=== pc_fetch_ctrl ===
==> pc_fetch_ctrl/metal_density.png <==
The die is cut into 10 by 10 equal tiles; white is low, dark blue is high, scaled to the fullest tile. Values are wire area over tile area, all layers added.
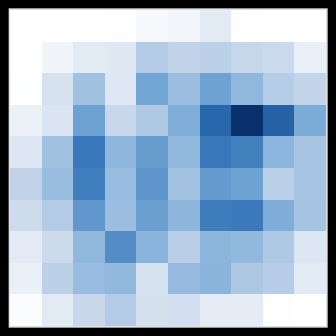

## src/rtl/pc_ctrl_pkg.sv

```systemverilog
// rtl/pc_ctrl_pkg.sv - state encoding and phase constants for the fetch controller
package pc_ctrl_pkg;

  typedef enum logic [1:0] {
    ST_IDLE   = 2'd0,
    ST_RUN    = 2'd1,
    ST_HALTED = 2'd2
  } state_t;

  localparam logic [1:0] T0 = 2'd0;
  localparam logic [1:0] T1 = 2'd1;
  localparam logic [1:0] T2 = 2'd2;
  localparam logic [1:0] T3 = 2'd3;

endpackage

```

## src/rtl/phase_decoder.sv

```systemverilog
// rtl/phase_decoder.sv - 2-to-4 one-hot decode of the phase counter
module phase_decoder (
  input  logic [1:0] count_i,
  output logic [3:0] t_phase_o
);

  always_comb begin
    t_phase_o = 4'b0001 << count_i;
  end

endmodule

```

## src/rtl/pc_fetch_ctrl.sv

```systemverilog
// rtl/pc_fetch_ctrl.sv - four-phase instruction fetch sequencer with PC, branch load and phase checking
module pc_fetch_ctrl
  import pc_ctrl_pkg::*;
#(
  parameter int              PC_W     = 8,
  parameter logic [PC_W-1:0] RESET_PC = '0
) (
  input  logic            clk,
  input  logic            reset,
  input  logic [1:0]      count,
  input  logic            run,
  input  logic            halt_req,
  input  logic            ld_en,
  input  logic [PC_W-1:0] ld_addr,
  output logic [PC_W-1:0] pc,
  output logic [3:0]      t_phase,
  output logic            ir_ld,
  output logic            pc_wrap,
  output logic            phase_err,
  output logic [1:0]      state
);

  state_t          state_q;
  logic [PC_W-1:0] pc_q;
  logic            ir_ld_q;
  logic            pc_wrap_q;
  logic            phase_err_q;
  logic [1:0]      prev_q;
  logic            prev_vld_q;

  logic [PC_W:0]   pc_inc_d;
  logic [1:0]      exp_count_d;
  logic            phase_ok_d;

  phase_decoder u_phase_decoder (
    .count_i   (count),
    .t_phase_o (t_phase)
  );

  // The carry out of the increment is the wrap indication.
  always_comb begin
    pc_inc_d    = {1'b0, pc_q} + {{PC_W{1'b0}}, 1'b1};
    exp_count_d = prev_q + 2'd1;
    phase_ok_d  = !prev_vld_q || (count == exp_count_d);
  end

  always_ff @(posedge clk or posedge reset) begin
    if (reset) begin
      state_q     <= ST_IDLE;
      pc_q        <= RESET_PC;
      ir_ld_q     <= 1'b0;
      pc_wrap_q   <= 1'b0;
      phase_err_q <= 1'b0;
      prev_q      <= T0;
      prev_vld_q  <= 1'b0;
    end else begin
      prev_q     <= count;
      prev_vld_q <= 1'b1;
      ir_ld_q    <= 1'b0;
      pc_wrap_q  <= 1'b0;
      if (!phase_ok_d) begin
        phase_err_q <= 1'b1;
      end
      case (state_q)
        ST_IDLE: begin
          if (phase_ok_d && run && (count == T0)) begin
            state_q <= ST_RUN;
            ir_ld_q <= 1'b1;
          end
        end
        ST_RUN: begin
          // A broken phase sequence abandons the instruction in flight.
          if (!phase_ok_d) begin
            state_q <= ST_IDLE;
          end else if (count == T0) begin
            ir_ld_q <= 1'b1;
          end else if (count == T3) begin
            if (ld_en) begin
              pc_q <= ld_addr;
            end else begin
              pc_q      <= pc_inc_d[PC_W-1:0];
              pc_wrap_q <= pc_inc_d[PC_W];
            end
            if (halt_req || !run) begin
              state_q <= ST_HALTED;
            end
          end
        end
        ST_HALTED: begin
          if (!run) begin
            state_q <= ST_IDLE;
          end
        end
        default: state_q <= ST_IDLE;
      endcase
    end
  end

  assign pc        = pc_q;
  assign ir_ld     = ir_ld_q;
  assign pc_wrap   = pc_wrap_q;
  assign phase_err = phase_err_q;
  assign state     = state_q;

endmodule

```

## config.mk

```make
export PLATFORM = sky130hd
export DESIGN_NAME = pc_fetch_ctrl
export DESIGN_NICKNAME = d
export VERILOG_FILES = /design/src/rtl/pc_ctrl_pkg.sv /design/src/rtl/phase_decoder.sv /design/src/rtl/pc_fetch_ctrl.sv
export SDC_FILE = /design/constraint.sdc
export NUM_CORES = 1
export LEC_CHECK = 0
export CORE_MARGIN = 2
export CORE_UTILIZATION = 38
export DETAILED_ROUTE_END_ITERATION = 8
export PLACE_DENSITY = 0.84
export SLEW_MARGIN = 20
export SYNTH_ARGS = -nofsm -noshare
export SYNTH_HDL_FRONTEND = slang
export SYNTH_HIERARCHICAL = 1
export SYNTH_SLANG_ARGS = --single-unit
```

## constraint.sdc

```tcl
create_clock -name clk -period 1.4 [get_ports clk]
set_clock_uncertainty 0.15 [all_clocks]
set_input_delay 0.42 -clock clk [delete_from_list [all_inputs] [get_ports clk]]
set_output_delay 0.42 -clock clk [all_outputs]
set_load 0.03 [all_outputs]
```

=== control_unit_fsm ===
File: config.mk
export PLATFORM = sky130hd
export DESIGN_NAME = control_unit_fsm
export DESIGN_NICKNAME = d
export VERILOG_FILES = /design/src/rtl/cpu_pkg.sv /design/src/rtl/opcode_decoder.sv /design/src/rtl/control_unit_fsm.sv
export SDC_FILE = /design/constraint.sdc
export NUM_CORES = 1
export LEC_CHECK = 0
export ABC_CLOCK_PERIOD_IN_PS = 3900
export CORE_ASPECT_RATIO = 0.6
export CORE_MARGIN = 10
export CORE_UTILIZATION = 51
export CTS_CLUSTER_DIAMETER = 40
export DETAILED_ROUTE_END_ITERATION = 8
export HOLD_SLACK_MARGIN = 0.12
export MAX_ROUTING_LAYER = met4
export PLACE_DENSITY = 0.85
export SETUP_SLACK_MARGIN = 0.05
export SLEW_MARGIN = 40
export SYNTH_ARGS = -nofsm -noshare
export SYNTH_HDL_FRONTEND = slang
export SYNTH_SLANG_ARGS = --single-unit
export TNS_END_PERCENT = 5
File: constraint.sdc
create_clock -name clock -period 3.9 [get_ports clock]
set_input_delay 0.78 -clock clock [delete_from_list [all_inputs] [get_ports clock]]
set_output_delay 0.78 -clock clock [all_outputs]
set_load 0.03 [all_outputs]
File: src/rtl/cpu_pkg.sv
// Shared definitions for the accumulator CPU control path: opcodes, state
// encoding and datapath mux select values.
package cpu_pkg;

    localparam int unsigned OPCODE_W = 4;
    localparam int unsigned DATA_W   = 8;
    localparam int unsigned WAIT_W   = 4;

    localparam logic [OPCODE_W-1:0] OP_NOP   = 4'h0;
    localparam logic [OPCODE_W-1:0] OP_LOAD  = 4'h1;
    localparam logic [OPCODE_W-1:0] OP_STORE = 4'h2;
    localparam logic [OPCODE_W-1:0] OP_ADD   = 4'h3;
    localparam logic [OPCODE_W-1:0] OP_SUB   = 4'h4;
    localparam logic [OPCODE_W-1:0] OP_AND   = 4'h5;
    localparam logic [OPCODE_W-1:0] OP_OR    = 4'h6;
    localparam logic [OPCODE_W-1:0] OP_XOR   = 4'h7;
    localparam logic [OPCODE_W-1:0] OP_NOT   = 4'h8;
    localparam logic [OPCODE_W-1:0] OP_JMP   = 4'h9;
    localparam logic [OPCODE_W-1:0] OP_JZ    = 4'hA;
    localparam logic [OPCODE_W-1:0] OP_JNZ   = 4'hB;
    localparam logic [OPCODE_W-1:0] OP_HALT  = 4'hF;

    localparam logic AC_SRC_ALU = 1'b0;
    localparam logic AC_SRC_MEM = 1'b1;
    localparam logic PC_SRC_INC = 1'b0;
    localparam logic PC_SRC_JMP = 1'b1;

    typedef enum logic [2:0] {
        ST_IDLE    = 3'd0,
        ST_FETCH   = 3'd1,
        ST_EXECUTE = 3'd2,
        ST_PAUSE   = 3'd3,
        ST_HALT    = 3'd4
    } state_t;

endpackage

File: src/rtl/opcode_decoder.sv
// Combinational opcode decode; every control is forced low outside EXECUTE so
// the datapath only ever sees strobes during the single execute cycle.
module opcode_decoder
    import cpu_pkg::*;
(
    input  logic [OPCODE_W-1:0] opcode,
    input  logic                ac_zero,
    input  logic                in_execute,
    output logic                ld_ac,
    output logic                ac_src,
    output logic                pc_src,
    output logic                ld_pc,
    output logic                dm_we,
    output logic                is_halt,
    output logic                is_illegal
);

    always_comb begin
        ld_ac      = 1'b0;
        ac_src     = AC_SRC_ALU;
        pc_src     = PC_SRC_INC;
        ld_pc      = 1'b0;
        dm_we      = 1'b0;
        is_halt    = 1'b0;
        is_illegal = 1'b0;
        if (in_execute) begin
            case (opcode)
                OP_NOP: begin
                    ld_pc = 1'b1;
                end
                OP_LOAD: begin
                    ld_ac  = 1'b1;
                    ac_src = AC_SRC_MEM;
                    ld_pc  = 1'b1;
                end
                OP_STORE: begin
                    dm_we = 1'b1;
                    ld_pc = 1'b1;
                end
                OP_ADD, OP_SUB, OP_AND, OP_OR, OP_XOR, OP_NOT: begin
                    ld_ac  = 1'b1;
                    ac_src = AC_SRC_ALU;
                    ld_pc  = 1'b1;
                end
                OP_JMP: begin
                    pc_src = PC_SRC_JMP;
                    ld_pc  = 1'b1;
                end
                OP_JZ: begin
                    pc_src = ac_zero ? PC_SRC_JMP : PC_SRC_INC;
                    ld_pc  = 1'b1;
                end
                OP_JNZ: begin
                    pc_src = ac_zero ? PC_SRC_INC : PC_SRC_JMP;
                    ld_pc  = 1'b1;
                end
                OP_HALT: begin
                    is_halt = 1'b1;
                end
                // 0xC-0xE: advance like a NOP but flag the fault
                default: begin
                    ld_pc      = 1'b1;
                    is_illegal = 1'b1;
                end
            endcase
        end
    end

endmodule

File: src/rtl/control_unit_fsm.sv
// Multi-cycle fetch/execute sequencer for the accumulator CPU with single-step
// debug, terminal HALT, sticky illegal-opcode flag and retired-instruction count.
module control_unit_fsm
    import cpu_pkg::*;
#(
    parameter int unsigned FETCH_WAIT = 1,
    parameter int unsigned COUNT_W    = 16
) (
    input  logic                clock,
    input  logic                reset,
    input  logic                start,
    input  logic                step_mode,
    input  logic                step,
    input  logic [OPCODE_W-1:0] opcode,
    input  logic [DATA_W-1:0]   ac_in,
    output logic                ld_ac,
    output logic                ac_src,
    output logic                pc_src,
    output logic                ld_pc,
    output logic                dm_we,
    output logic                busy,
    output logic                halted,
    output logic                illegal,
    output logic [COUNT_W-1:0]  instr_count
);

    localparam logic [WAIT_W-1:0]  WAIT_LOAD = WAIT_W'(FETCH_WAIT - 1);
    localparam logic [COUNT_W-1:0] COUNT_MAX = '1;

    state_t              state;
    state_t              state_nxt;
    logic [WAIT_W-1:0]   wait_cnt;
    logic [WAIT_W-1:0]   wait_nxt;
    logic [COUNT_W-1:0]  count_nxt;
    logic                illegal_nxt;
    logic                in_execute;
    logic                ac_zero;
    logic                is_halt;
    logic                is_illegal;

    assign in_execute = (state == ST_EXECUTE);
    assign ac_zero    = (ac_in == DATA_W'(0));

    opcode_decoder u_decoder (
        .opcode     (opcode),
        .ac_zero    (ac_zero),
        .in_execute (in_execute),
        .ld_ac      (ld_ac),
        .ac_src     (ac_src),
        .pc_src     (pc_src),
        .ld_pc      (ld_pc),
        .dm_we      (dm_we),
        .is_halt    (is_halt),
        .is_illegal (is_illegal)
    );

    // State, fetch wait counter, retire counter and sticky fault flag
    always_ff @(posedge clock or negedge reset) begin
        if (!reset) begin
            state       <= ST_IDLE;
            wait_cnt    <= '0;
            instr_count <= '0;
            illegal     <= 1'b0;
        end else begin
            state       <= state_nxt;
            wait_cnt    <= wait_nxt;
            instr_count <= count_nxt;
            illegal     <= illegal_nxt;
        end
    end

    always_comb begin
        state_nxt   = state;
        wait_nxt    = wait_cnt;
        count_nxt   = instr_count;
        illegal_nxt = illegal;
        case (state)
            ST_IDLE: begin
                if (start) begin
                    state_nxt = ST_FETCH;
                    wait_nxt  = WAIT_LOAD;
                end
            end
            ST_FETCH: begin
                if (wait_cnt == '0) begin
                    state_nxt = ST_EXECUTE;
                end else begin
                    wait_nxt = wait_cnt - WAIT_W'(1);
                end
            end
            ST_EXECUTE: begin
                if (is_halt) begin
                    state_nxt = ST_HALT;
                end else begin
                    if (instr_count != COUNT_MAX) begin
                        count_nxt = instr_count + COUNT_W'(1);
                    end
                    if (is_illegal) begin
                        illegal_nxt = 1'b1;
                    end
                    if (step_mode) begin
                        state_nxt = ST_PAUSE;
                    end else begin
                        state_nxt = ST_FETCH;
                        wait_nxt  = WAIT_LOAD;
                    end
                end
            end
            // A step pulse or leaving debug mode both resume fetching
            ST_PAUSE: begin
                if (step || !step_mode) begin
                    state_nxt = ST_FETCH;
                    wait_nxt  = WAIT_LOAD;
                end
            end
            ST_HALT: begin
                state_nxt = ST_HALT;
            end
            default: begin
                state_nxt = ST_IDLE;
            end
        endcase
    end

    assign busy   = (state == ST_FETCH) || (state == ST_EXECUTE) || (state == ST_PAUSE);
    assign halted = (state == ST_HALT);

endmodule

==> pc_fetch_ctrl/layer_met1.png <==
Bar = 20 um. Cells faint in the background.
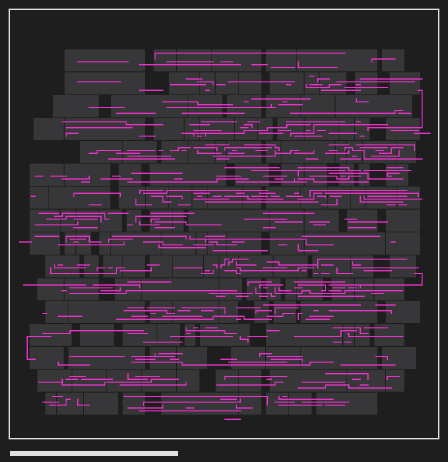
longest straight run	22.5 um
nets with wire on the layer	160
share of all routed wire	38%
main direction	horizontal

## Picture notes: pc_fetch_ctrl/metal_density.png
densest ninth of the die	right middle
mean over tiles	0.23
emptiest ninth of the die	top left
fullest tile	0.72

==> results_dict.tcl, pc_fetch_ctrl <==
# flow metrics
set metrics [dict create \
    nFillCells 89 \
    vias_per_cell 5.67 \
    inv_count 2 \
    num_tap_cells 27 \
    edf_count 0 \
    endpoint "pc[7]" \
    cpMaxStageDelayCell "or4_1" \
    rr_startpoint "pc[0]" \
    ys_cells 91 \
    drtPass1Iterations 6 \
    synthesis.nets 107 \
    die_x_um 50.9 \
    largest_register_ff_count 8 \
    comb_cells 70 \
    place_congestion 0.851 \
    grt_use_total 0.270 \
    r2r-end "pc[7]" \
    flop_cell "dfrtp_1" \
    whs_ns 0.302 \
    pwr-share-seq 0.297 \
    cts_tree "yes" \
    status "finished with violations" \
    setup_violations 27 \
    ys_sh_simple 0.246 \
    yosys_warnings 6 \
    synth.avg_cell_area_sq_um 9.17 \
    fin_tns_setup_ns -2.85 \
    finalNonFillerCells 194 \
    cts_root_buf "clkbuf_4" \
    drt_iter0_drc 34 \
    drv_slew 0 \
    synth_flops 16 \
    r2r_cells 5 \
    violations "negative setup slack" \
    io_pins 32 \
    setup_ws_ns -0.334 \
    synthTopCellsByArea "dfrtp_1 (48%), o21ai_0 (6.6%), a21oi_1 (5.4%)" \
    utilization 0.886 \
]
pc_fetch_ctrl: cells in the mapped netlist, types with 2 or more instances:
master,n
dfrtp_1,16
o21ai_0,11
a21oi_1,9
nand3_1,7
nand2_1,5
nor2b_1,5
nor2_1,4
clkbuf_1,3
a21o_1,2
a31oi_1,2
inv_1,2
mux2i_1,2
nand2b_1,2
nor3_1,2
pc_fetch_ctrl: worst max-delay path, delay by kind of cell, from the launching register on:
kind	cells	cell delay [ns]
buffers and inverters	1	0.10
DFF	1	0.40
and+or+nand+nor	4	1.01
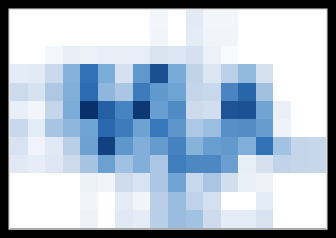
(control_unit_fsm/metal_density.png)
The die is cut into 18 by 12 equal tiles; white is low, dark blue is high, scaled to the fullest tile. Values are wire area over tile area, all layers added.
densest ninth of the die	middle
tiles over half the peak	19%
mean over tiles	0.11
nearly empty tiles	32%

==> results_dict.tcl, control_unit_fsm <==
# flow metrics
set metrics [dict create \
    post_drt_wl_per_cell_um 17.3 \
    drive_gt1_frac 0.110 \
    status "finished, final reports clean" \
    comb_area_share 0.400 \
    clock_path_buffers 2 \
    grt_use_total 0.149 \
    lay_top_count "clkdlybuf4s50_1" \
    critPathMaxFanout 8 \
    final_cell_mix "clkdlybuf4s50_1 (39), dfrtp_1 (24), xor2_1 (12)" \
    clock_buffers 3 \
    tightest_slew_ns 0.524 \
    yosys_warnings 0 \
    ys_seq_share 0.423 \
    cts.repair.resized 0 \
    n_all_buffers 41 \
    ff_count 24 \
    post-route-min-period_ns 3.60 \
    inv_count 8 \
    cp-startpoint "opcode[0]" \
    whs_ns 0.480 \
    pg_seq_mw 0.361 \
    power_leader "combinational cells" \
    comb_cells 104 \
    final_area_sq_mm 0.00191 \
    p_int_mw 0.609 \
    nFillCells 171 \
    gr-total-overflow 0 \
    hold_buffers 0 \
    synthesis.nets 159 \
    grt_max_degree 25 \
    drt_iter0_drc 56 \
    cts_tree "yes" \
    num_vias 1272 \
    num_tap_cells 32 \
    yosys.area.top_type "dfrtp_1" \
    reg2reg_setup_slack_ns 1.92 \
    peakVddDrop_mv 0.350 \
    top_layer_used "met4" \
    wl_met3_um 146 \
    edf_count 0 \
    top_register "instr_count" \
    yosys_area_sq_mm 0.00142 \
    r2r-end "wait_cnt[3]" \
    async_flop_share 1.00 \
    cp_cell_sequence "clkdlybuf4s50_1 -> or4b_2 -> a21oi_1 -> clkdlybuf4s50_1" \
    syn2layout_area_growth_pct 34.4 \
    cts_root_buf "clkbuf_8" \
    flop_cell "dfrtp_1" \
    synthMostInstantiatedCell "dfrtp_1" \
    drtPass1Iterations 4 \
    critPathTopFamily "buffers and inverters" \
    vias_per_cell 5.97 \
    dp_cells 209 \
    critical_path_arrival_ns 2.82 \
    cp.required_ns 3.12 \
    synth_flops 24 \
]
[control_unit_fsm: cells by family (layout without fill, tap and decap cells)]
kind of cell / count (synthesis) / after routing / synth area share
flip-flops: 24 / 24 / 0.423
buffers and inverters: 12 / 53 / 0.0397
XOR/XNOR: 15 / 15 / 0.0926
AND/OR/NAND/NOR: 59 / 59 / 0.275
AND-OR/OR-AND: 26 / 26 / 0.136
multiplexers: 2 / 2 / 0.0159
adder cells (fa/ha/maj): 2 / 2 / 0.0176

==> gallery <==
A small window of the routed layout.
(a)
Bar = 5 um. Window x 28 to 48, y 28 to 48 um. Cells in grey, sequential cells in the stronger grey; small squares are vias.
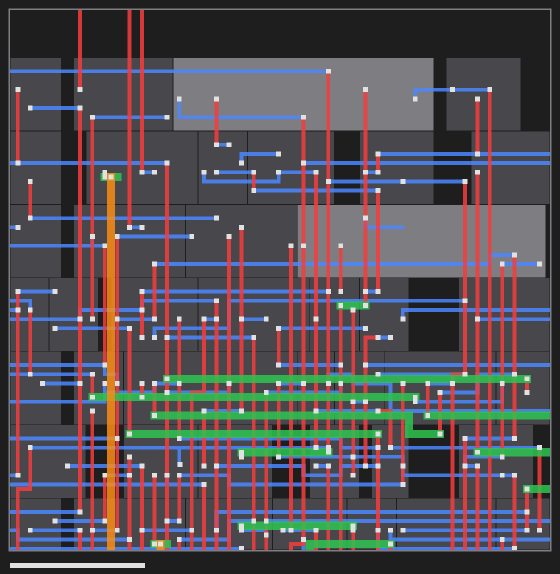
(b)
Bar = 5 um. Window x 56 to 76, y 36 to 56 um. Cells in grey, sequential cells in the stronger grey; small squares are vias.
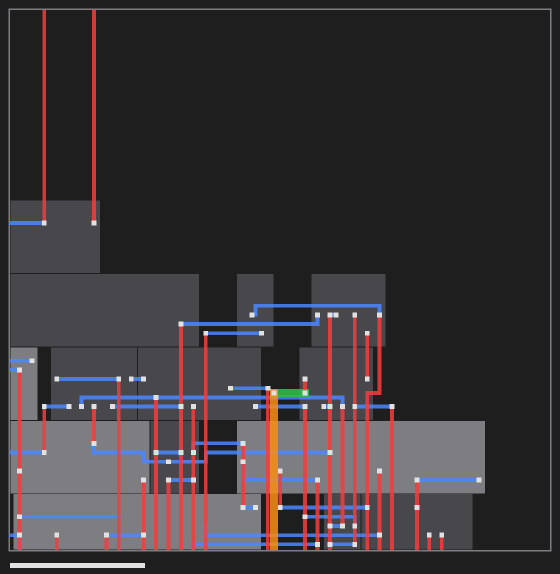
For pc_fetch_ctrl, see (a).
For control_unit_fsm, see (b).
Of these, largest die: (b)


=== store_aligner ===
`src/rtl/store_aligner_pkg.sv`:
```
// Shared definitions for the store aligner: size codes, FSM states and lane masks.
// Helper functions derive lane masks and boundary crossing from the size code and byte offset.
package store_aligner_pkg;

    localparam logic [1:0] SZ_BYTE = 2'd0;
    localparam logic [1:0] SZ_HALF = 2'd1;
    localparam logic [1:0] SZ_WORD = 2'd2;
    localparam logic [1:0] SZ_RSVD = 2'd3;

    localparam logic [3:0] MASK_BYTE = 4'b0001;
    localparam logic [3:0] MASK_HALF = 4'b0011;
    localparam logic [3:0] MASK_WORD = 4'b1111;

    typedef enum logic [1:0] {
        IDLE  = 2'd0,
        BEAT0 = 2'd1,
        BEAT1 = 2'd2,
        DONE  = 2'd3
    } state_t;

    function automatic logic [3:0] size_mask(input logic [1:0] sz);
        case (sz)
            SZ_BYTE: size_mask = MASK_BYTE;
            SZ_HALF: size_mask = MASK_HALF;
            SZ_WORD: size_mask = MASK_WORD;
            default: size_mask = 4'b0000;
        endcase
    endfunction

    function automatic logic [2:0] size_bytes(input logic [1:0] sz);
        case (sz)
            SZ_BYTE: size_bytes = 3'd1;
            SZ_HALF: size_bytes = 3'd2;
            SZ_WORD: size_bytes = 3'd4;
            default: size_bytes = 3'd0;
        endcase
    endfunction

    // A store needs a second beat when its last byte lands in the next word.
    function automatic logic crosses(input logic [1:0] off, input logic [1:0] sz);
        crosses = (({1'b0, off} + size_bytes(sz)) > 3'd4);
    endfunction

endpackage

```
`src/rtl/store_aligner_lane_shifter.sv`:
```
// Places a right-justified store value onto the byte lanes of one write beat.
// Beat 0 carries the low bytes shifted up by the offset; beat 1 carries the spill-over.
module store_lane_shifter
    import store_aligner_pkg::*;
(
    input  logic [31:0] data,
    input  logic [1:0]  size,
    input  logic [1:0]  offset,
    input  logic        beat_sel,
    output logic [31:0] wdata,
    output logic [3:0]  be
);

    logic [3:0]  mask;
    logic [31:0] masked;
    logic [2:0]  lane_shift;

    always_comb begin
        mask       = size_mask(size);
        masked     = data & {{8{mask[3]}}, {8{mask[2]}}, {8{mask[1]}}, {8{mask[0]}}};
        lane_shift = 3'd0;
        wdata      = 32'd0;
        be         = 4'd0;
        if (!beat_sel) begin
            lane_shift = {1'b0, offset};
            wdata      = masked << {lane_shift, 3'b000};
            be         = mask << lane_shift;
        end else begin
            // A zero offset gives a full-width shift, which empties the second beat.
            lane_shift = 3'd4 - {1'b0, offset};
            wdata      = masked >> {lane_shift, 3'b000};
            be         = mask >> lane_shift;
        end
    end

endmodule

```
`src/rtl/store_aligner.sv`:
```
// Converts a byte/halfword/word store into one or two word-aligned memory write beats.
// All outputs are decoded from registered state and the request latched at acceptance.
module store_aligner
    import store_aligner_pkg::*;
(
    input  logic        clk,
    input  logic        reset,
    input  logic        in_valid,
    output logic        in_ready,
    input  logic [31:0] addr,
    input  logic [31:0] data_in,
    input  logic [1:0]  size,
    output logic        mem_req,
    input  logic        mem_ack,
    output logic [31:0] mem_addr,
    output logic [31:0] mem_wdata,
    output logic [3:0]  mem_be,
    output logic        done,
    output logic        err
);

    state_t      state, next_state;
    logic [31:0] addr_q;
    logic [31:0] data_q;
    logic [1:0]  size_q;
    logic        accept;
    logic [31:0] lane_wdata;
    logic [3:0]  lane_be;
    logic [31:0] base_addr;

    assign accept    = in_valid && in_ready;
    assign base_addr = {addr_q[31:2], 2'b00};

    always_ff @(posedge clk) begin
        if (reset) begin
            state  <= IDLE;
            addr_q <= 32'd0;
            data_q <= 32'd0;
            size_q <= SZ_BYTE;
        end else begin
            state <= next_state;
            if (accept) begin
                addr_q <= addr;
                data_q <= data_in;
                size_q <= size;
            end
        end
    end

    always_comb begin
        next_state = state;
        case (state)
            IDLE: begin
                if (accept)
                    next_state = (size == SZ_RSVD) ? DONE : BEAT0;
            end
            BEAT0: begin
                if (mem_ack)
                    next_state = crosses(addr_q[1:0], size_q) ? BEAT1 : DONE;
            end
            BEAT1: begin
                if (mem_ack)
                    next_state = DONE;
            end
            DONE:    next_state = IDLE;
            default: next_state = IDLE;
        endcase
    end

    store_lane_shifter u_shifter (
        .data     (data_q),
        .size     (size_q),
        .offset   (addr_q[1:0]),
        .beat_sel (state == BEAT1),
        .wdata    (lane_wdata),
        .be       (lane_be)
    );

    // Beat fields come only from latched registers, so they stay stable while ack is low.
    always_comb begin
        in_ready  = (state == IDLE);
        mem_req   = 1'b0;
        mem_addr  = 32'd0;
        mem_wdata = 32'd0;
        mem_be    = 4'd0;
        done      = 1'b0;
        err       = 1'b0;
        case (state)
            BEAT0: begin
                mem_req   = 1'b1;
                mem_addr  = base_addr;
                mem_wdata = lane_wdata;
                mem_be    = lane_be;
            end
            BEAT1: begin
                mem_req   = 1'b1;
                mem_addr  = base_addr + 32'd4;
                mem_wdata = lane_wdata;
                mem_be    = lane_be;
            end
            DONE: begin
                done = 1'b1;
                err  = (size_q == SZ_RSVD);
            end
            default: ;
        endcase
    end

endmodule

```
`config.mk`:
```
export PLATFORM = sky130hd
export DESIGN_NAME = store_aligner
export DESIGN_NICKNAME = d
export VERILOG_FILES = /design/src/rtl/store_aligner_pkg.sv /design/src/rtl/store_aligner_lane_shifter.sv /design/src/rtl/store_aligner.sv
export SDC_FILE = /design/constraint.sdc
export NUM_CORES = 1
export LEC_CHECK = 0
export CAP_MARGIN = 40
export CORE_UTILIZATION = 25
export DETAILED_ROUTE_END_ITERATION = 10
export HOLD_SLACK_MARGIN = 0.06
export MAX_ROUTING_LAYER = met4
export PLACE_DENSITY = 0.43
export SLEW_MARGIN = 20
export SYNTH_ARGS = -nofsm -noshare
export SYNTH_HDL_FRONTEND = slang
export SYNTH_SLANG_ARGS = --single-unit
```
`constraint.sdc`:
```
create_clock -name clk -period 4.3 [get_ports clk]
set_clock_uncertainty 0.05 [all_clocks]
set_input_delay 0.86 -clock clk [delete_from_list [all_inputs] [get_ports clk]]
set_output_delay 0.86 -clock clk [all_outputs]
set_load 0.05 [all_outputs]
```
=== operand_fetch ===
<file path="config.mk">
export PLATFORM = sky130hd
export DESIGN_NAME = operand_fetch
export DESIGN_NICKNAME = d
export VERILOG_FILES = /design/src/rtl/riscv_pkg.sv /design/src/rtl/operand_fifo.sv /design/src/rtl/operand_fetch.sv
export SDC_FILE = /design/constraint.sdc
export NUM_CORES = 1
export LEC_CHECK = 0
export CAP_MARGIN = 25
export CORE_ASPECT_RATIO = 0.9
export CORE_MARGIN = 3
export CORE_UTILIZATION = 30
export CTS_CLUSTER_DIAMETER = 60
export CTS_CLUSTER_SIZE = 24
export DETAILED_ROUTE_END_ITERATION = 12
export HOLD_SLACK_MARGIN = 0.02
export PLACE_DENSITY = 0.51
export SLEW_MARGIN = 30
export SYNTH_ARGS = -nofsm -noshare
export SYNTH_HDL_FRONTEND = slang
export SYNTH_SLANG_ARGS = --single-unit
</file>
<file path="constraint.sdc">
create_clock -name clk -period 16 [get_ports clk]
set_input_delay 3.2 -clock clk [delete_from_list [all_inputs] [get_ports clk]]
set_output_delay 3.2 -clock clk [all_outputs]
set_load 0.02 [all_outputs]
</file>
<file path="src/rtl/riscv_pkg.sv">
// Shared register-file front-end types and constants.
// No logic; used by operand_fetch and operand_fifo.
// Holds the operand FIFO entry layout and the writeback-match helper.
package riscv_pkg;

  localparam int XLEN           = 32;
  localparam int REG_ADDR_WIDTH = 5;
  localparam int TAG_WIDTH      = 32;
  localparam int FIFO_DEPTH     = 3;

  typedef struct packed {
    logic [REG_ADDR_WIDTH-1:0] rs1;
    logic [REG_ADDR_WIDTH-1:0] rs2;
    logic [XLEN-1:0]           rs1_data;
    logic [XLEN-1:0]           rs2_data;
    logic [TAG_WIDTH-1:0]      tag;
  } operand_entry_t;

  // A writeback forwards to a source operand when it targets that register.
  // x0 is hard-wired, so it never matches.
  function automatic logic fwd_hit(input logic                      we,
                                   input logic [REG_ADDR_WIDTH-1:0] waddr,
                                   input logic [REG_ADDR_WIDTH-1:0] rs);
    return we && (waddr != '0) && (waddr == rs);
  endfunction

endpackage

</file>
<file path="src/rtl/operand_fifo.sv">
// 3-entry in-order operand FIFO whose stored operands are snooped by writeback.
// Latency: a pushed entry is visible at the head the following cycle.
// Backpressure: no internal stall; the producer must not push when full.
module operand_fifo (
  input  logic        clk,
  input  logic        rst,
  input  logic        i_push,
  input  riscv_pkg::operand_entry_t i_push_entry,
  input  logic        i_pop,
  input  logic        i_wb_we,
  input  logic [4:0]  i_wb_waddr,
  input  logic [31:0] i_wb_wdata,
  output logic [1:0]  o_count,
  output logic [31:0] o_head_rs1_data,
  output logic [31:0] o_head_rs2_data,
  output logic [31:0] o_head_tag
);
  import riscv_pkg::*;

  operand_entry_t r_mem [FIFO_DEPTH];
  logic [1:0]     r_rd_ptr;
  logic [1:0]     r_wr_ptr;
  logic [1:0]     r_count;
  logic           w_pop;

  function automatic logic [1:0] next_ptr(input logic [1:0] p);
    return (p == 2'd2) ? 2'd0 : p + 2'd1;
  endfunction

  assign w_pop = i_pop && (r_count != 2'd0);

  // Storage, pointers and occupancy; every entry snoops writeback, a push overrides it.
  always_ff @(posedge clk or posedge rst) begin
    if (rst) begin
      r_rd_ptr <= 2'd0;
      r_wr_ptr <= 2'd0;
      r_count  <= 2'd0;
      for (int i = 0; i < FIFO_DEPTH; i++) r_mem[i] <= '0;
    end else begin
      for (int i = 0; i < FIFO_DEPTH; i++) begin
        if (fwd_hit(i_wb_we, i_wb_waddr, r_mem[i].rs1)) r_mem[i].rs1_data <= i_wb_wdata;
        if (fwd_hit(i_wb_we, i_wb_waddr, r_mem[i].rs2)) r_mem[i].rs2_data <= i_wb_wdata;
      end
      if (i_push) begin
        r_mem[r_wr_ptr] <= i_push_entry;
        r_wr_ptr        <= next_ptr(r_wr_ptr);
      end
      if (w_pop) r_rd_ptr <= next_ptr(r_rd_ptr);
      case ({i_push, w_pop})
        2'b10:   r_count <= r_count + 2'd1;
        2'b01:   r_count <= r_count - 2'd1;
        default: r_count <= r_count;
      endcase
    end
  end

  // Head presentation; reads as zero when empty.
  always_comb begin
    o_head_rs1_data = '0;
    o_head_rs2_data = '0;
    o_head_tag      = '0;
    if (r_count != 2'd0) begin
      o_head_rs1_data = r_mem[r_rd_ptr].rs1_data;
      o_head_rs2_data = r_mem[r_rd_ptr].rs2_data;
      o_head_tag      = r_mem[r_rd_ptr].tag;
    end
  end

  assign o_count = r_count;

endmodule

</file>
<file path="src/rtl/operand_fetch.sv">
// Register-read front end: issue -> S1 (RF read latency) -> snooping operand FIFO.
// Latency: accept at T, operands valid at T+2.
// Backpressure: req_ready from registered occupancy only; S1 never stalls.
module operand_fetch #(
  parameter int XLEN           = 32,
  parameter int REG_ADDR_WIDTH = 5,
  parameter int TAG_WIDTH      = 32
) (
  input  logic                      clk,
  input  logic                      rst,
  input  logic                      req_valid,
  output logic                      req_ready,
  input  logic [REG_ADDR_WIDTH-1:0] req_rs1,
  input  logic [REG_ADDR_WIDTH-1:0] req_rs2,
  input  logic [TAG_WIDTH-1:0]      req_tag,
  output logic [REG_ADDR_WIDTH-1:0] rf_raddr1,
  output logic [REG_ADDR_WIDTH-1:0] rf_raddr2,
  input  logic [XLEN-1:0]           rf_rdata1,
  input  logic [XLEN-1:0]           rf_rdata2,
  input  logic                      wb_we,
  input  logic [REG_ADDR_WIDTH-1:0] wb_waddr,
  input  logic [XLEN-1:0]           wb_wdata,
  output logic                      op_valid,
  input  logic                      op_ready,
  output logic [XLEN-1:0]           op_rs1_data,
  output logic [XLEN-1:0]           op_rs2_data,
  output logic [TAG_WIDTH-1:0]      op_tag
);
  import riscv_pkg::*;

  logic                      r_s1_valid;
  logic [REG_ADDR_WIDTH-1:0] r_s1_rs1;
  logic [REG_ADDR_WIDTH-1:0] r_s1_rs2;
  logic [TAG_WIDTH-1:0]      r_s1_tag;
  logic                      r_s1_byp1;
  logic                      r_s1_byp2;
  logic [XLEN-1:0]           r_s1_bdat1;
  logic [XLEN-1:0]           r_s1_bdat2;

  logic                      w_accept;
  logic [2:0]                w_occupancy;
  logic [1:0]                w_count;
  operand_entry_t            w_s1_entry;

  // Reads are issued unconditionally; the RF has no side effects on read.
  assign rf_raddr1 = req_rs1;
  assign rf_raddr2 = req_rs2;

  // S1 plus FIFO can hold at most three in-flight requests.
  assign w_occupancy = {2'b00, r_s1_valid} + {1'b0, w_count};
  assign req_ready   = (w_occupancy < 3'd3);
  assign w_accept    = req_valid && req_ready;

  // S1 capture; a same-edge writeback is missed by the RF so it is latched here.
  always_ff @(posedge clk or posedge rst) begin
    if (rst) begin
      r_s1_valid <= 1'b0;
      r_s1_rs1   <= '0;
      r_s1_rs2   <= '0;
      r_s1_tag   <= '0;
      r_s1_byp1  <= 1'b0;
      r_s1_byp2  <= 1'b0;
      r_s1_bdat1 <= '0;
      r_s1_bdat2 <= '0;
    end else begin
      r_s1_valid <= w_accept;
      if (w_accept) begin
        r_s1_rs1   <= req_rs1;
        r_s1_rs2   <= req_rs2;
        r_s1_tag   <= req_tag;
        r_s1_byp1  <= fwd_hit(wb_we, wb_waddr, req_rs1);
        r_s1_byp2  <= fwd_hit(wb_we, wb_waddr, req_rs2);
        r_s1_bdat1 <= wb_wdata;
        r_s1_bdat2 <= wb_wdata;
      end
    end
  end

  // Operand selection in S1: live writeback beats latched bypass beats RF data.
  always_comb begin
    w_s1_entry      = '0;
    w_s1_entry.rs1  = r_s1_rs1;
    w_s1_entry.rs2  = r_s1_rs2;
    w_s1_entry.tag  = r_s1_tag;
    if (r_s1_rs1 == '0)                          w_s1_entry.rs1_data = '0;
    else if (fwd_hit(wb_we, wb_waddr, r_s1_rs1)) w_s1_entry.rs1_data = wb_wdata;
    else if (r_s1_byp1)                          w_s1_entry.rs1_data = r_s1_bdat1;
    else                                         w_s1_entry.rs1_data = rf_rdata1;
    if (r_s1_rs2 == '0)                          w_s1_entry.rs2_data = '0;
    else if (fwd_hit(wb_we, wb_waddr, r_s1_rs2)) w_s1_entry.rs2_data = wb_wdata;
    else if (r_s1_byp2)                          w_s1_entry.rs2_data = r_s1_bdat2;
    else                                         w_s1_entry.rs2_data = rf_rdata2;
  end

  operand_fifo u_fifo (
    .clk             (clk),
    .rst             (rst),
    .i_push          (r_s1_valid),
    .i_push_entry    (w_s1_entry),
    .i_pop           (op_valid && op_ready),
    .i_wb_we         (wb_we),
    .i_wb_waddr      (wb_waddr),
    .i_wb_wdata      (wb_wdata),
    .o_count         (w_count),
    .o_head_rs1_data (op_rs1_data),
    .o_head_rs2_data (op_rs2_data),
    .o_head_tag      (op_tag)
  );

  assign op_valid = (w_count != 2'd0);

endmodule

</file>
==> operand_fetch/wires.png <==
Bar = 100 um. Two of the layers only.
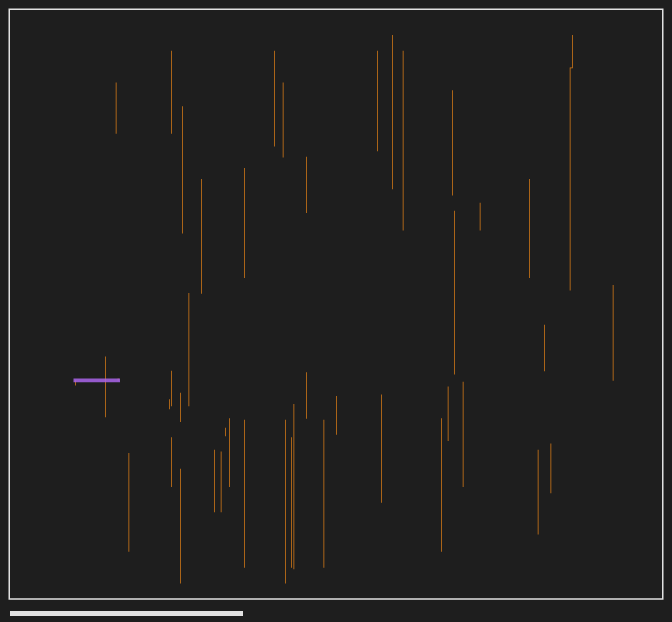
colour	layer	wire length
orange	metal 4	1,720 um
purple	metal 5	18.4 um

==> results_dict.tcl, operand_fetch <==
# flow metrics
set metrics [dict create \
    antennaDiodeCount 0 \
    top_regs "u_fifo.r_mem (318), r_s1_bdat2 (32), r_s1_tag (32)" \
    fin_worst_skew_ns 0.0225 \
    clkPwrFrac 0.191 \
    place_ws_ns 8.43 \
    largest_register_ff_count 318 \
    core_sq_mm 0.0663 \
    min_to "u_fifo.r_mem[12]" \
    numCtsBuffers 41 \
    grt_setup_unrepaired "false" \
    p_int_mw 3.27 \
    critPathMaxFanout 3 \
    cts_root_buf "clkbuf_16" \
    end_kind "primary output" \
    status "finished, final reports clean" \
    path_class "in -> out" \
    top_cell_area_share 0.495 \
    synth_area_sq_mm 0.0203 \
    pwr-share-seq 0.326 \
    finalNonFillerCells 3190 \
    drive_gt1_frac 0.117 \
    power.density_mw_per_mm2 226 \
    hold_viol 0 \
    path_common_cell "clkdlybuf4s50_1" \
    worstHoldPathCells 2 \
]
-- operand_fetch: per-layer routing --
metal | GRT usage | share of wire
met5 | 0 | 0.00024
met4 | 0.0625 | 0.023
met3 | 0.0314 | 0.071
met2 | 0.326 | 0.46
met1 | 0.288 | 0.45
-- operand_fetch: layout make-up --
type / count / area, sq um / share of cell area
repair buffers: 299 / 2930 / 0.116
inverters: 166 / 636 / 0.0252
well taps: 864 / 1080 / 0.0429
flip-flops and latches: 401 / 10000 / 0.399
multi-input cells: 1384 / 8970 / 0.356
clock inverters: 26 / 384 / 0.0153
clock buffers: 50 / 1140 / 0.0454
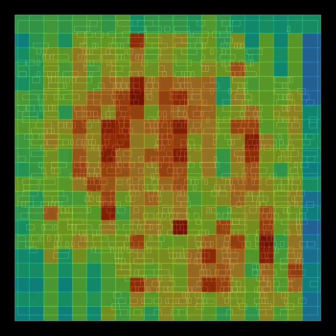
(store_aligner/congestion.png)
Wirelength per Cell: 18.9 um
GRT busiest layer: met2

==> results_dict.tcl, store_aligner <==
# flow metrics
set metrics [dict create \
    status "finished, final reports clean" \
    ys_cells 760 \
    whs_ns 0.434 \
    yosys_area_sq_mm 0.00524 \
    cp_cell_sequence "inv_1 -> ha_1 -> and2_1 -> o21ai_0 -> a31oi_1 -> clkdlybuf4s50_1" \
    switching_power_mw 1.90 \
    drive_gt1_frac 0.137 \
    fmax_mhz 248 \
    seq_area_frac 0.180 \
    cts.repair.resized 0 \
    clkLatencyLatePin_ns 0.34 \
    synth_cells 760 \
    lay_top_count "nand2_1" \
    ys_seq_share 0.260 \
    post-route-min-period_ns 4.03 \
    yosys_warnings 0 \
    synthTopCellsByCount "nand2_1 (174), a21oi_1 (95), dfxtp_1 (68), clkbuf_1 (44), nor2_1 (38)" \
]
-- store_aligner: sequential cells by signal, summed over array words and instances (netlist names) --
name    cells
state       2
size_q      2
data_q     32
addr_q     32
-- store_aligner: stage by stage --
step           area (sq um)  utilization  std cells
5_1_grt                7570        0.372       1146
6_report               7570        0.372       1146
3_3_place_gp           7220        0.355       1127
3_5_place_dp           7260        0.356       1129
4_1_cts                7560        0.371       1145
2_1_floorplan          5250            -        761

=== pwm_bank_flat ===
==> pwm_bank_flat/layer_met1.png <==
Bar = 50 um. Cells faint in the background.
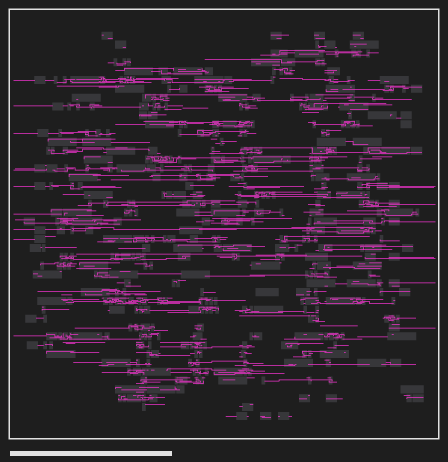

File: src/rtl/pwm_bank_pkg.sv
// Shared constants and types for the PWM bank: register map, CTRL bit
// positions, shadow-settings structs and a small counter helper.
package pwm_bank_pkg;

    localparam int OFF_CTRL      = 0;
    localparam int OFF_PRESC     = 1;
    localparam int OFF_TOP       = 2;
    localparam int OFF_DUTY      = 3;

    localparam int CTRL_EN_BIT   = 0;
    localparam int CTRL_CHEN_LSB = 1;
    localparam int CTRL_INV_LSB  = 5;
    localparam int MAX_CH        = 4;

    typedef struct packed {
        logic [7:0] presc;
        logic [7:0] top;
    } tim_cfg_t;

    typedef struct packed {
        logic [7:0] duty;
        logic       en;
        logic       inv;
    } ch_cfg_t;

    // Next value of a wrapping up-counter.
    function automatic logic [7:0] count_next(input logic [7:0] cnt, input logic wrap);
        logic [7:0] nxt;
        if (wrap) begin
            nxt = 8'd0;
        end else begin
            nxt = cnt + 8'd1;
        end
        return nxt;
    endfunction

endpackage

File: src/rtl/pwm_bank_if.sv
// Register-window input and PWM status/output bundle between the register
// file side (master) and the PWM bank (slave).
interface pwm_bank_if #(
    parameter int NREGS = 16,
    parameter int NCH   = 2
);
    logic [8*NREGS-1:0] registers_packed;
    logic [NCH-1:0]     pwm;
    logic               period_start;
    logic               running;

    modport master (output registers_packed, input pwm, input period_start, input running);
    modport slave  (input registers_packed, output pwm, output period_start, output running);
endinterface

File: src/rtl/pwm_bank_channel.sv
// One PWM channel: shadowed duty/enable/invert, compare against the shared
// period counter, registered glitch-free output.
module pwm_bank_channel import pwm_bank_pkg::*; (
    input  logic       clock,
    input  logic       reset_n,
    input  logic       load,
    input  logic       active,
    input  logic [7:0] cnt,
    input  ch_cfg_t    cfg_in,
    output logic       pwm
);

    ch_cfg_t cfg_q;
    ch_cfg_t cfg_d;
    logic    pwm_q;
    logic    pwm_d;
    logic    raw_s;

    // Shadow update and compare; inactive channels sit at their invert level.
    always_comb begin
        if (load) begin
            cfg_d = cfg_in;
        end else begin
            cfg_d = cfg_q;
        end
        raw_s = cfg_q.en && active && (cnt < cfg_q.duty);
        pwm_d = raw_s ^ cfg_q.inv;
    end

    // Shadow and output registers.
    always_ff @(posedge clock or negedge reset_n) begin
        if (!reset_n) begin
            cfg_q <= '0;
            pwm_q <= 1'b0;
        end else begin
            cfg_q <= cfg_d;
            pwm_q <= pwm_d;
        end
    end

    assign pwm = pwm_q;

endmodule

File: src/rtl/pwm_bank_checker.sv
// Parameter sanity and protocol invariants for pwm_bank.
module pwm_bank_checker import pwm_bank_pkg::*; #(
    parameter int NREGS    = 16,
    parameter int BASE_REG = 0,
    parameter int NCH      = 2
) (
    input logic clock,
    input logic reset_n,
    input logic period_start,
    input logic running
);

    // Checks sampled on every clock outside reset.
    always_ff @(posedge clock) begin
        if (reset_n) begin
            assert (NCH >= 1 && NCH <= MAX_CH && BASE_REG + OFF_DUTY + NCH <= NREGS)
                else $error("pwm_bank: illegal NCH/BASE_REG/NREGS combination");
            assert (!period_start || running)
                else $error("pwm_bank: period_start while not running");
        end
    end

endmodule

File: src/rtl/pwm_bank.sv
// PWM bank top: decodes its register window, runs the shared prescaler and
// period counter, and loads channel shadows only at period boundaries.
module pwm_bank import pwm_bank_pkg::*; #(
    parameter int NREGS    = 16,
    parameter int BASE_REG = 0,
    parameter int NCH      = 2
) (
    input  logic      clock,
    input  logic      reset_n,
    pwm_bank_if.slave bus
);

    logic [7:0]     ctrl_s;
    tim_cfg_t       tim_reg_s;
    logic           ctrl_en_s;
    logic           tick_s;
    logic           boundary_s;
    logic           load_s;
    logic           active_s;
    logic           regs_unused_s;
    logic [NCH-1:0] pwm_s;

    tim_cfg_t   tim_sh_q, tim_sh_d;
    logic [7:0] pcnt_q, pcnt_d;
    logic [7:0] cnt_q, cnt_d;
    logic       running_q, running_d;
    logic       period_start_q, period_start_d;

    // Register window decode.
    always_comb begin
        ctrl_s          = bus.registers_packed[8*(BASE_REG+OFF_CTRL) +: 8];
        tim_reg_s.presc = bus.registers_packed[8*(BASE_REG+OFF_PRESC) +: 8];
        tim_reg_s.top   = bus.registers_packed[8*(BASE_REG+OFF_TOP) +: 8];
        ctrl_en_s       = ctrl_s[CTRL_EN_BIT];
        regs_unused_s   = ^bus.registers_packed;
    end

    // Tick, boundary and shadow-load strobes. Shadows track the registers
    // continuously whenever the bank is (or is about to be) idle.
    always_comb begin
        tick_s     = running_q && (pcnt_q == tim_sh_q.presc);
        boundary_s = tick_s && (cnt_q == tim_sh_q.top);
        load_s     = boundary_s || !running_q || !ctrl_en_s;
        active_s   = ctrl_en_s && running_q;
    end

    // Next state for counters, timing shadows and status flags.
    always_comb begin
        running_d      = ctrl_en_s;
        period_start_d = ctrl_en_s && load_s;
        if (load_s) begin
            tim_sh_d = tim_reg_s;
        end else begin
            tim_sh_d = tim_sh_q;
        end
        if (!active_s) begin
            pcnt_d = 8'd0;
            cnt_d  = 8'd0;
        end else if (tick_s) begin
            pcnt_d = 8'd0;
            cnt_d  = count_next(cnt_q, boundary_s);
        end else begin
            pcnt_d = count_next(pcnt_q, 1'b0);
            cnt_d  = cnt_q;
        end
    end

    // Timing state registers.
    always_ff @(posedge clock or negedge reset_n) begin
        if (!reset_n) begin
            tim_sh_q       <= '0;
            pcnt_q         <= 8'd0;
            cnt_q          <= 8'd0;
            running_q      <= 1'b0;
            period_start_q <= 1'b0;
        end else begin
            tim_sh_q       <= tim_sh_d;
            pcnt_q         <= pcnt_d;
            cnt_q          <= cnt_d;
            running_q      <= running_d;
            period_start_q <= period_start_d;
        end
    end

    for (genvar i = 0; i < NCH; i++) begin : g_ch
        ch_cfg_t cfg_s;
        assign cfg_s.duty = bus.registers_packed[8*(BASE_REG+OFF_DUTY+i) +: 8];
        assign cfg_s.en   = ctrl_s[CTRL_CHEN_LSB+i];
        // CTRL has no invert bit for channel 3; it never inverts.
        if (CTRL_INV_LSB + i < 8) begin : g_inv
            assign cfg_s.inv = ctrl_s[CTRL_INV_LSB+i];
        end else begin : g_noinv
            assign cfg_s.inv = 1'b0;
        end

        pwm_bank_channel u_ch (
            .clock   (clock),
            .reset_n (reset_n),
            .load    (load_s),
            .active  (active_s),
            .cnt     (cnt_q),
            .cfg_in  (cfg_s),
            .pwm     (pwm_s[i])
        );
    end

    pwm_bank_checker #(
        .NREGS    (NREGS),
        .BASE_REG (BASE_REG),
        .NCH      (NCH)
    ) u_chk (
        .clock        (clock),
        .reset_n      (reset_n),
        .period_start (period_start_q),
        .running      (running_q)
    );

    assign bus.pwm          = pwm_s;
    assign bus.period_start = period_start_q;
    assign bus.running      = running_q;

endmodule

File: src/flat_wrapper.sv
// flat-port wrapper written by rule: the top's interface ports become plain ports
module pwm_bank_flat import pwm_bank_pkg::*;
#(
    parameter int NREGS    = 16,
    parameter int BASE_REG = 0,
    parameter int NCH      = 2
)
  (clock, reset_n, bus_registers_packed, bus_pwm, bus_period_start, bus_running);
  pwm_bank_if #(.NREGS(NREGS), .NCH(NCH)) bus_i ();
  input  logic clock;
  input  logic reset_n;
  input wire logic [$bits(bus_i.registers_packed)-1:0] bus_registers_packed;
  output wire logic [$bits(bus_i.pwm)-1:0] bus_pwm;
  output wire logic [$bits(bus_i.period_start)-1:0] bus_period_start;
  output wire logic [$bits(bus_i.running)-1:0] bus_running;
  assign bus_i.registers_packed = bus_registers_packed;
  assign bus_pwm = bus_i.pwm;
  assign bus_period_start = bus_i.period_start;
  assign bus_running = bus_i.running;
  pwm_bank #(.NREGS(NREGS), .BASE_REG(BASE_REG), .NCH(NCH)) u_core (.clock(clock), .reset_n(reset_n), .bus(bus_i));
endmodule
File: config.mk
export PLATFORM = sky130hd
export DESIGN_NAME = pwm_bank_flat
export DESIGN_NICKNAME = d
export VERILOG_FILES = /design/src/rtl/pwm_bank_pkg.sv /design/src/rtl/pwm_bank_if.sv /design/src/rtl/pwm_bank_channel.sv /design/src/rtl/pwm_bank_checker.sv /design/src/rtl/pwm_bank.sv /design/src/flat_wrapper.sv
export SDC_FILE = /design/constraint.sdc
export NUM_CORES = 1
export LEC_CHECK = 0
export ABC_AREA = 1
export CAP_MARGIN = 20
export CELL_PAD_IN_SITES_DETAIL_PLACEMENT = 0
export CELL_PAD_IN_SITES_GLOBAL_PLACEMENT = 2
export CORE_MARGIN = 4
export CORE_UTILIZATION = 21
export DETAILED_ROUTE_END_ITERATION = 16
export GPL_ROUTABILITY_DRIVEN = 0
export MAX_ROUTING_LAYER = met4
export PLACE_DENSITY_LB_ADDON = 0.1
export SYNTH_ARGS = -nofsm -noshare
export SYNTH_HDL_FRONTEND = slang
export SYNTH_HIERARCHICAL = 1
export SYNTH_SLANG_ARGS = --single-unit
File: constraint.sdc
create_clock -name clock -period 1.8 [get_ports clock]
set_clock_uncertainty 0.05 [all_clocks]
set_input_delay 0.18 -clock clock [delete_from_list [all_inputs] [get_ports clock]]
set_output_delay 0.18 -clock clock [all_outputs]
set_load 0.02 [all_outputs]
=== booth_radix4_seq_multiplier ===
[src/rtl/booth_radix4_seq_multiplier.sv]
// booth_radix4_seq_multiplier: sequential radix-4 Booth multiplier, two multiplier bits per clock.
// Operands are extended by two bits at capture so signed and unsigned share one datapath.
module booth_radix4_seq_multiplier #(
  parameter int WIDTH = 32
) (
  input  logic               clk,
  input  logic               reset_n,
  input  logic               start,
  input  logic               signed_mode,
  input  logic [WIDTH-1:0]   m,
  input  logic [WIDTH-1:0]   q,
  output logic               busy,
  output logic               done,
  output logic [2*WIDTH-1:0] p
);
  localparam int N  = WIDTH / 2 + 1;
  localparam int CW = $clog2(N + 1);
  localparam int XW = WIDTH + 2;
  localparam int AW = WIDTH + 4;
  localparam logic [1:0] IDLE = 2'd0;
  localparam logic [1:0] RUN  = 2'd1;
  localparam logic [1:0] DONE = 2'd2;
  logic [1:0]         state_q, state_d;
  logic [CW-1:0]      cnt_q, cnt_d;
  logic [XW-1:0]      mx_q, mx_d, qx_q, qx_d;
  logic               qm1_q, qm1_d;
  logic [AW-1:0]      acc_q, acc_d;
  logic [2*WIDTH-1:0] p_q, p_d;
  logic [XW-1:0]      m_ext, q_ext;
  logic [AW-1:0]      mx_a, mx2, pp, sum;
  logic [2:0]         trip;
  logic               accept;
  assign m_ext  = {{2{signed_mode & m[WIDTH-1]}}, m};
  assign q_ext  = {{2{signed_mode & q[WIDTH-1]}}, q};
  assign mx_a   = {{2{mx_q[XW-1]}}, mx_q};
  assign mx2    = mx_a << 1;
  assign trip   = {qx_q[1:0], qm1_q};
  assign pp     = (trip == 3'b001 || trip == 3'b010) ? mx_a :
                  (trip == 3'b011) ? mx2 :
                  (trip == 3'b100) ? -mx2 :
                  (trip == 3'b101 || trip == 3'b110) ? -mx_a : '0;
  assign sum    = acc_q + pp;
  assign accept = start && (state_q != RUN);
  // RUN holds N+1 cycles: N Booth steps, then one cycle to move the product into p.
  always_comb begin
    state_d = state_q;
    cnt_d   = cnt_q;
    mx_d    = mx_q;
    qx_d    = qx_q;
    qm1_d   = qm1_q;
    acc_d   = acc_q;
    p_d     = p_q;
    if (accept) begin
      state_d = RUN;
      cnt_d   = CW'(N);
      mx_d    = m_ext;
      qx_d    = q_ext;
      qm1_d   = 1'b0;
      acc_d   = '0;
    end else if (state_q == RUN) begin
      if (cnt_q != '0) begin
        acc_d = {{2{sum[AW-1]}}, sum[AW-1:2]};
        qx_d  = {sum[1:0], qx_q[XW-1:2]};
        qm1_d = qx_q[1];
        cnt_d = cnt_q - CW'(1);
      end else begin
        state_d = DONE;
        p_d     = {acc_q[WIDTH-3:0], qx_q};
      end
    end else if (state_q == DONE) begin
      state_d = IDLE;
    end
  end
  always_ff @(posedge clk or negedge reset_n) begin
    if (!reset_n) begin
      state_q <= IDLE;
      cnt_q   <= '0;
      mx_q    <= '0;
      qx_q    <= '0;
      qm1_q   <= 1'b0;
      acc_q   <= '0;
      p_q     <= '0;
    end else begin
      state_q <= state_d;
      cnt_q   <= cnt_d;
      mx_q    <= mx_d;
      qx_q    <= qx_d;
      qm1_q   <= qm1_d;
      acc_q   <= acc_d;
      p_q     <= p_d;
    end
  end
  assign busy = (state_q == RUN);
  assign done = (state_q == DONE);
  assign p    = p_q;
endmodule

[config.mk]
export PLATFORM = sky130hd
export DESIGN_NAME = booth_radix4_seq_multiplier
export DESIGN_NICKNAME = d
export VERILOG_FILES = /design/src/rtl/booth_radix4_seq_multiplier.sv
export SDC_FILE = /design/constraint.sdc
export NUM_CORES = 1
export LEC_CHECK = 0
export ABC_AREA = 1
export CORE_MARGIN = 10
export CORE_UTILIZATION = 50
export DETAILED_ROUTE_END_ITERATION = 16
export PLACE_DENSITY = 0.79
export SYNTH_ARGS = -nofsm -noshare
export SYNTH_HDL_FRONTEND = slang
export SYNTH_SLANG_ARGS = --single-unit
export TNS_END_PERCENT = 100
[constraint.sdc]
create_clock -name clk -period 2.8 [get_ports clk]
set_input_delay 0.28 -clock clk [delete_from_list [all_inputs] [get_ports clk]]
set_output_delay 0.28 -clock clk [all_outputs]
set_load 0.03 [all_outputs]
=== volt_to_code_flat ===
[config.mk]
export PLATFORM = sky130hd
export DESIGN_NAME = volt_to_code_flat
export DESIGN_NICKNAME = d
export VERILOG_FILES = /design/src/rtl/volt_to_code_pkg.sv /design/src/rtl/volt_to_code_if.sv /design/src/rtl/volt_to_code_serial_div32.sv /design/src/rtl/volt_to_code.sv /design/src/flat_wrapper.sv
export SDC_FILE = /design/constraint.sdc
export NUM_CORES = 1
export LEC_CHECK = 0
export CORE_ASPECT_RATIO = 1.25
export CORE_MARGIN = 3
export CORE_UTILIZATION = 40
export CTS_CLUSTER_DIAMETER = 150
export CTS_CLUSTER_SIZE = 8
export DETAILED_ROUTE_END_ITERATION = 10
export DONT_BUFFER_PORTS = 1
export GPL_ROUTABILITY_DRIVEN = 0
export PLACE_DENSITY = 0.58
export REMOVE_ABC_BUFFERS = 1
export SLEW_MARGIN = 40
export SYNTH_ARGS = -nofsm -noshare
export SYNTH_HDL_FRONTEND = slang
export SYNTH_HIERARCHICAL = 1
export SYNTH_SLANG_ARGS = --single-unit
[constraint.sdc]
create_clock -name clk -period 3.8 [get_ports clk]
set_input_delay 0.95 -clock clk [delete_from_list [all_inputs] [get_ports clk]]
set_output_delay 0.95 -clock clk [all_outputs]
set_load 0.01 [all_outputs]
[src/rtl/volt_to_code_pkg.sv]
// ----------------------------------------------------------------------------
// volt_to_code_pkg
//   Shared constants and types for the decimal-voltage-to-code converter.
//   The ASCII sign characters and the full-scale value are also used by the
//   channel voltage formatter (code -> volts), so both sides agree on them.
// ----------------------------------------------------------------------------
package volt_to_code_pkg;

    // Sign characters on the console path
    localparam logic [7:0] ASCII_PLUS  = 8'd43;
    localparam logic [7:0] ASCII_MINUS = 8'd45;

    // Magnitude in 0.1 mV units that maps onto 2^CODE_FRAC_BITS codes (5 V)
    localparam int FULL_SCALE     = 50000;
    localparam int CODE_FRAC_BITS = 15;

    // Code and accumulator widths
    localparam int CODE_W = 16;
    localparam int BIN_W  = 17;   // holds up to 99999

    // Clamp limits: largest positive code, largest negative magnitude
    localparam logic [CODE_W-1:0] CODE_POS_MAX = 16'h7FFF;
    localparam logic [CODE_W-1:0] CODE_NEG_MAG = 16'h8000;

    typedef enum logic [1:0] {
        IDLE = 2'd0,
        BCD  = 2'd1,
        DIV  = 2'd2,
        RES  = 2'd3
    } vtc_state_e;

    // True when every nibble of a BCD word is a decimal digit
    function automatic logic bcd_ok(input logic [19:0] dec);
        logic ok;
        ok = 1'b1;
        for (int i = 0; i < 5; i++) begin
            if (dec[4*i +: 4] > 4'd9) ok = 1'b0;
        end
        return ok;
    endfunction

endpackage

[src/rtl/volt_to_code_if.sv]
// ----------------------------------------------------------------------------
// volt_to_code_if
//   Request/response bundle of the converter.
//   Request  : in_valid/in_ready handshake carrying dec_in (BCD magnitude,
//              MSD in the top nibble) and sig_in (ASCII '+' or '-').
//   Response : out_valid/out_ready handshake carrying code_out (two's
//              complement), sat (result clamped) and err (bad digit/sign).
//   master : the requester/consumer side
//   slave  : the converter
// ----------------------------------------------------------------------------
interface volt_to_code_if
    import volt_to_code_pkg::*;
#(
    parameter int NDIG = 5
);
    logic                in_valid;
    logic                in_ready;
    logic [4*NDIG-1:0]   dec_in;
    logic [7:0]          sig_in;
    logic                out_valid;
    logic                out_ready;
    logic [CODE_W-1:0]   code_out;
    logic                sat;
    logic                err;

    modport master (
        output in_valid, dec_in, sig_in, out_ready,
        input  in_ready, out_valid, code_out, sat, err
    );

    modport slave (
        input  in_valid, dec_in, sig_in, out_ready,
        output in_ready, out_valid, code_out, sat, err
    );
endinterface

[src/rtl/volt_to_code_serial_div32.sv]
// ----------------------------------------------------------------------------
// serial_div32
//   Restoring divider, one quotient bit per clock, MSB first.
//   Divides a 2*DIV_W-bit dividend by a DIV_W-bit divisor and returns a
//   DIV_W-bit quotient. The caller guarantees the upper half of the dividend
//   is below the divisor, so the quotient always fits DIV_W bits.
//   Ports:
//     clk, rst   clock, synchronous active-high reset (control only)
//     start      one-cycle pulse; dividend/divisor sampled on this cycle
//     dividend   2*DIV_W-bit unsigned dividend
//     divisor    DIV_W-bit unsigned divisor (non-zero)
//     done       one-cycle pulse DIV_W cycles after start; quotient valid
//                from then until the next start
//     quotient   DIV_W-bit unsigned result
// ----------------------------------------------------------------------------
module serial_div32 #(
    parameter int DIV_W = 16
) (
    input  logic                 clk,
    input  logic                 rst,
    input  logic                 start,
    input  logic [2*DIV_W-1:0]   dividend,
    input  logic [DIV_W-1:0]     divisor,
    output logic                 done,
    output logic [DIV_W-1:0]     quotient
);
    localparam int CNT_W = $clog2(DIV_W);

    logic [DIV_W-1:0] rem_r;
    logic [DIV_W-1:0] lo_r;     // remaining low dividend bits, next one at MSB
    logic [DIV_W-1:0] quo_r;
    logic [DIV_W-1:0] dvs_r;
    logic [CNT_W-1:0] cnt_r;
    logic             busy_r;
    logic             done_r;

    // One restoring step: shift the next dividend bit into the partial
    // remainder and subtract the divisor when it fits. Returns {qbit, rem}.
    function automatic logic [DIV_W:0] div_step(
        input logic [DIV_W-1:0] rem,
        input logic             nb,
        input logic [DIV_W-1:0] dvs
    );
        logic [DIV_W:0] t;
        t = {rem, nb};
        if (t >= {1'b0, dvs}) return {1'b1, DIV_W'(t - {1'b0, dvs})};
        else                  return {1'b0, t[DIV_W-1:0]};
    endfunction

    // The start cycle already produces the first quotient bit, so the
    // whole division takes exactly DIV_W clock edges.
    logic [DIV_W-1:0] step_rem;
    logic             step_bit;
    logic [DIV_W-1:0] step_dvs;
    logic [DIV_W:0]   step_res;

    always_comb begin
        step_rem = start ? dividend[2*DIV_W-1:DIV_W] : rem_r;
        step_bit = start ? dividend[DIV_W-1]         : lo_r[DIV_W-1];
        step_dvs = start ? divisor                   : dvs_r;
        step_res = div_step(step_rem, step_bit, step_dvs);
    end

    // Control
    always_ff @(posedge clk) begin
        if (rst) begin
            busy_r <= 1'b0;
            done_r <= 1'b0;
            cnt_r  <= '0;
        end else begin
            done_r <= 1'b0;
            if (start) begin
                busy_r <= 1'b1;
                cnt_r  <= CNT_W'(1);
            end else if (busy_r) begin
                cnt_r <= cnt_r + CNT_W'(1);
                if (cnt_r == CNT_W'(DIV_W - 1)) begin
                    busy_r <= 1'b0;
                    done_r <= 1'b1;
                end
            end
        end
    end

    // Datapath
    always_ff @(posedge clk) begin
        if (start) begin
            dvs_r <= divisor;
            rem_r <= step_res[DIV_W-1:0];
            lo_r  <= {dividend[DIV_W-2:0], 1'b0};
            quo_r <= {{(DIV_W-1){1'b0}}, step_res[DIV_W]};
        end else if (busy_r) begin
            rem_r <= step_res[DIV_W-1:0];
            lo_r  <= {lo_r[DIV_W-2:0], 1'b0};
            quo_r <= {quo_r[DIV_W-2:0], step_res[DIV_W]};
        end
    end

    assign done     = done_r;
    assign quotient = quo_r;

endmodule

[src/rtl/volt_to_code.sv]
// ----------------------------------------------------------------------------
// volt_to_code
//   Converts a signed decimal voltage (5-digit BCD magnitude in 0.1 mV units
//   plus ASCII sign) into a 16-bit two's-complement code for a +/-5 V range.
//   It inverts the formatter transfer vol = code*FULL_SCALE >> 15 with
//   round-half-up: code = round(mag * 2^15 / FULL_SCALE), clamped to 16 bits.
//   One conversion in flight; accept at edge N gives out_valid after N+23.
//   Ports:
//     clk        system clock
//     ad_reset   synchronous active-high reset
//     bus        volt_to_code_if.slave (request and response handshakes)
// ----------------------------------------------------------------------------
module volt_to_code #(
    parameter int FULL_SCALE = volt_to_code_pkg::FULL_SCALE,
    parameter int NDIG       = 5
) (
    input  logic              clk,
    input  logic              ad_reset,
    volt_to_code_if.slave     bus
);
    import volt_to_code_pkg::*;

    localparam int CNT_W = $clog2(NDIG + 1);
    localparam int DIV_W = CODE_W;

    vtc_state_e          state, state_n;
    logic [CNT_W-1:0]    dig_cnt;
    logic                accept;
    logic                in_ready;

    logic [4*NDIG-1:0]   dec_r;
    logic                neg_r;
    logic                err_r;
    logic [BIN_W-1:0]    bin_r;
    logic [BIN_W-1:0]    bin_step;
    logic [3:0]          digit;

    logic                div_start_r;
    logic                div_done;
    logic [DIV_W-1:0]    quot;
    logic [2*DIV_W-1:0]  dividend;

    logic                out_valid_r;
    logic [CODE_W-1:0]   code_r;
    logic                sat_r;
    logic                err_o_r;
    logic [CODE_W+1:0]   result;

    // Clamp the unsigned quotient into the signed code range and apply the
    // sign. Returns {code, sat, err}. An errored request always yields 0.
    function automatic logic [CODE_W+1:0] clamp_code(
        input logic [CODE_W-1:0] q,
        input logic              neg,
        input logic              bad
    );
        logic signed [CODE_W-1:0] code_s;
        logic                     s;
        code_s = '0;
        s      = 1'b0;
        if (!bad) begin
            if (!neg) begin
                if (q > CODE_POS_MAX) begin
                    code_s = signed'(CODE_POS_MAX);
                    s      = 1'b1;
                end else begin
                    code_s = signed'(q);
                end
            end else begin
                // q == 0x8000 negates onto itself, which is exactly -32768
                if (q > CODE_NEG_MAG) begin
                    code_s = signed'(CODE_NEG_MAG);
                    s      = 1'b1;
                end else begin
                    code_s = -signed'(q);
                end
            end
        end
        return {code_s, s, bad};
    endfunction

    assign in_ready = (state == IDLE) && !out_valid_r;

    // Next-state logic
    always_comb begin
        state_n = state;
        accept  = 1'b0;
        case (state)
            IDLE: begin
                if (bus.in_valid && in_ready) begin
                    accept  = 1'b1;
                    state_n = BCD;
                end
            end
            BCD: begin
                if (dig_cnt == CNT_W'(NDIG - 1)) state_n = DIV;
            end
            DIV: begin
                if (div_done) state_n = RES;
            end
            RES: begin
                state_n = IDLE;
            end
            default: state_n = IDLE;
        endcase
    end

    // Digit-serial BCD to binary, MSD first: bin*10 + digit as (bin<<3)+(bin<<1)
    assign digit    = dec_r[4*NDIG-1 -: 4];
    assign bin_step = (bin_r << 3) + (bin_r << 1) + {{(BIN_W-4){1'b0}}, digit};

    // Adding FULL_SCALE/2 before the truncating divide gives round-half-up
    assign dividend = {bin_r, {CODE_FRAC_BITS{1'b0}}} + (2*DIV_W)'(FULL_SCALE / 2);

    assign result = clamp_code(quot, neg_r, err_r);

    // Control and registered outputs
    always_ff @(posedge clk) begin
        if (ad_reset) begin
            state       <= IDLE;
            dig_cnt     <= '0;
            div_start_r <= 1'b0;
            out_valid_r <= 1'b0;
            code_r      <= '0;
            sat_r       <= 1'b0;
            err_o_r     <= 1'b0;
        end else begin
            state       <= state_n;
            div_start_r <= (state == BCD) && (state_n == DIV);
            if (state == BCD) dig_cnt <= dig_cnt + CNT_W'(1);
            else              dig_cnt <= '0;

            if (state == RES) begin
                out_valid_r <= 1'b1;
                code_r      <= result[CODE_W+1:2];
                sat_r       <= result[1];
                err_o_r     <= result[0];
            end else if (out_valid_r && bus.out_ready) begin
                out_valid_r <= 1'b0;
            end
        end
    end

    // Request capture and BCD accumulation
    always_ff @(posedge clk) begin
        if (accept) begin
            dec_r <= bus.dec_in;
            neg_r <= (bus.sig_in == ASCII_MINUS);
            err_r <= !bcd_ok(bus.dec_in) ||
                     !((bus.sig_in == ASCII_PLUS) || (bus.sig_in == ASCII_MINUS));
            bin_r <= '0;
        end else if (state == BCD) begin
            bin_r <= bin_step;
            dec_r <= dec_r << 4;
        end
    end

    serial_div32 #(
        .DIV_W (DIV_W)
    ) u_div (
        .clk      (clk),
        .rst      (ad_reset),
        .start    (div_start_r),
        .dividend (dividend),
        .divisor  (DIV_W'(FULL_SCALE)),
        .done     (div_done),
        .quotient (quot)
    );

    assign bus.in_ready  = in_ready;
    assign bus.out_valid = out_valid_r;
    assign bus.code_out  = code_r;
    assign bus.sat       = sat_r;
    assign bus.err       = err_o_r;

endmodule

[src/flat_wrapper.sv]
// flat-port wrapper written by rule: the top's interface ports become plain ports
module volt_to_code_flat import volt_to_code_pkg::*;
#(
    parameter int FULL_SCALE = volt_to_code_pkg::FULL_SCALE,
    parameter int NDIG       = 5
)
  (clk, ad_reset, bus_in_valid, bus_dec_in, bus_sig_in, bus_out_ready, bus_in_ready, bus_out_valid, bus_code_out, bus_sat, bus_err);
  volt_to_code_if #(.NDIG(NDIG)) bus_i ();
  input  logic clk;
  input  logic ad_reset;
  input wire logic [$bits(bus_i.in_valid)-1:0] bus_in_valid;
  input wire logic [$bits(bus_i.dec_in)-1:0] bus_dec_in;
  input wire logic [$bits(bus_i.sig_in)-1:0] bus_sig_in;
  input wire logic [$bits(bus_i.out_ready)-1:0] bus_out_ready;
  output wire logic [$bits(bus_i.in_ready)-1:0] bus_in_ready;
  output wire logic [$bits(bus_i.out_valid)-1:0] bus_out_valid;
  output wire logic [$bits(bus_i.code_out)-1:0] bus_code_out;
  output wire logic [$bits(bus_i.sat)-1:0] bus_sat;
  output wire logic [$bits(bus_i.err)-1:0] bus_err;
  assign bus_i.in_valid = bus_in_valid;
  assign bus_i.dec_in = bus_dec_in;
  assign bus_i.sig_in = bus_sig_in;
  assign bus_i.out_ready = bus_out_ready;
  assign bus_in_ready = bus_i.in_ready;
  assign bus_out_valid = bus_i.out_valid;
  assign bus_code_out = bus_i.code_out;
  assign bus_sat = bus_i.sat;
  assign bus_err = bus_i.err;
  volt_to_code #(.FULL_SCALE(FULL_SCALE), .NDIG(NDIG)) u_core (.clk(clk), .ad_reset(ad_reset), .bus(bus_i));
endmodule
=== button_event_classifier ===
--- src/rtl/button_event_classifier.sv ---
// Turns a debounced button level into single-click, double-click and long-press pulses.
// Define BTN_EVENT_COUNT_EN to add an 8-bit running count of emitted events.
module button_event_classifier #(
  parameter int CNT_WIDTH   = 16,
  parameter int LONG_CYCLES = 50000,
  parameter int GAP_CYCLES  = 25000
) (
  input  logic       clk,
  input  logic       rst,
  input  logic       btn_in,
  output logic       single_click,
  output logic       double_click,
  output logic       long_press,
  output logic       long_held
`ifdef BTN_EVENT_COUNT_EN
  ,
  output logic [7:0] event_count
`endif
);

  localparam logic [2:0] IDLE      = 3'd0;
  localparam logic [2:0] PRESSED   = 3'd1;
  localparam logic [2:0] LONG_HELD = 3'd2;
  localparam logic [2:0] WAIT_GAP  = 3'd3;
  localparam logic [2:0] WAIT_REL  = 3'd4;

  localparam logic [CNT_WIDTH-1:0] LONG_LAST = CNT_WIDTH'(LONG_CYCLES - 1);
  localparam logic [CNT_WIDTH-1:0] GAP_LAST  = CNT_WIDTH'(GAP_CYCLES - 1);

  generate
    if (LONG_CYCLES < 2 || GAP_CYCLES < 2 ||
        LONG_CYCLES > (1 << CNT_WIDTH) || GAP_CYCLES > (1 << CNT_WIDTH)) begin : g_bad_cfg
      $error("button_event_classifier: LONG_CYCLES/GAP_CYCLES out of range for CNT_WIDTH");
    end
  endgenerate

  logic [2:0]           state, state_nxt;
  logic [CNT_WIDTH-1:0] cnt, cnt_nxt;
  logic                 btn_q;
  logic                 rise;
  logic                 single_nxt, double_nxt, long_nxt, held_nxt;

  assign rise = btn_in & ~btn_q;

  // Next-state logic; the counter restarts from zero on every state change.
  always_comb begin
    state_nxt  = state;
    cnt_nxt    = cnt;
    single_nxt = 1'b0;
    double_nxt = 1'b0;
    long_nxt   = 1'b0;
    held_nxt   = long_held;
    case (state)
      IDLE: begin
        if (rise) begin
          state_nxt = PRESSED;
          cnt_nxt   = '0;
        end
      end
      PRESSED: begin
        if (!btn_in) begin
          state_nxt = WAIT_GAP;
          cnt_nxt   = '0;
        end else if (cnt == LONG_LAST) begin
          long_nxt  = 1'b1;
          held_nxt  = 1'b1;
          state_nxt = LONG_HELD;
          cnt_nxt   = '0;
        end else begin
          cnt_nxt = cnt + 1'b1;
        end
      end
      LONG_HELD: begin
        if (!btn_in) begin
          held_nxt  = 1'b0;
          state_nxt = IDLE;
          cnt_nxt   = '0;
        end
      end
      WAIT_GAP: begin
        if (btn_in) begin
          double_nxt = 1'b1;
          state_nxt  = WAIT_REL;
          cnt_nxt    = '0;
        end else if (cnt == GAP_LAST) begin
          single_nxt = 1'b1;
          state_nxt  = IDLE;
          cnt_nxt    = '0;
        end else begin
          cnt_nxt = cnt + 1'b1;
        end
      end
      WAIT_REL: begin
        if (!btn_in) begin
          state_nxt = IDLE;
          cnt_nxt   = '0;
        end
      end
      default: begin
        state_nxt = IDLE;
        cnt_nxt   = '0;
        held_nxt  = 1'b0;
      end
    endcase
  end

  // Clearing btn_q on reset makes a button held across reset release count as a fresh rise.
  always_ff @(posedge clk) begin
    if (!rst) begin
      state        <= IDLE;
      cnt          <= '0;
      btn_q        <= 1'b0;
      single_click <= 1'b0;
      double_click <= 1'b0;
      long_press   <= 1'b0;
      long_held    <= 1'b0;
    end else begin
      state        <= state_nxt;
      cnt          <= cnt_nxt;
      btn_q        <= btn_in;
      single_click <= single_nxt;
      double_click <= double_nxt;
      long_press   <= long_nxt;
      long_held    <= held_nxt;
    end
  end

`ifdef BTN_EVENT_COUNT_EN
  always_ff @(posedge clk) begin
    if (!rst) begin
      event_count <= 8'd0;
    end else if (single_nxt || double_nxt || long_nxt) begin
      event_count <= event_count + 8'd1;
    end
  end
`endif

endmodule

--- config.mk ---
export PLATFORM = sky130hd
export DESIGN_NAME = button_event_classifier
export DESIGN_NICKNAME = d
export VERILOG_FILES = /design/src/rtl/button_event_classifier.sv
export SDC_FILE = /design/constraint.sdc
export NUM_CORES = 1
export LEC_CHECK = 0
export CAP_MARGIN = 10
export CORE_MARGIN = 8
export CORE_UTILIZATION = 63
export DETAILED_ROUTE_END_ITERATION = 12
export HOLD_SLACK_MARGIN = 0.15
export PLACE_DENSITY_LB_ADDON = 0.2
export SYNTH_ARGS = -nofsm -noshare
export SYNTH_HDL_FRONTEND = slang
export SYNTH_SLANG_ARGS = --single-unit
--- constraint.sdc ---
create_clock -name clk -period 2.64 [get_ports clk]
set_input_delay 0.264 -clock clk [delete_from_list [all_inputs] [get_ports clk]]
set_output_delay 0.264 -clock clk [all_outputs]
set_load 0.05 [all_outputs]

## Gallery

Routed metal per tile.
image #1
The die is cut into 26 by 26 equal tiles; white is low, dark blue is high, scaled to the fullest tile. Values are wire area over tile area, all layers added.
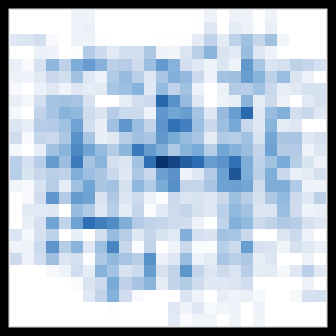
image #2
The die is cut into 33 by 33 equal tiles; white is low, dark blue is high, scaled to the fullest tile. Values are wire area over tile area, all layers added.
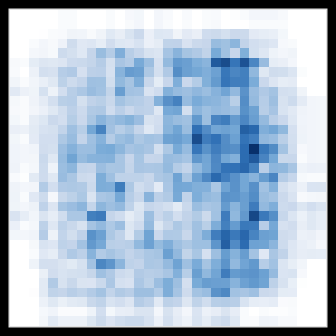
image #3
The die is cut into 26 by 32 equal tiles; white is low, dark blue is high, scaled to the fullest tile. Values are wire area over tile area, all layers added.
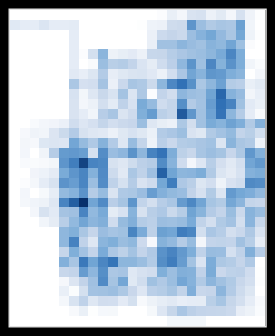
image #4
The die is cut into 12 by 12 equal tiles; white is low, dark blue is high, scaled to the fullest tile. Values are wire area over tile area, all layers added.
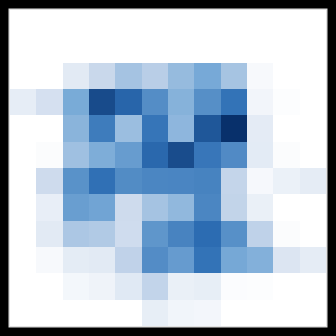
volt_to_code_flat -> image #3
button_event_classifier -> image #4
pwm_bank_flat -> image #1
booth_radix4_seq_multiplier -> image #2

==> pwm_bank_flat/wires.png <==
Bar = 50 um. Two of the layers only.
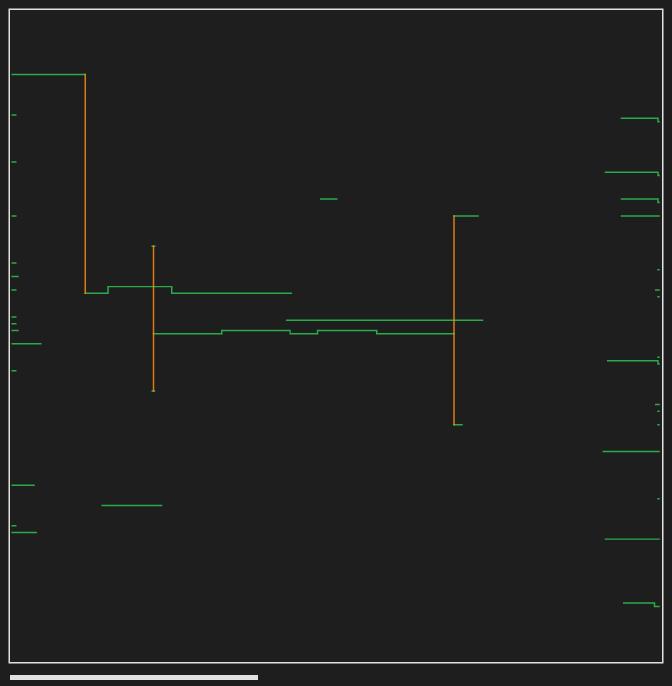
colour	layer	wire length
green	metal 3	287 um
orange	metal 4	116 um

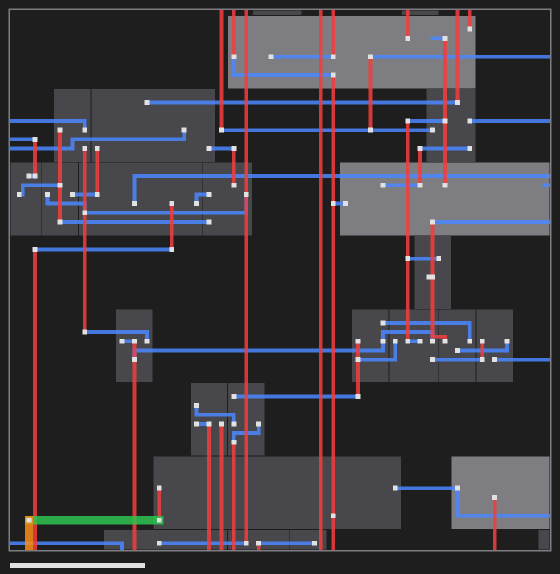
(pwm_bank_flat/detail.png)
Bar = 5 um. Window x 89 to 109, y 89 to 109 um. Cells in grey, sequential cells in the stronger grey; small squares are vias.
colour	layer
green	metal 3
red	metal 2
orange	metal 4
blue	metal 1
most frequent	nand2_1 (6)
cells with their middle in the window	18
netlist names of flops here include	`u_core/g_ch.u_ch/cfg_q` (2)
sequential cells in the window	2

Notes on pwm_bank_flat/layer_met1.png above:
share of all routed wire	52%
wire length on this layer	4,590 um
longest straight run	49.2 um
nets with wire on the layer	496
main direction	horizontal

==> results_dict.tcl, pwm_bank_flat <==
# flow metrics
set metrics [dict create \
    drive_gt1_frac 0.126 \
    critPathTopFamily "simple AND/OR/NAND/NOR gates" \
    wl_met3_um 286 \
    rr_startpoint "u_core/pcnt_q[1]" \
    cpMaxStageDelayCell "dfrtp_2" \
    io_pins 134 \
    clk_pin_slew_worst_paths_ns 0.07 \
    ys_sh_simple 0.295 \
    numCtsBuffers 5 \
    status "finished, final reports clean" \
    place_ws_ns 0.0620 \
    top_layer_used "met4" \
    drv_slew 0 \
    synth.avg_cell_area_sq_um 7.88 \
    clkLatencyLatePin_ns 0.30 \
    top_cell_area_share 0.436 \
    gr-usage-met3 0.0229 \
    fp_util 0.218 \
    cp-start-kind "register" \
    dp_cells 646 \
    top_register "u_core/g_ch.u_ch/cfg_q" \
    grt_pass1_vias 2771 \
    final_area_sq_mm 0.00422 \
    lay_top_count "nand2_1" \
]
==> pwm_bank_flat: layout make-up <==
class / count / area, sq um
well taps: 184 / 230
flip-flops and latches: 56 / 1400
clock buffers: 8 / 146
multi-input cells: 287 / 1540
repair buffers: 71 / 689
inverters: 55 / 210
fillers: 1601 / 10500
==> pwm_bank_flat: repair_timing <==
item | CTS | global route
gates resized | 0 | 11
setup buffers | 0 | 4
hold endpoints to repair | 56 | 0
hold buffers | 1 | 0
endpoints found under the setup margin | 0 | 27
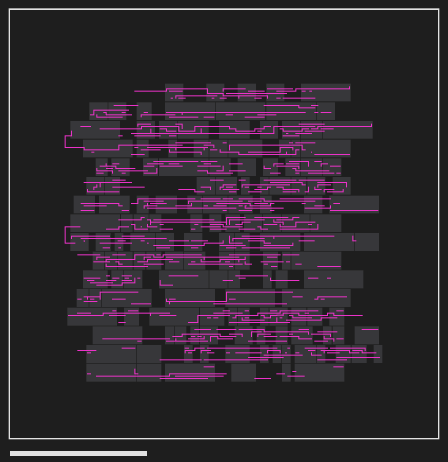
(button_event_classifier/layer_met1.png)
Bar = 20 um. Cells faint in the background.
share of all routed wire	47%
wire length on this layer	1,280 um

==> results_dict.tcl, button_event_classifier <==
# flow metrics
set metrics [dict create \
    fmax_mhz 438 \
    tightest_slew_ns 0.889 \
    cts_tree "yes" \
    worstHoldPathCells 2 \
    r2r-end "cnt[6]" \
    fa_ha_area_frac 0.00925 \
    async_flop_share 0 \
    whs_ns 0.523 \
    post-route-period-util 0.864 \
    dp_hpwl_mm 1.95 \
    top_cell_area_share 0.355 \
    final_area_sq_mm 0.00142 \
    cap_violations 0 \
    io_pins 7 \
    cp-start-kind "register" \
    std_cell_rows 16 \
    path_depth 4 \
    clock_path_buffers 2 \
    dominant_cells "multi-input combinational cells" \
    wirelength_mm 2.70 \
    fp_util 0.676 \
    grt_max_degree 33 \
    critPathMaxFanout 16 \
    status "finished, final reports clean" \
    drv_slew 0 \
    synthTopCellsByCount "dfxtp_1 (24), nand2_1 (12), a22oi_1 (9)" \
    comb_area_share 0.555 \
    grt_setup_unrepaired "false" \
    dp_cells 174 \
    drtPass1Iterations 4 \
    drc 0 \
    utilization 0.710 \
    post_drt_wl_per_cell_um 15.2 \
    rr_startpoint "cnt[10]" \
    fin_tns_setup_ns 0 \
    hold_viol 0 \
    critPathTopFamily "AND-OR/OR-AND gates" \
    r2r_cells 4 \
    ff_count 24 \
    fin_worst_skew_ns 0.00375 \
    path_class "reg -> reg" \
    hold_path_class "reg -> reg" \
    lay_top_count "dfxtp_1" \
    seq_area_frac 0.338 \
    clkLatencyLatePin_ns 0.31 \
    vias_per_cell 6.53 \
    antennaDiodeCount 0 \
    die_h_um 62.3 \
    edf_count 0 \
    slew_headroom 0.408 \
    drt_iter0_drc 59 \
    setup_ws_ns 0.358 \
    path_buffers 0 \
    nFillCells 178 \
    cp_cell_sequence "nor4_1 -> nand4_1 -> a32oi_2 -> a22oi_1" \
    reg2reg_setup_slack_ns 0.36 \
    grt_pass1_vias 1098 \
]
-- button_event_classifier: state kept, by name, summed over array words and instances, names as in the netlist --
register and flops:
long_held 1, cnt 16, long_press 1, btn_q 1, single_click 1, double_click 1
state 3
-- button_event_classifier: worst reg2reg max path, cell delays in order (launching register included) --
cell     delay, ns
dfxtp_1       0.38
nor4_1        0.44
nand4_1       0.29
a32oi_2       0.82
a22oi_1       0.21
-- button_event_classifier: routing by layer --
metal	part of all wire	GRT usage	vias to the layer above
li1	-	-	596
met1	0.47	0.175	544
met2	0.48	0.254	23
met3	0.044	0.0305	0
met4	0	0.0256	0
met5	0	0	-
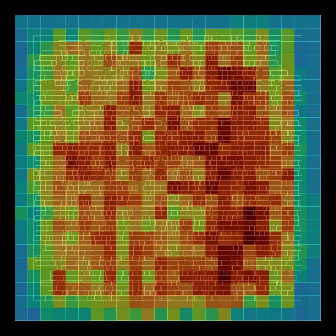
(booth_radix4_seq_multiplier/congestion.png)
Final Core Density: 0.800
grt met3 use: 0.0483
GRT met1 Usage: 0.347
gr usage total: 0.277
Wirelength per Cell: 20.0 um

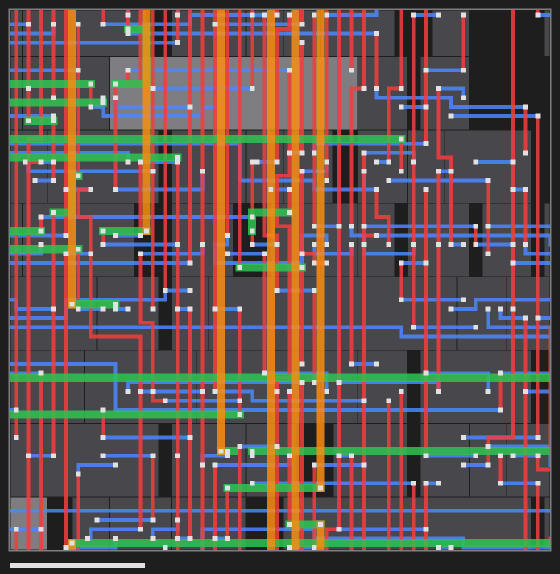
(booth_radix4_seq_multiplier/detail.png)
Bar = 5 um. Window x 115 to 135, y 115 to 135 um. Cells in grey, sequential cells in the stronger grey; small squares are vias.
colour	layer
orange	metal 4
red	metal 2
green	metal 3
blue	metal 1
cells with their middle in the window	47
most frequent	buf_4 (9), nand3_1 (4), nand2_1 (4)
netlist names of flops here include	`acc_q` (1)
sequential cells in the window	1

==> results_dict.tcl, booth_radix4_seq_multiplier <==
# flow metrics
set metrics [dict create \
    path_buffers 3 \
    portBuffers 133 \
    ys_sh_xor 0.0172 \
    clock_sinks 173 \
    comb_area_share 0.423 \
    rr_startpoint "mx_q[9]" \
    buffer_area_frac 0.225 \
    hold_viol 0 \
    topCombFamilyByArea "simple AND/OR/NAND/NOR gates" \
    setup_violations 32 \
    cap_violations 0 \
    status "finished with violations" \
    drive_gt1_frac 0.334 \
    reg2reg_setup_slack_ns -0.60 \
    ys_cells 1478 \
    cts_setup_buffers 34 \
    setup_ws_ns -0.602 \
    synthTopCellsByCount "nand2_1 (460), dfrtp_1 (173), inv_1 (158), o21ai_0 (137), nor2_1 (114)" \
    violations "negative setup slack" \
    synthTopCellsByArea "dfrtp_1 (41%), nand2_1 (16%), o21ai_0 (6.4%)" \
    hold_path_class "in -> reg" \
    synth_flops 173 \
    drtAntennaViolNets 0 \
    met1_length_mm 16.6 \
    flop_cell "dfrtp_1" \
    r2r_cells 22 \
]
==> booth_radix4_seq_multiplier: worst max-delay path by stage <==
| stage | startpoint | end | slack (ns) | cells after the start |
|---|---|---|---|---|
| floorplan | mx_q[2] | acc_q[31] | -0.08 | 22 |
| global placement | mx_q[2] | acc_q[21] | -0.66 | 22 |
| detailed placement | mx_q[5] | acc_q[21] | -0.66 | 22 |
| CTS | mx_q[8] | acc_q[31] | -0.40 | 25 |
| global route | mx_q[9] | acc_q[20] | -0.80 | 22 |
| finish | mx_q[9] | acc_q[28] | -0.60 | 22 |
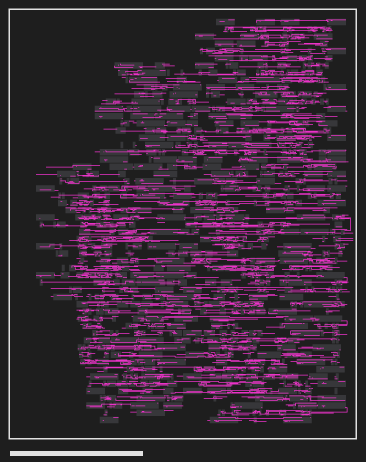
(volt_to_code_flat/layer_met1.png)
Bar = 50 um. Cells faint in the background.
nets with wire on the layer	885
wire length on this layer	8,200 um
longest straight run	42.3 um
main direction	horizontal

==> results_dict.tcl, volt_to_code_flat <==
# flow metrics
set metrics [dict create \
    busiest_layer "met2" \
    wirelength_mm 16.6 \
    gr-total-overflow 0 \
    core_sq_mm 0.0188 \
    yosys_warnings 6 \
    antenna_found_initial 0 \
    synth_flops 133 \
    die_h_um 161 \
    compound_area_frac 0.157 \
    drt_iter0_drc 333 \
    status "finished, final reports clean" \
    synthTopCellsByArea "edfxtp_1 (21%), dfxtp_1 (21%), ha_1 (7.8%)" \
]
volt_to_code_flat: per-stage QoR:
stage	cells	worst slack, ns	util
3_5_place_dp	1046	0.295	0.426
3_3_place_gp	1046	0.301	0.426
4_1_cts	1078	0.287	0.457
6_report	1079	0.302	0.459
5_1_grt	1079	0.108	0.459
2_1_floorplan	803	-0.555	-


==> layout pictures side by side <==
Signal wires by layer.
picture 1
Bar = 20 um. Two of the layers only.
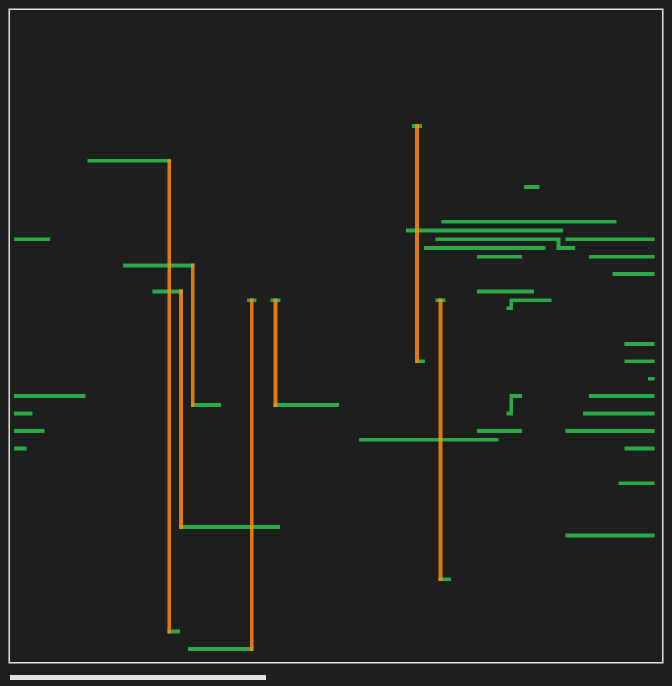
picture 2
Bar = 50 um. Two of the layers only.
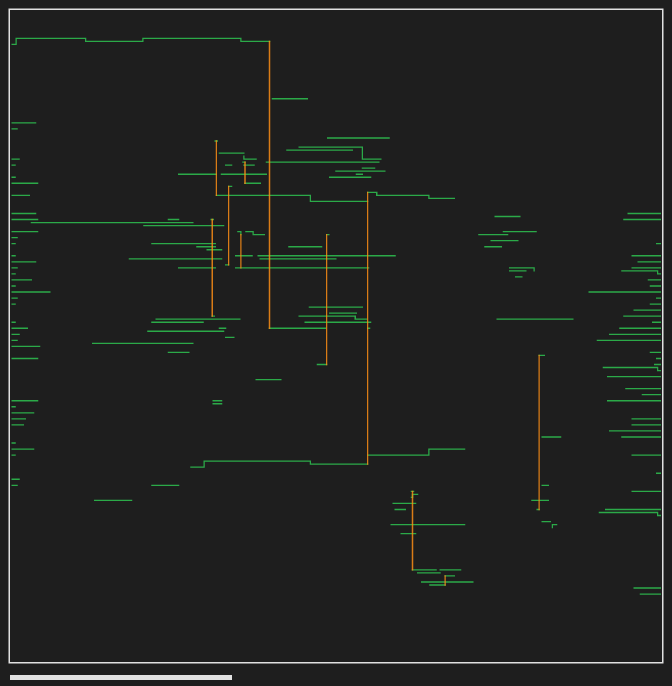
picture 3
Bar = 50 um. Two of the layers only.
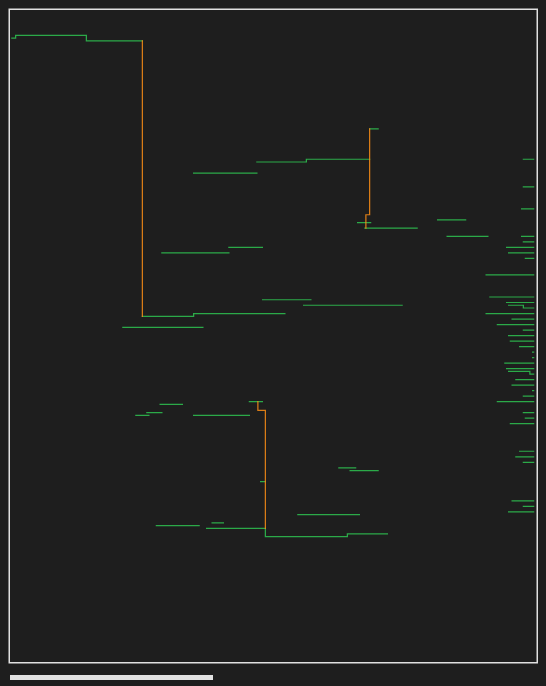
picture 4
Bar = 20 um. Two of the layers only.
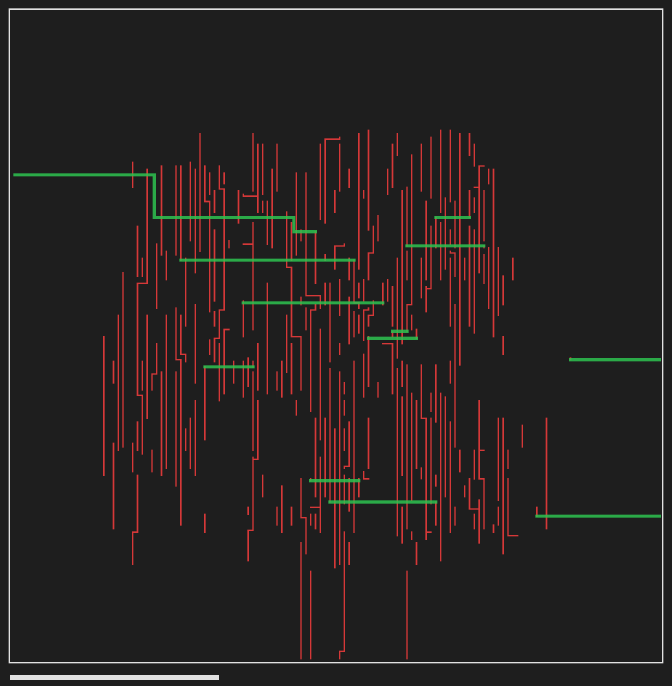
picture 5
Bar = 50 um. Two of the layers only.
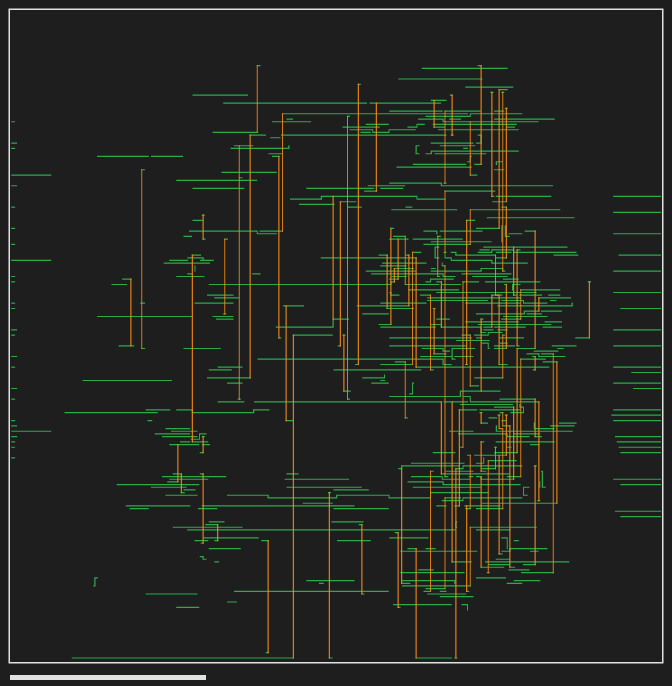
picture 6
Bar = 20 um. Two of the layers only.
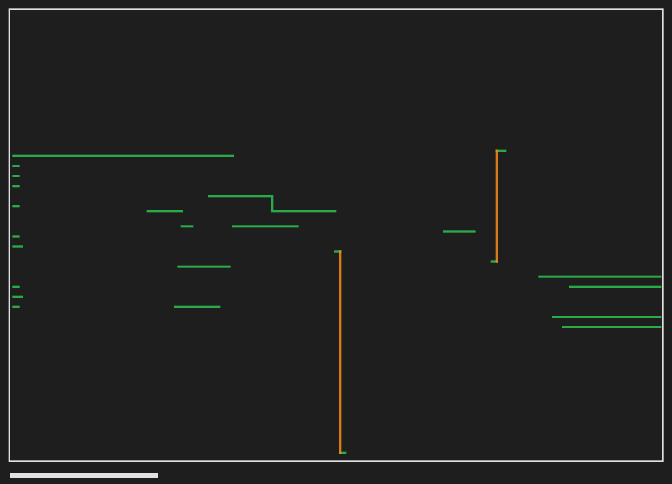
| picture | from |
|---|---|
| picture 1 | pc_fetch_ctrl |
| picture 4 | button_event_classifier |
| picture 3 | volt_to_code_flat |
| picture 5 | booth_radix4_seq_multiplier |
| picture 6 | control_unit_fsm |
| picture 2 | store_aligner |
- least wire: picture 4
- most wire: picture 5

Key to picture 1:
colour	layer	wire length
green	metal 3	168 um
orange	metal 4	141 um


==> layout pictures side by side <==
M1 wires.
panel A
Bar = 20 um. Cells faint in the background.
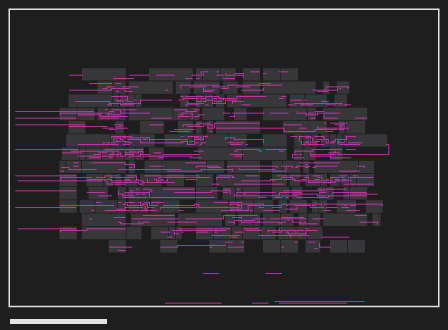
panel B
Bar = 100 um. Cells faint in the background.
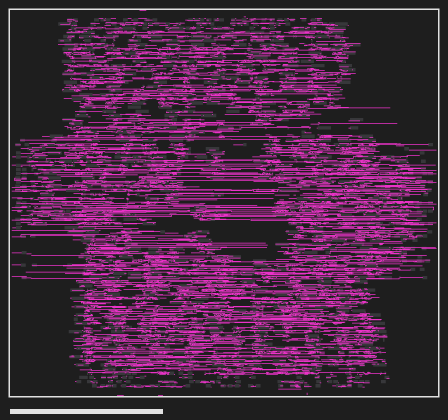
panel C
Bar = 50 um. Cells faint in the background.
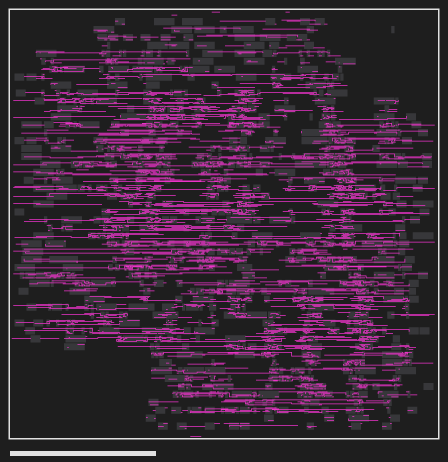
panel D
Bar = 50 um. Cells faint in the background.
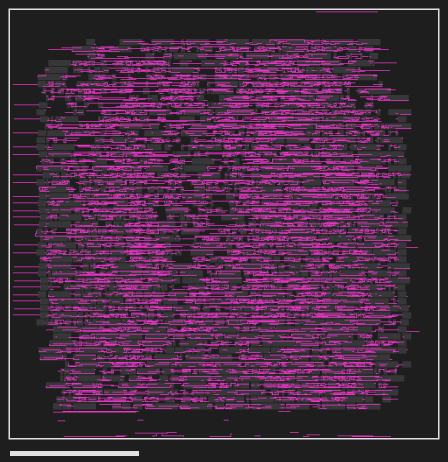
The one with the smallest die is panel A.
| from | picture |
|---|---|
| store_aligner | panel C |
| booth_radix4_seq_multiplier | panel D |
| control_unit_fsm | panel A |
| operand_fetch | panel B |

Key to panel A:
main direction	horizontal
share of all routed wire	44%
longest straight run	18.4 um

Power and IR drop assume default switching activity.
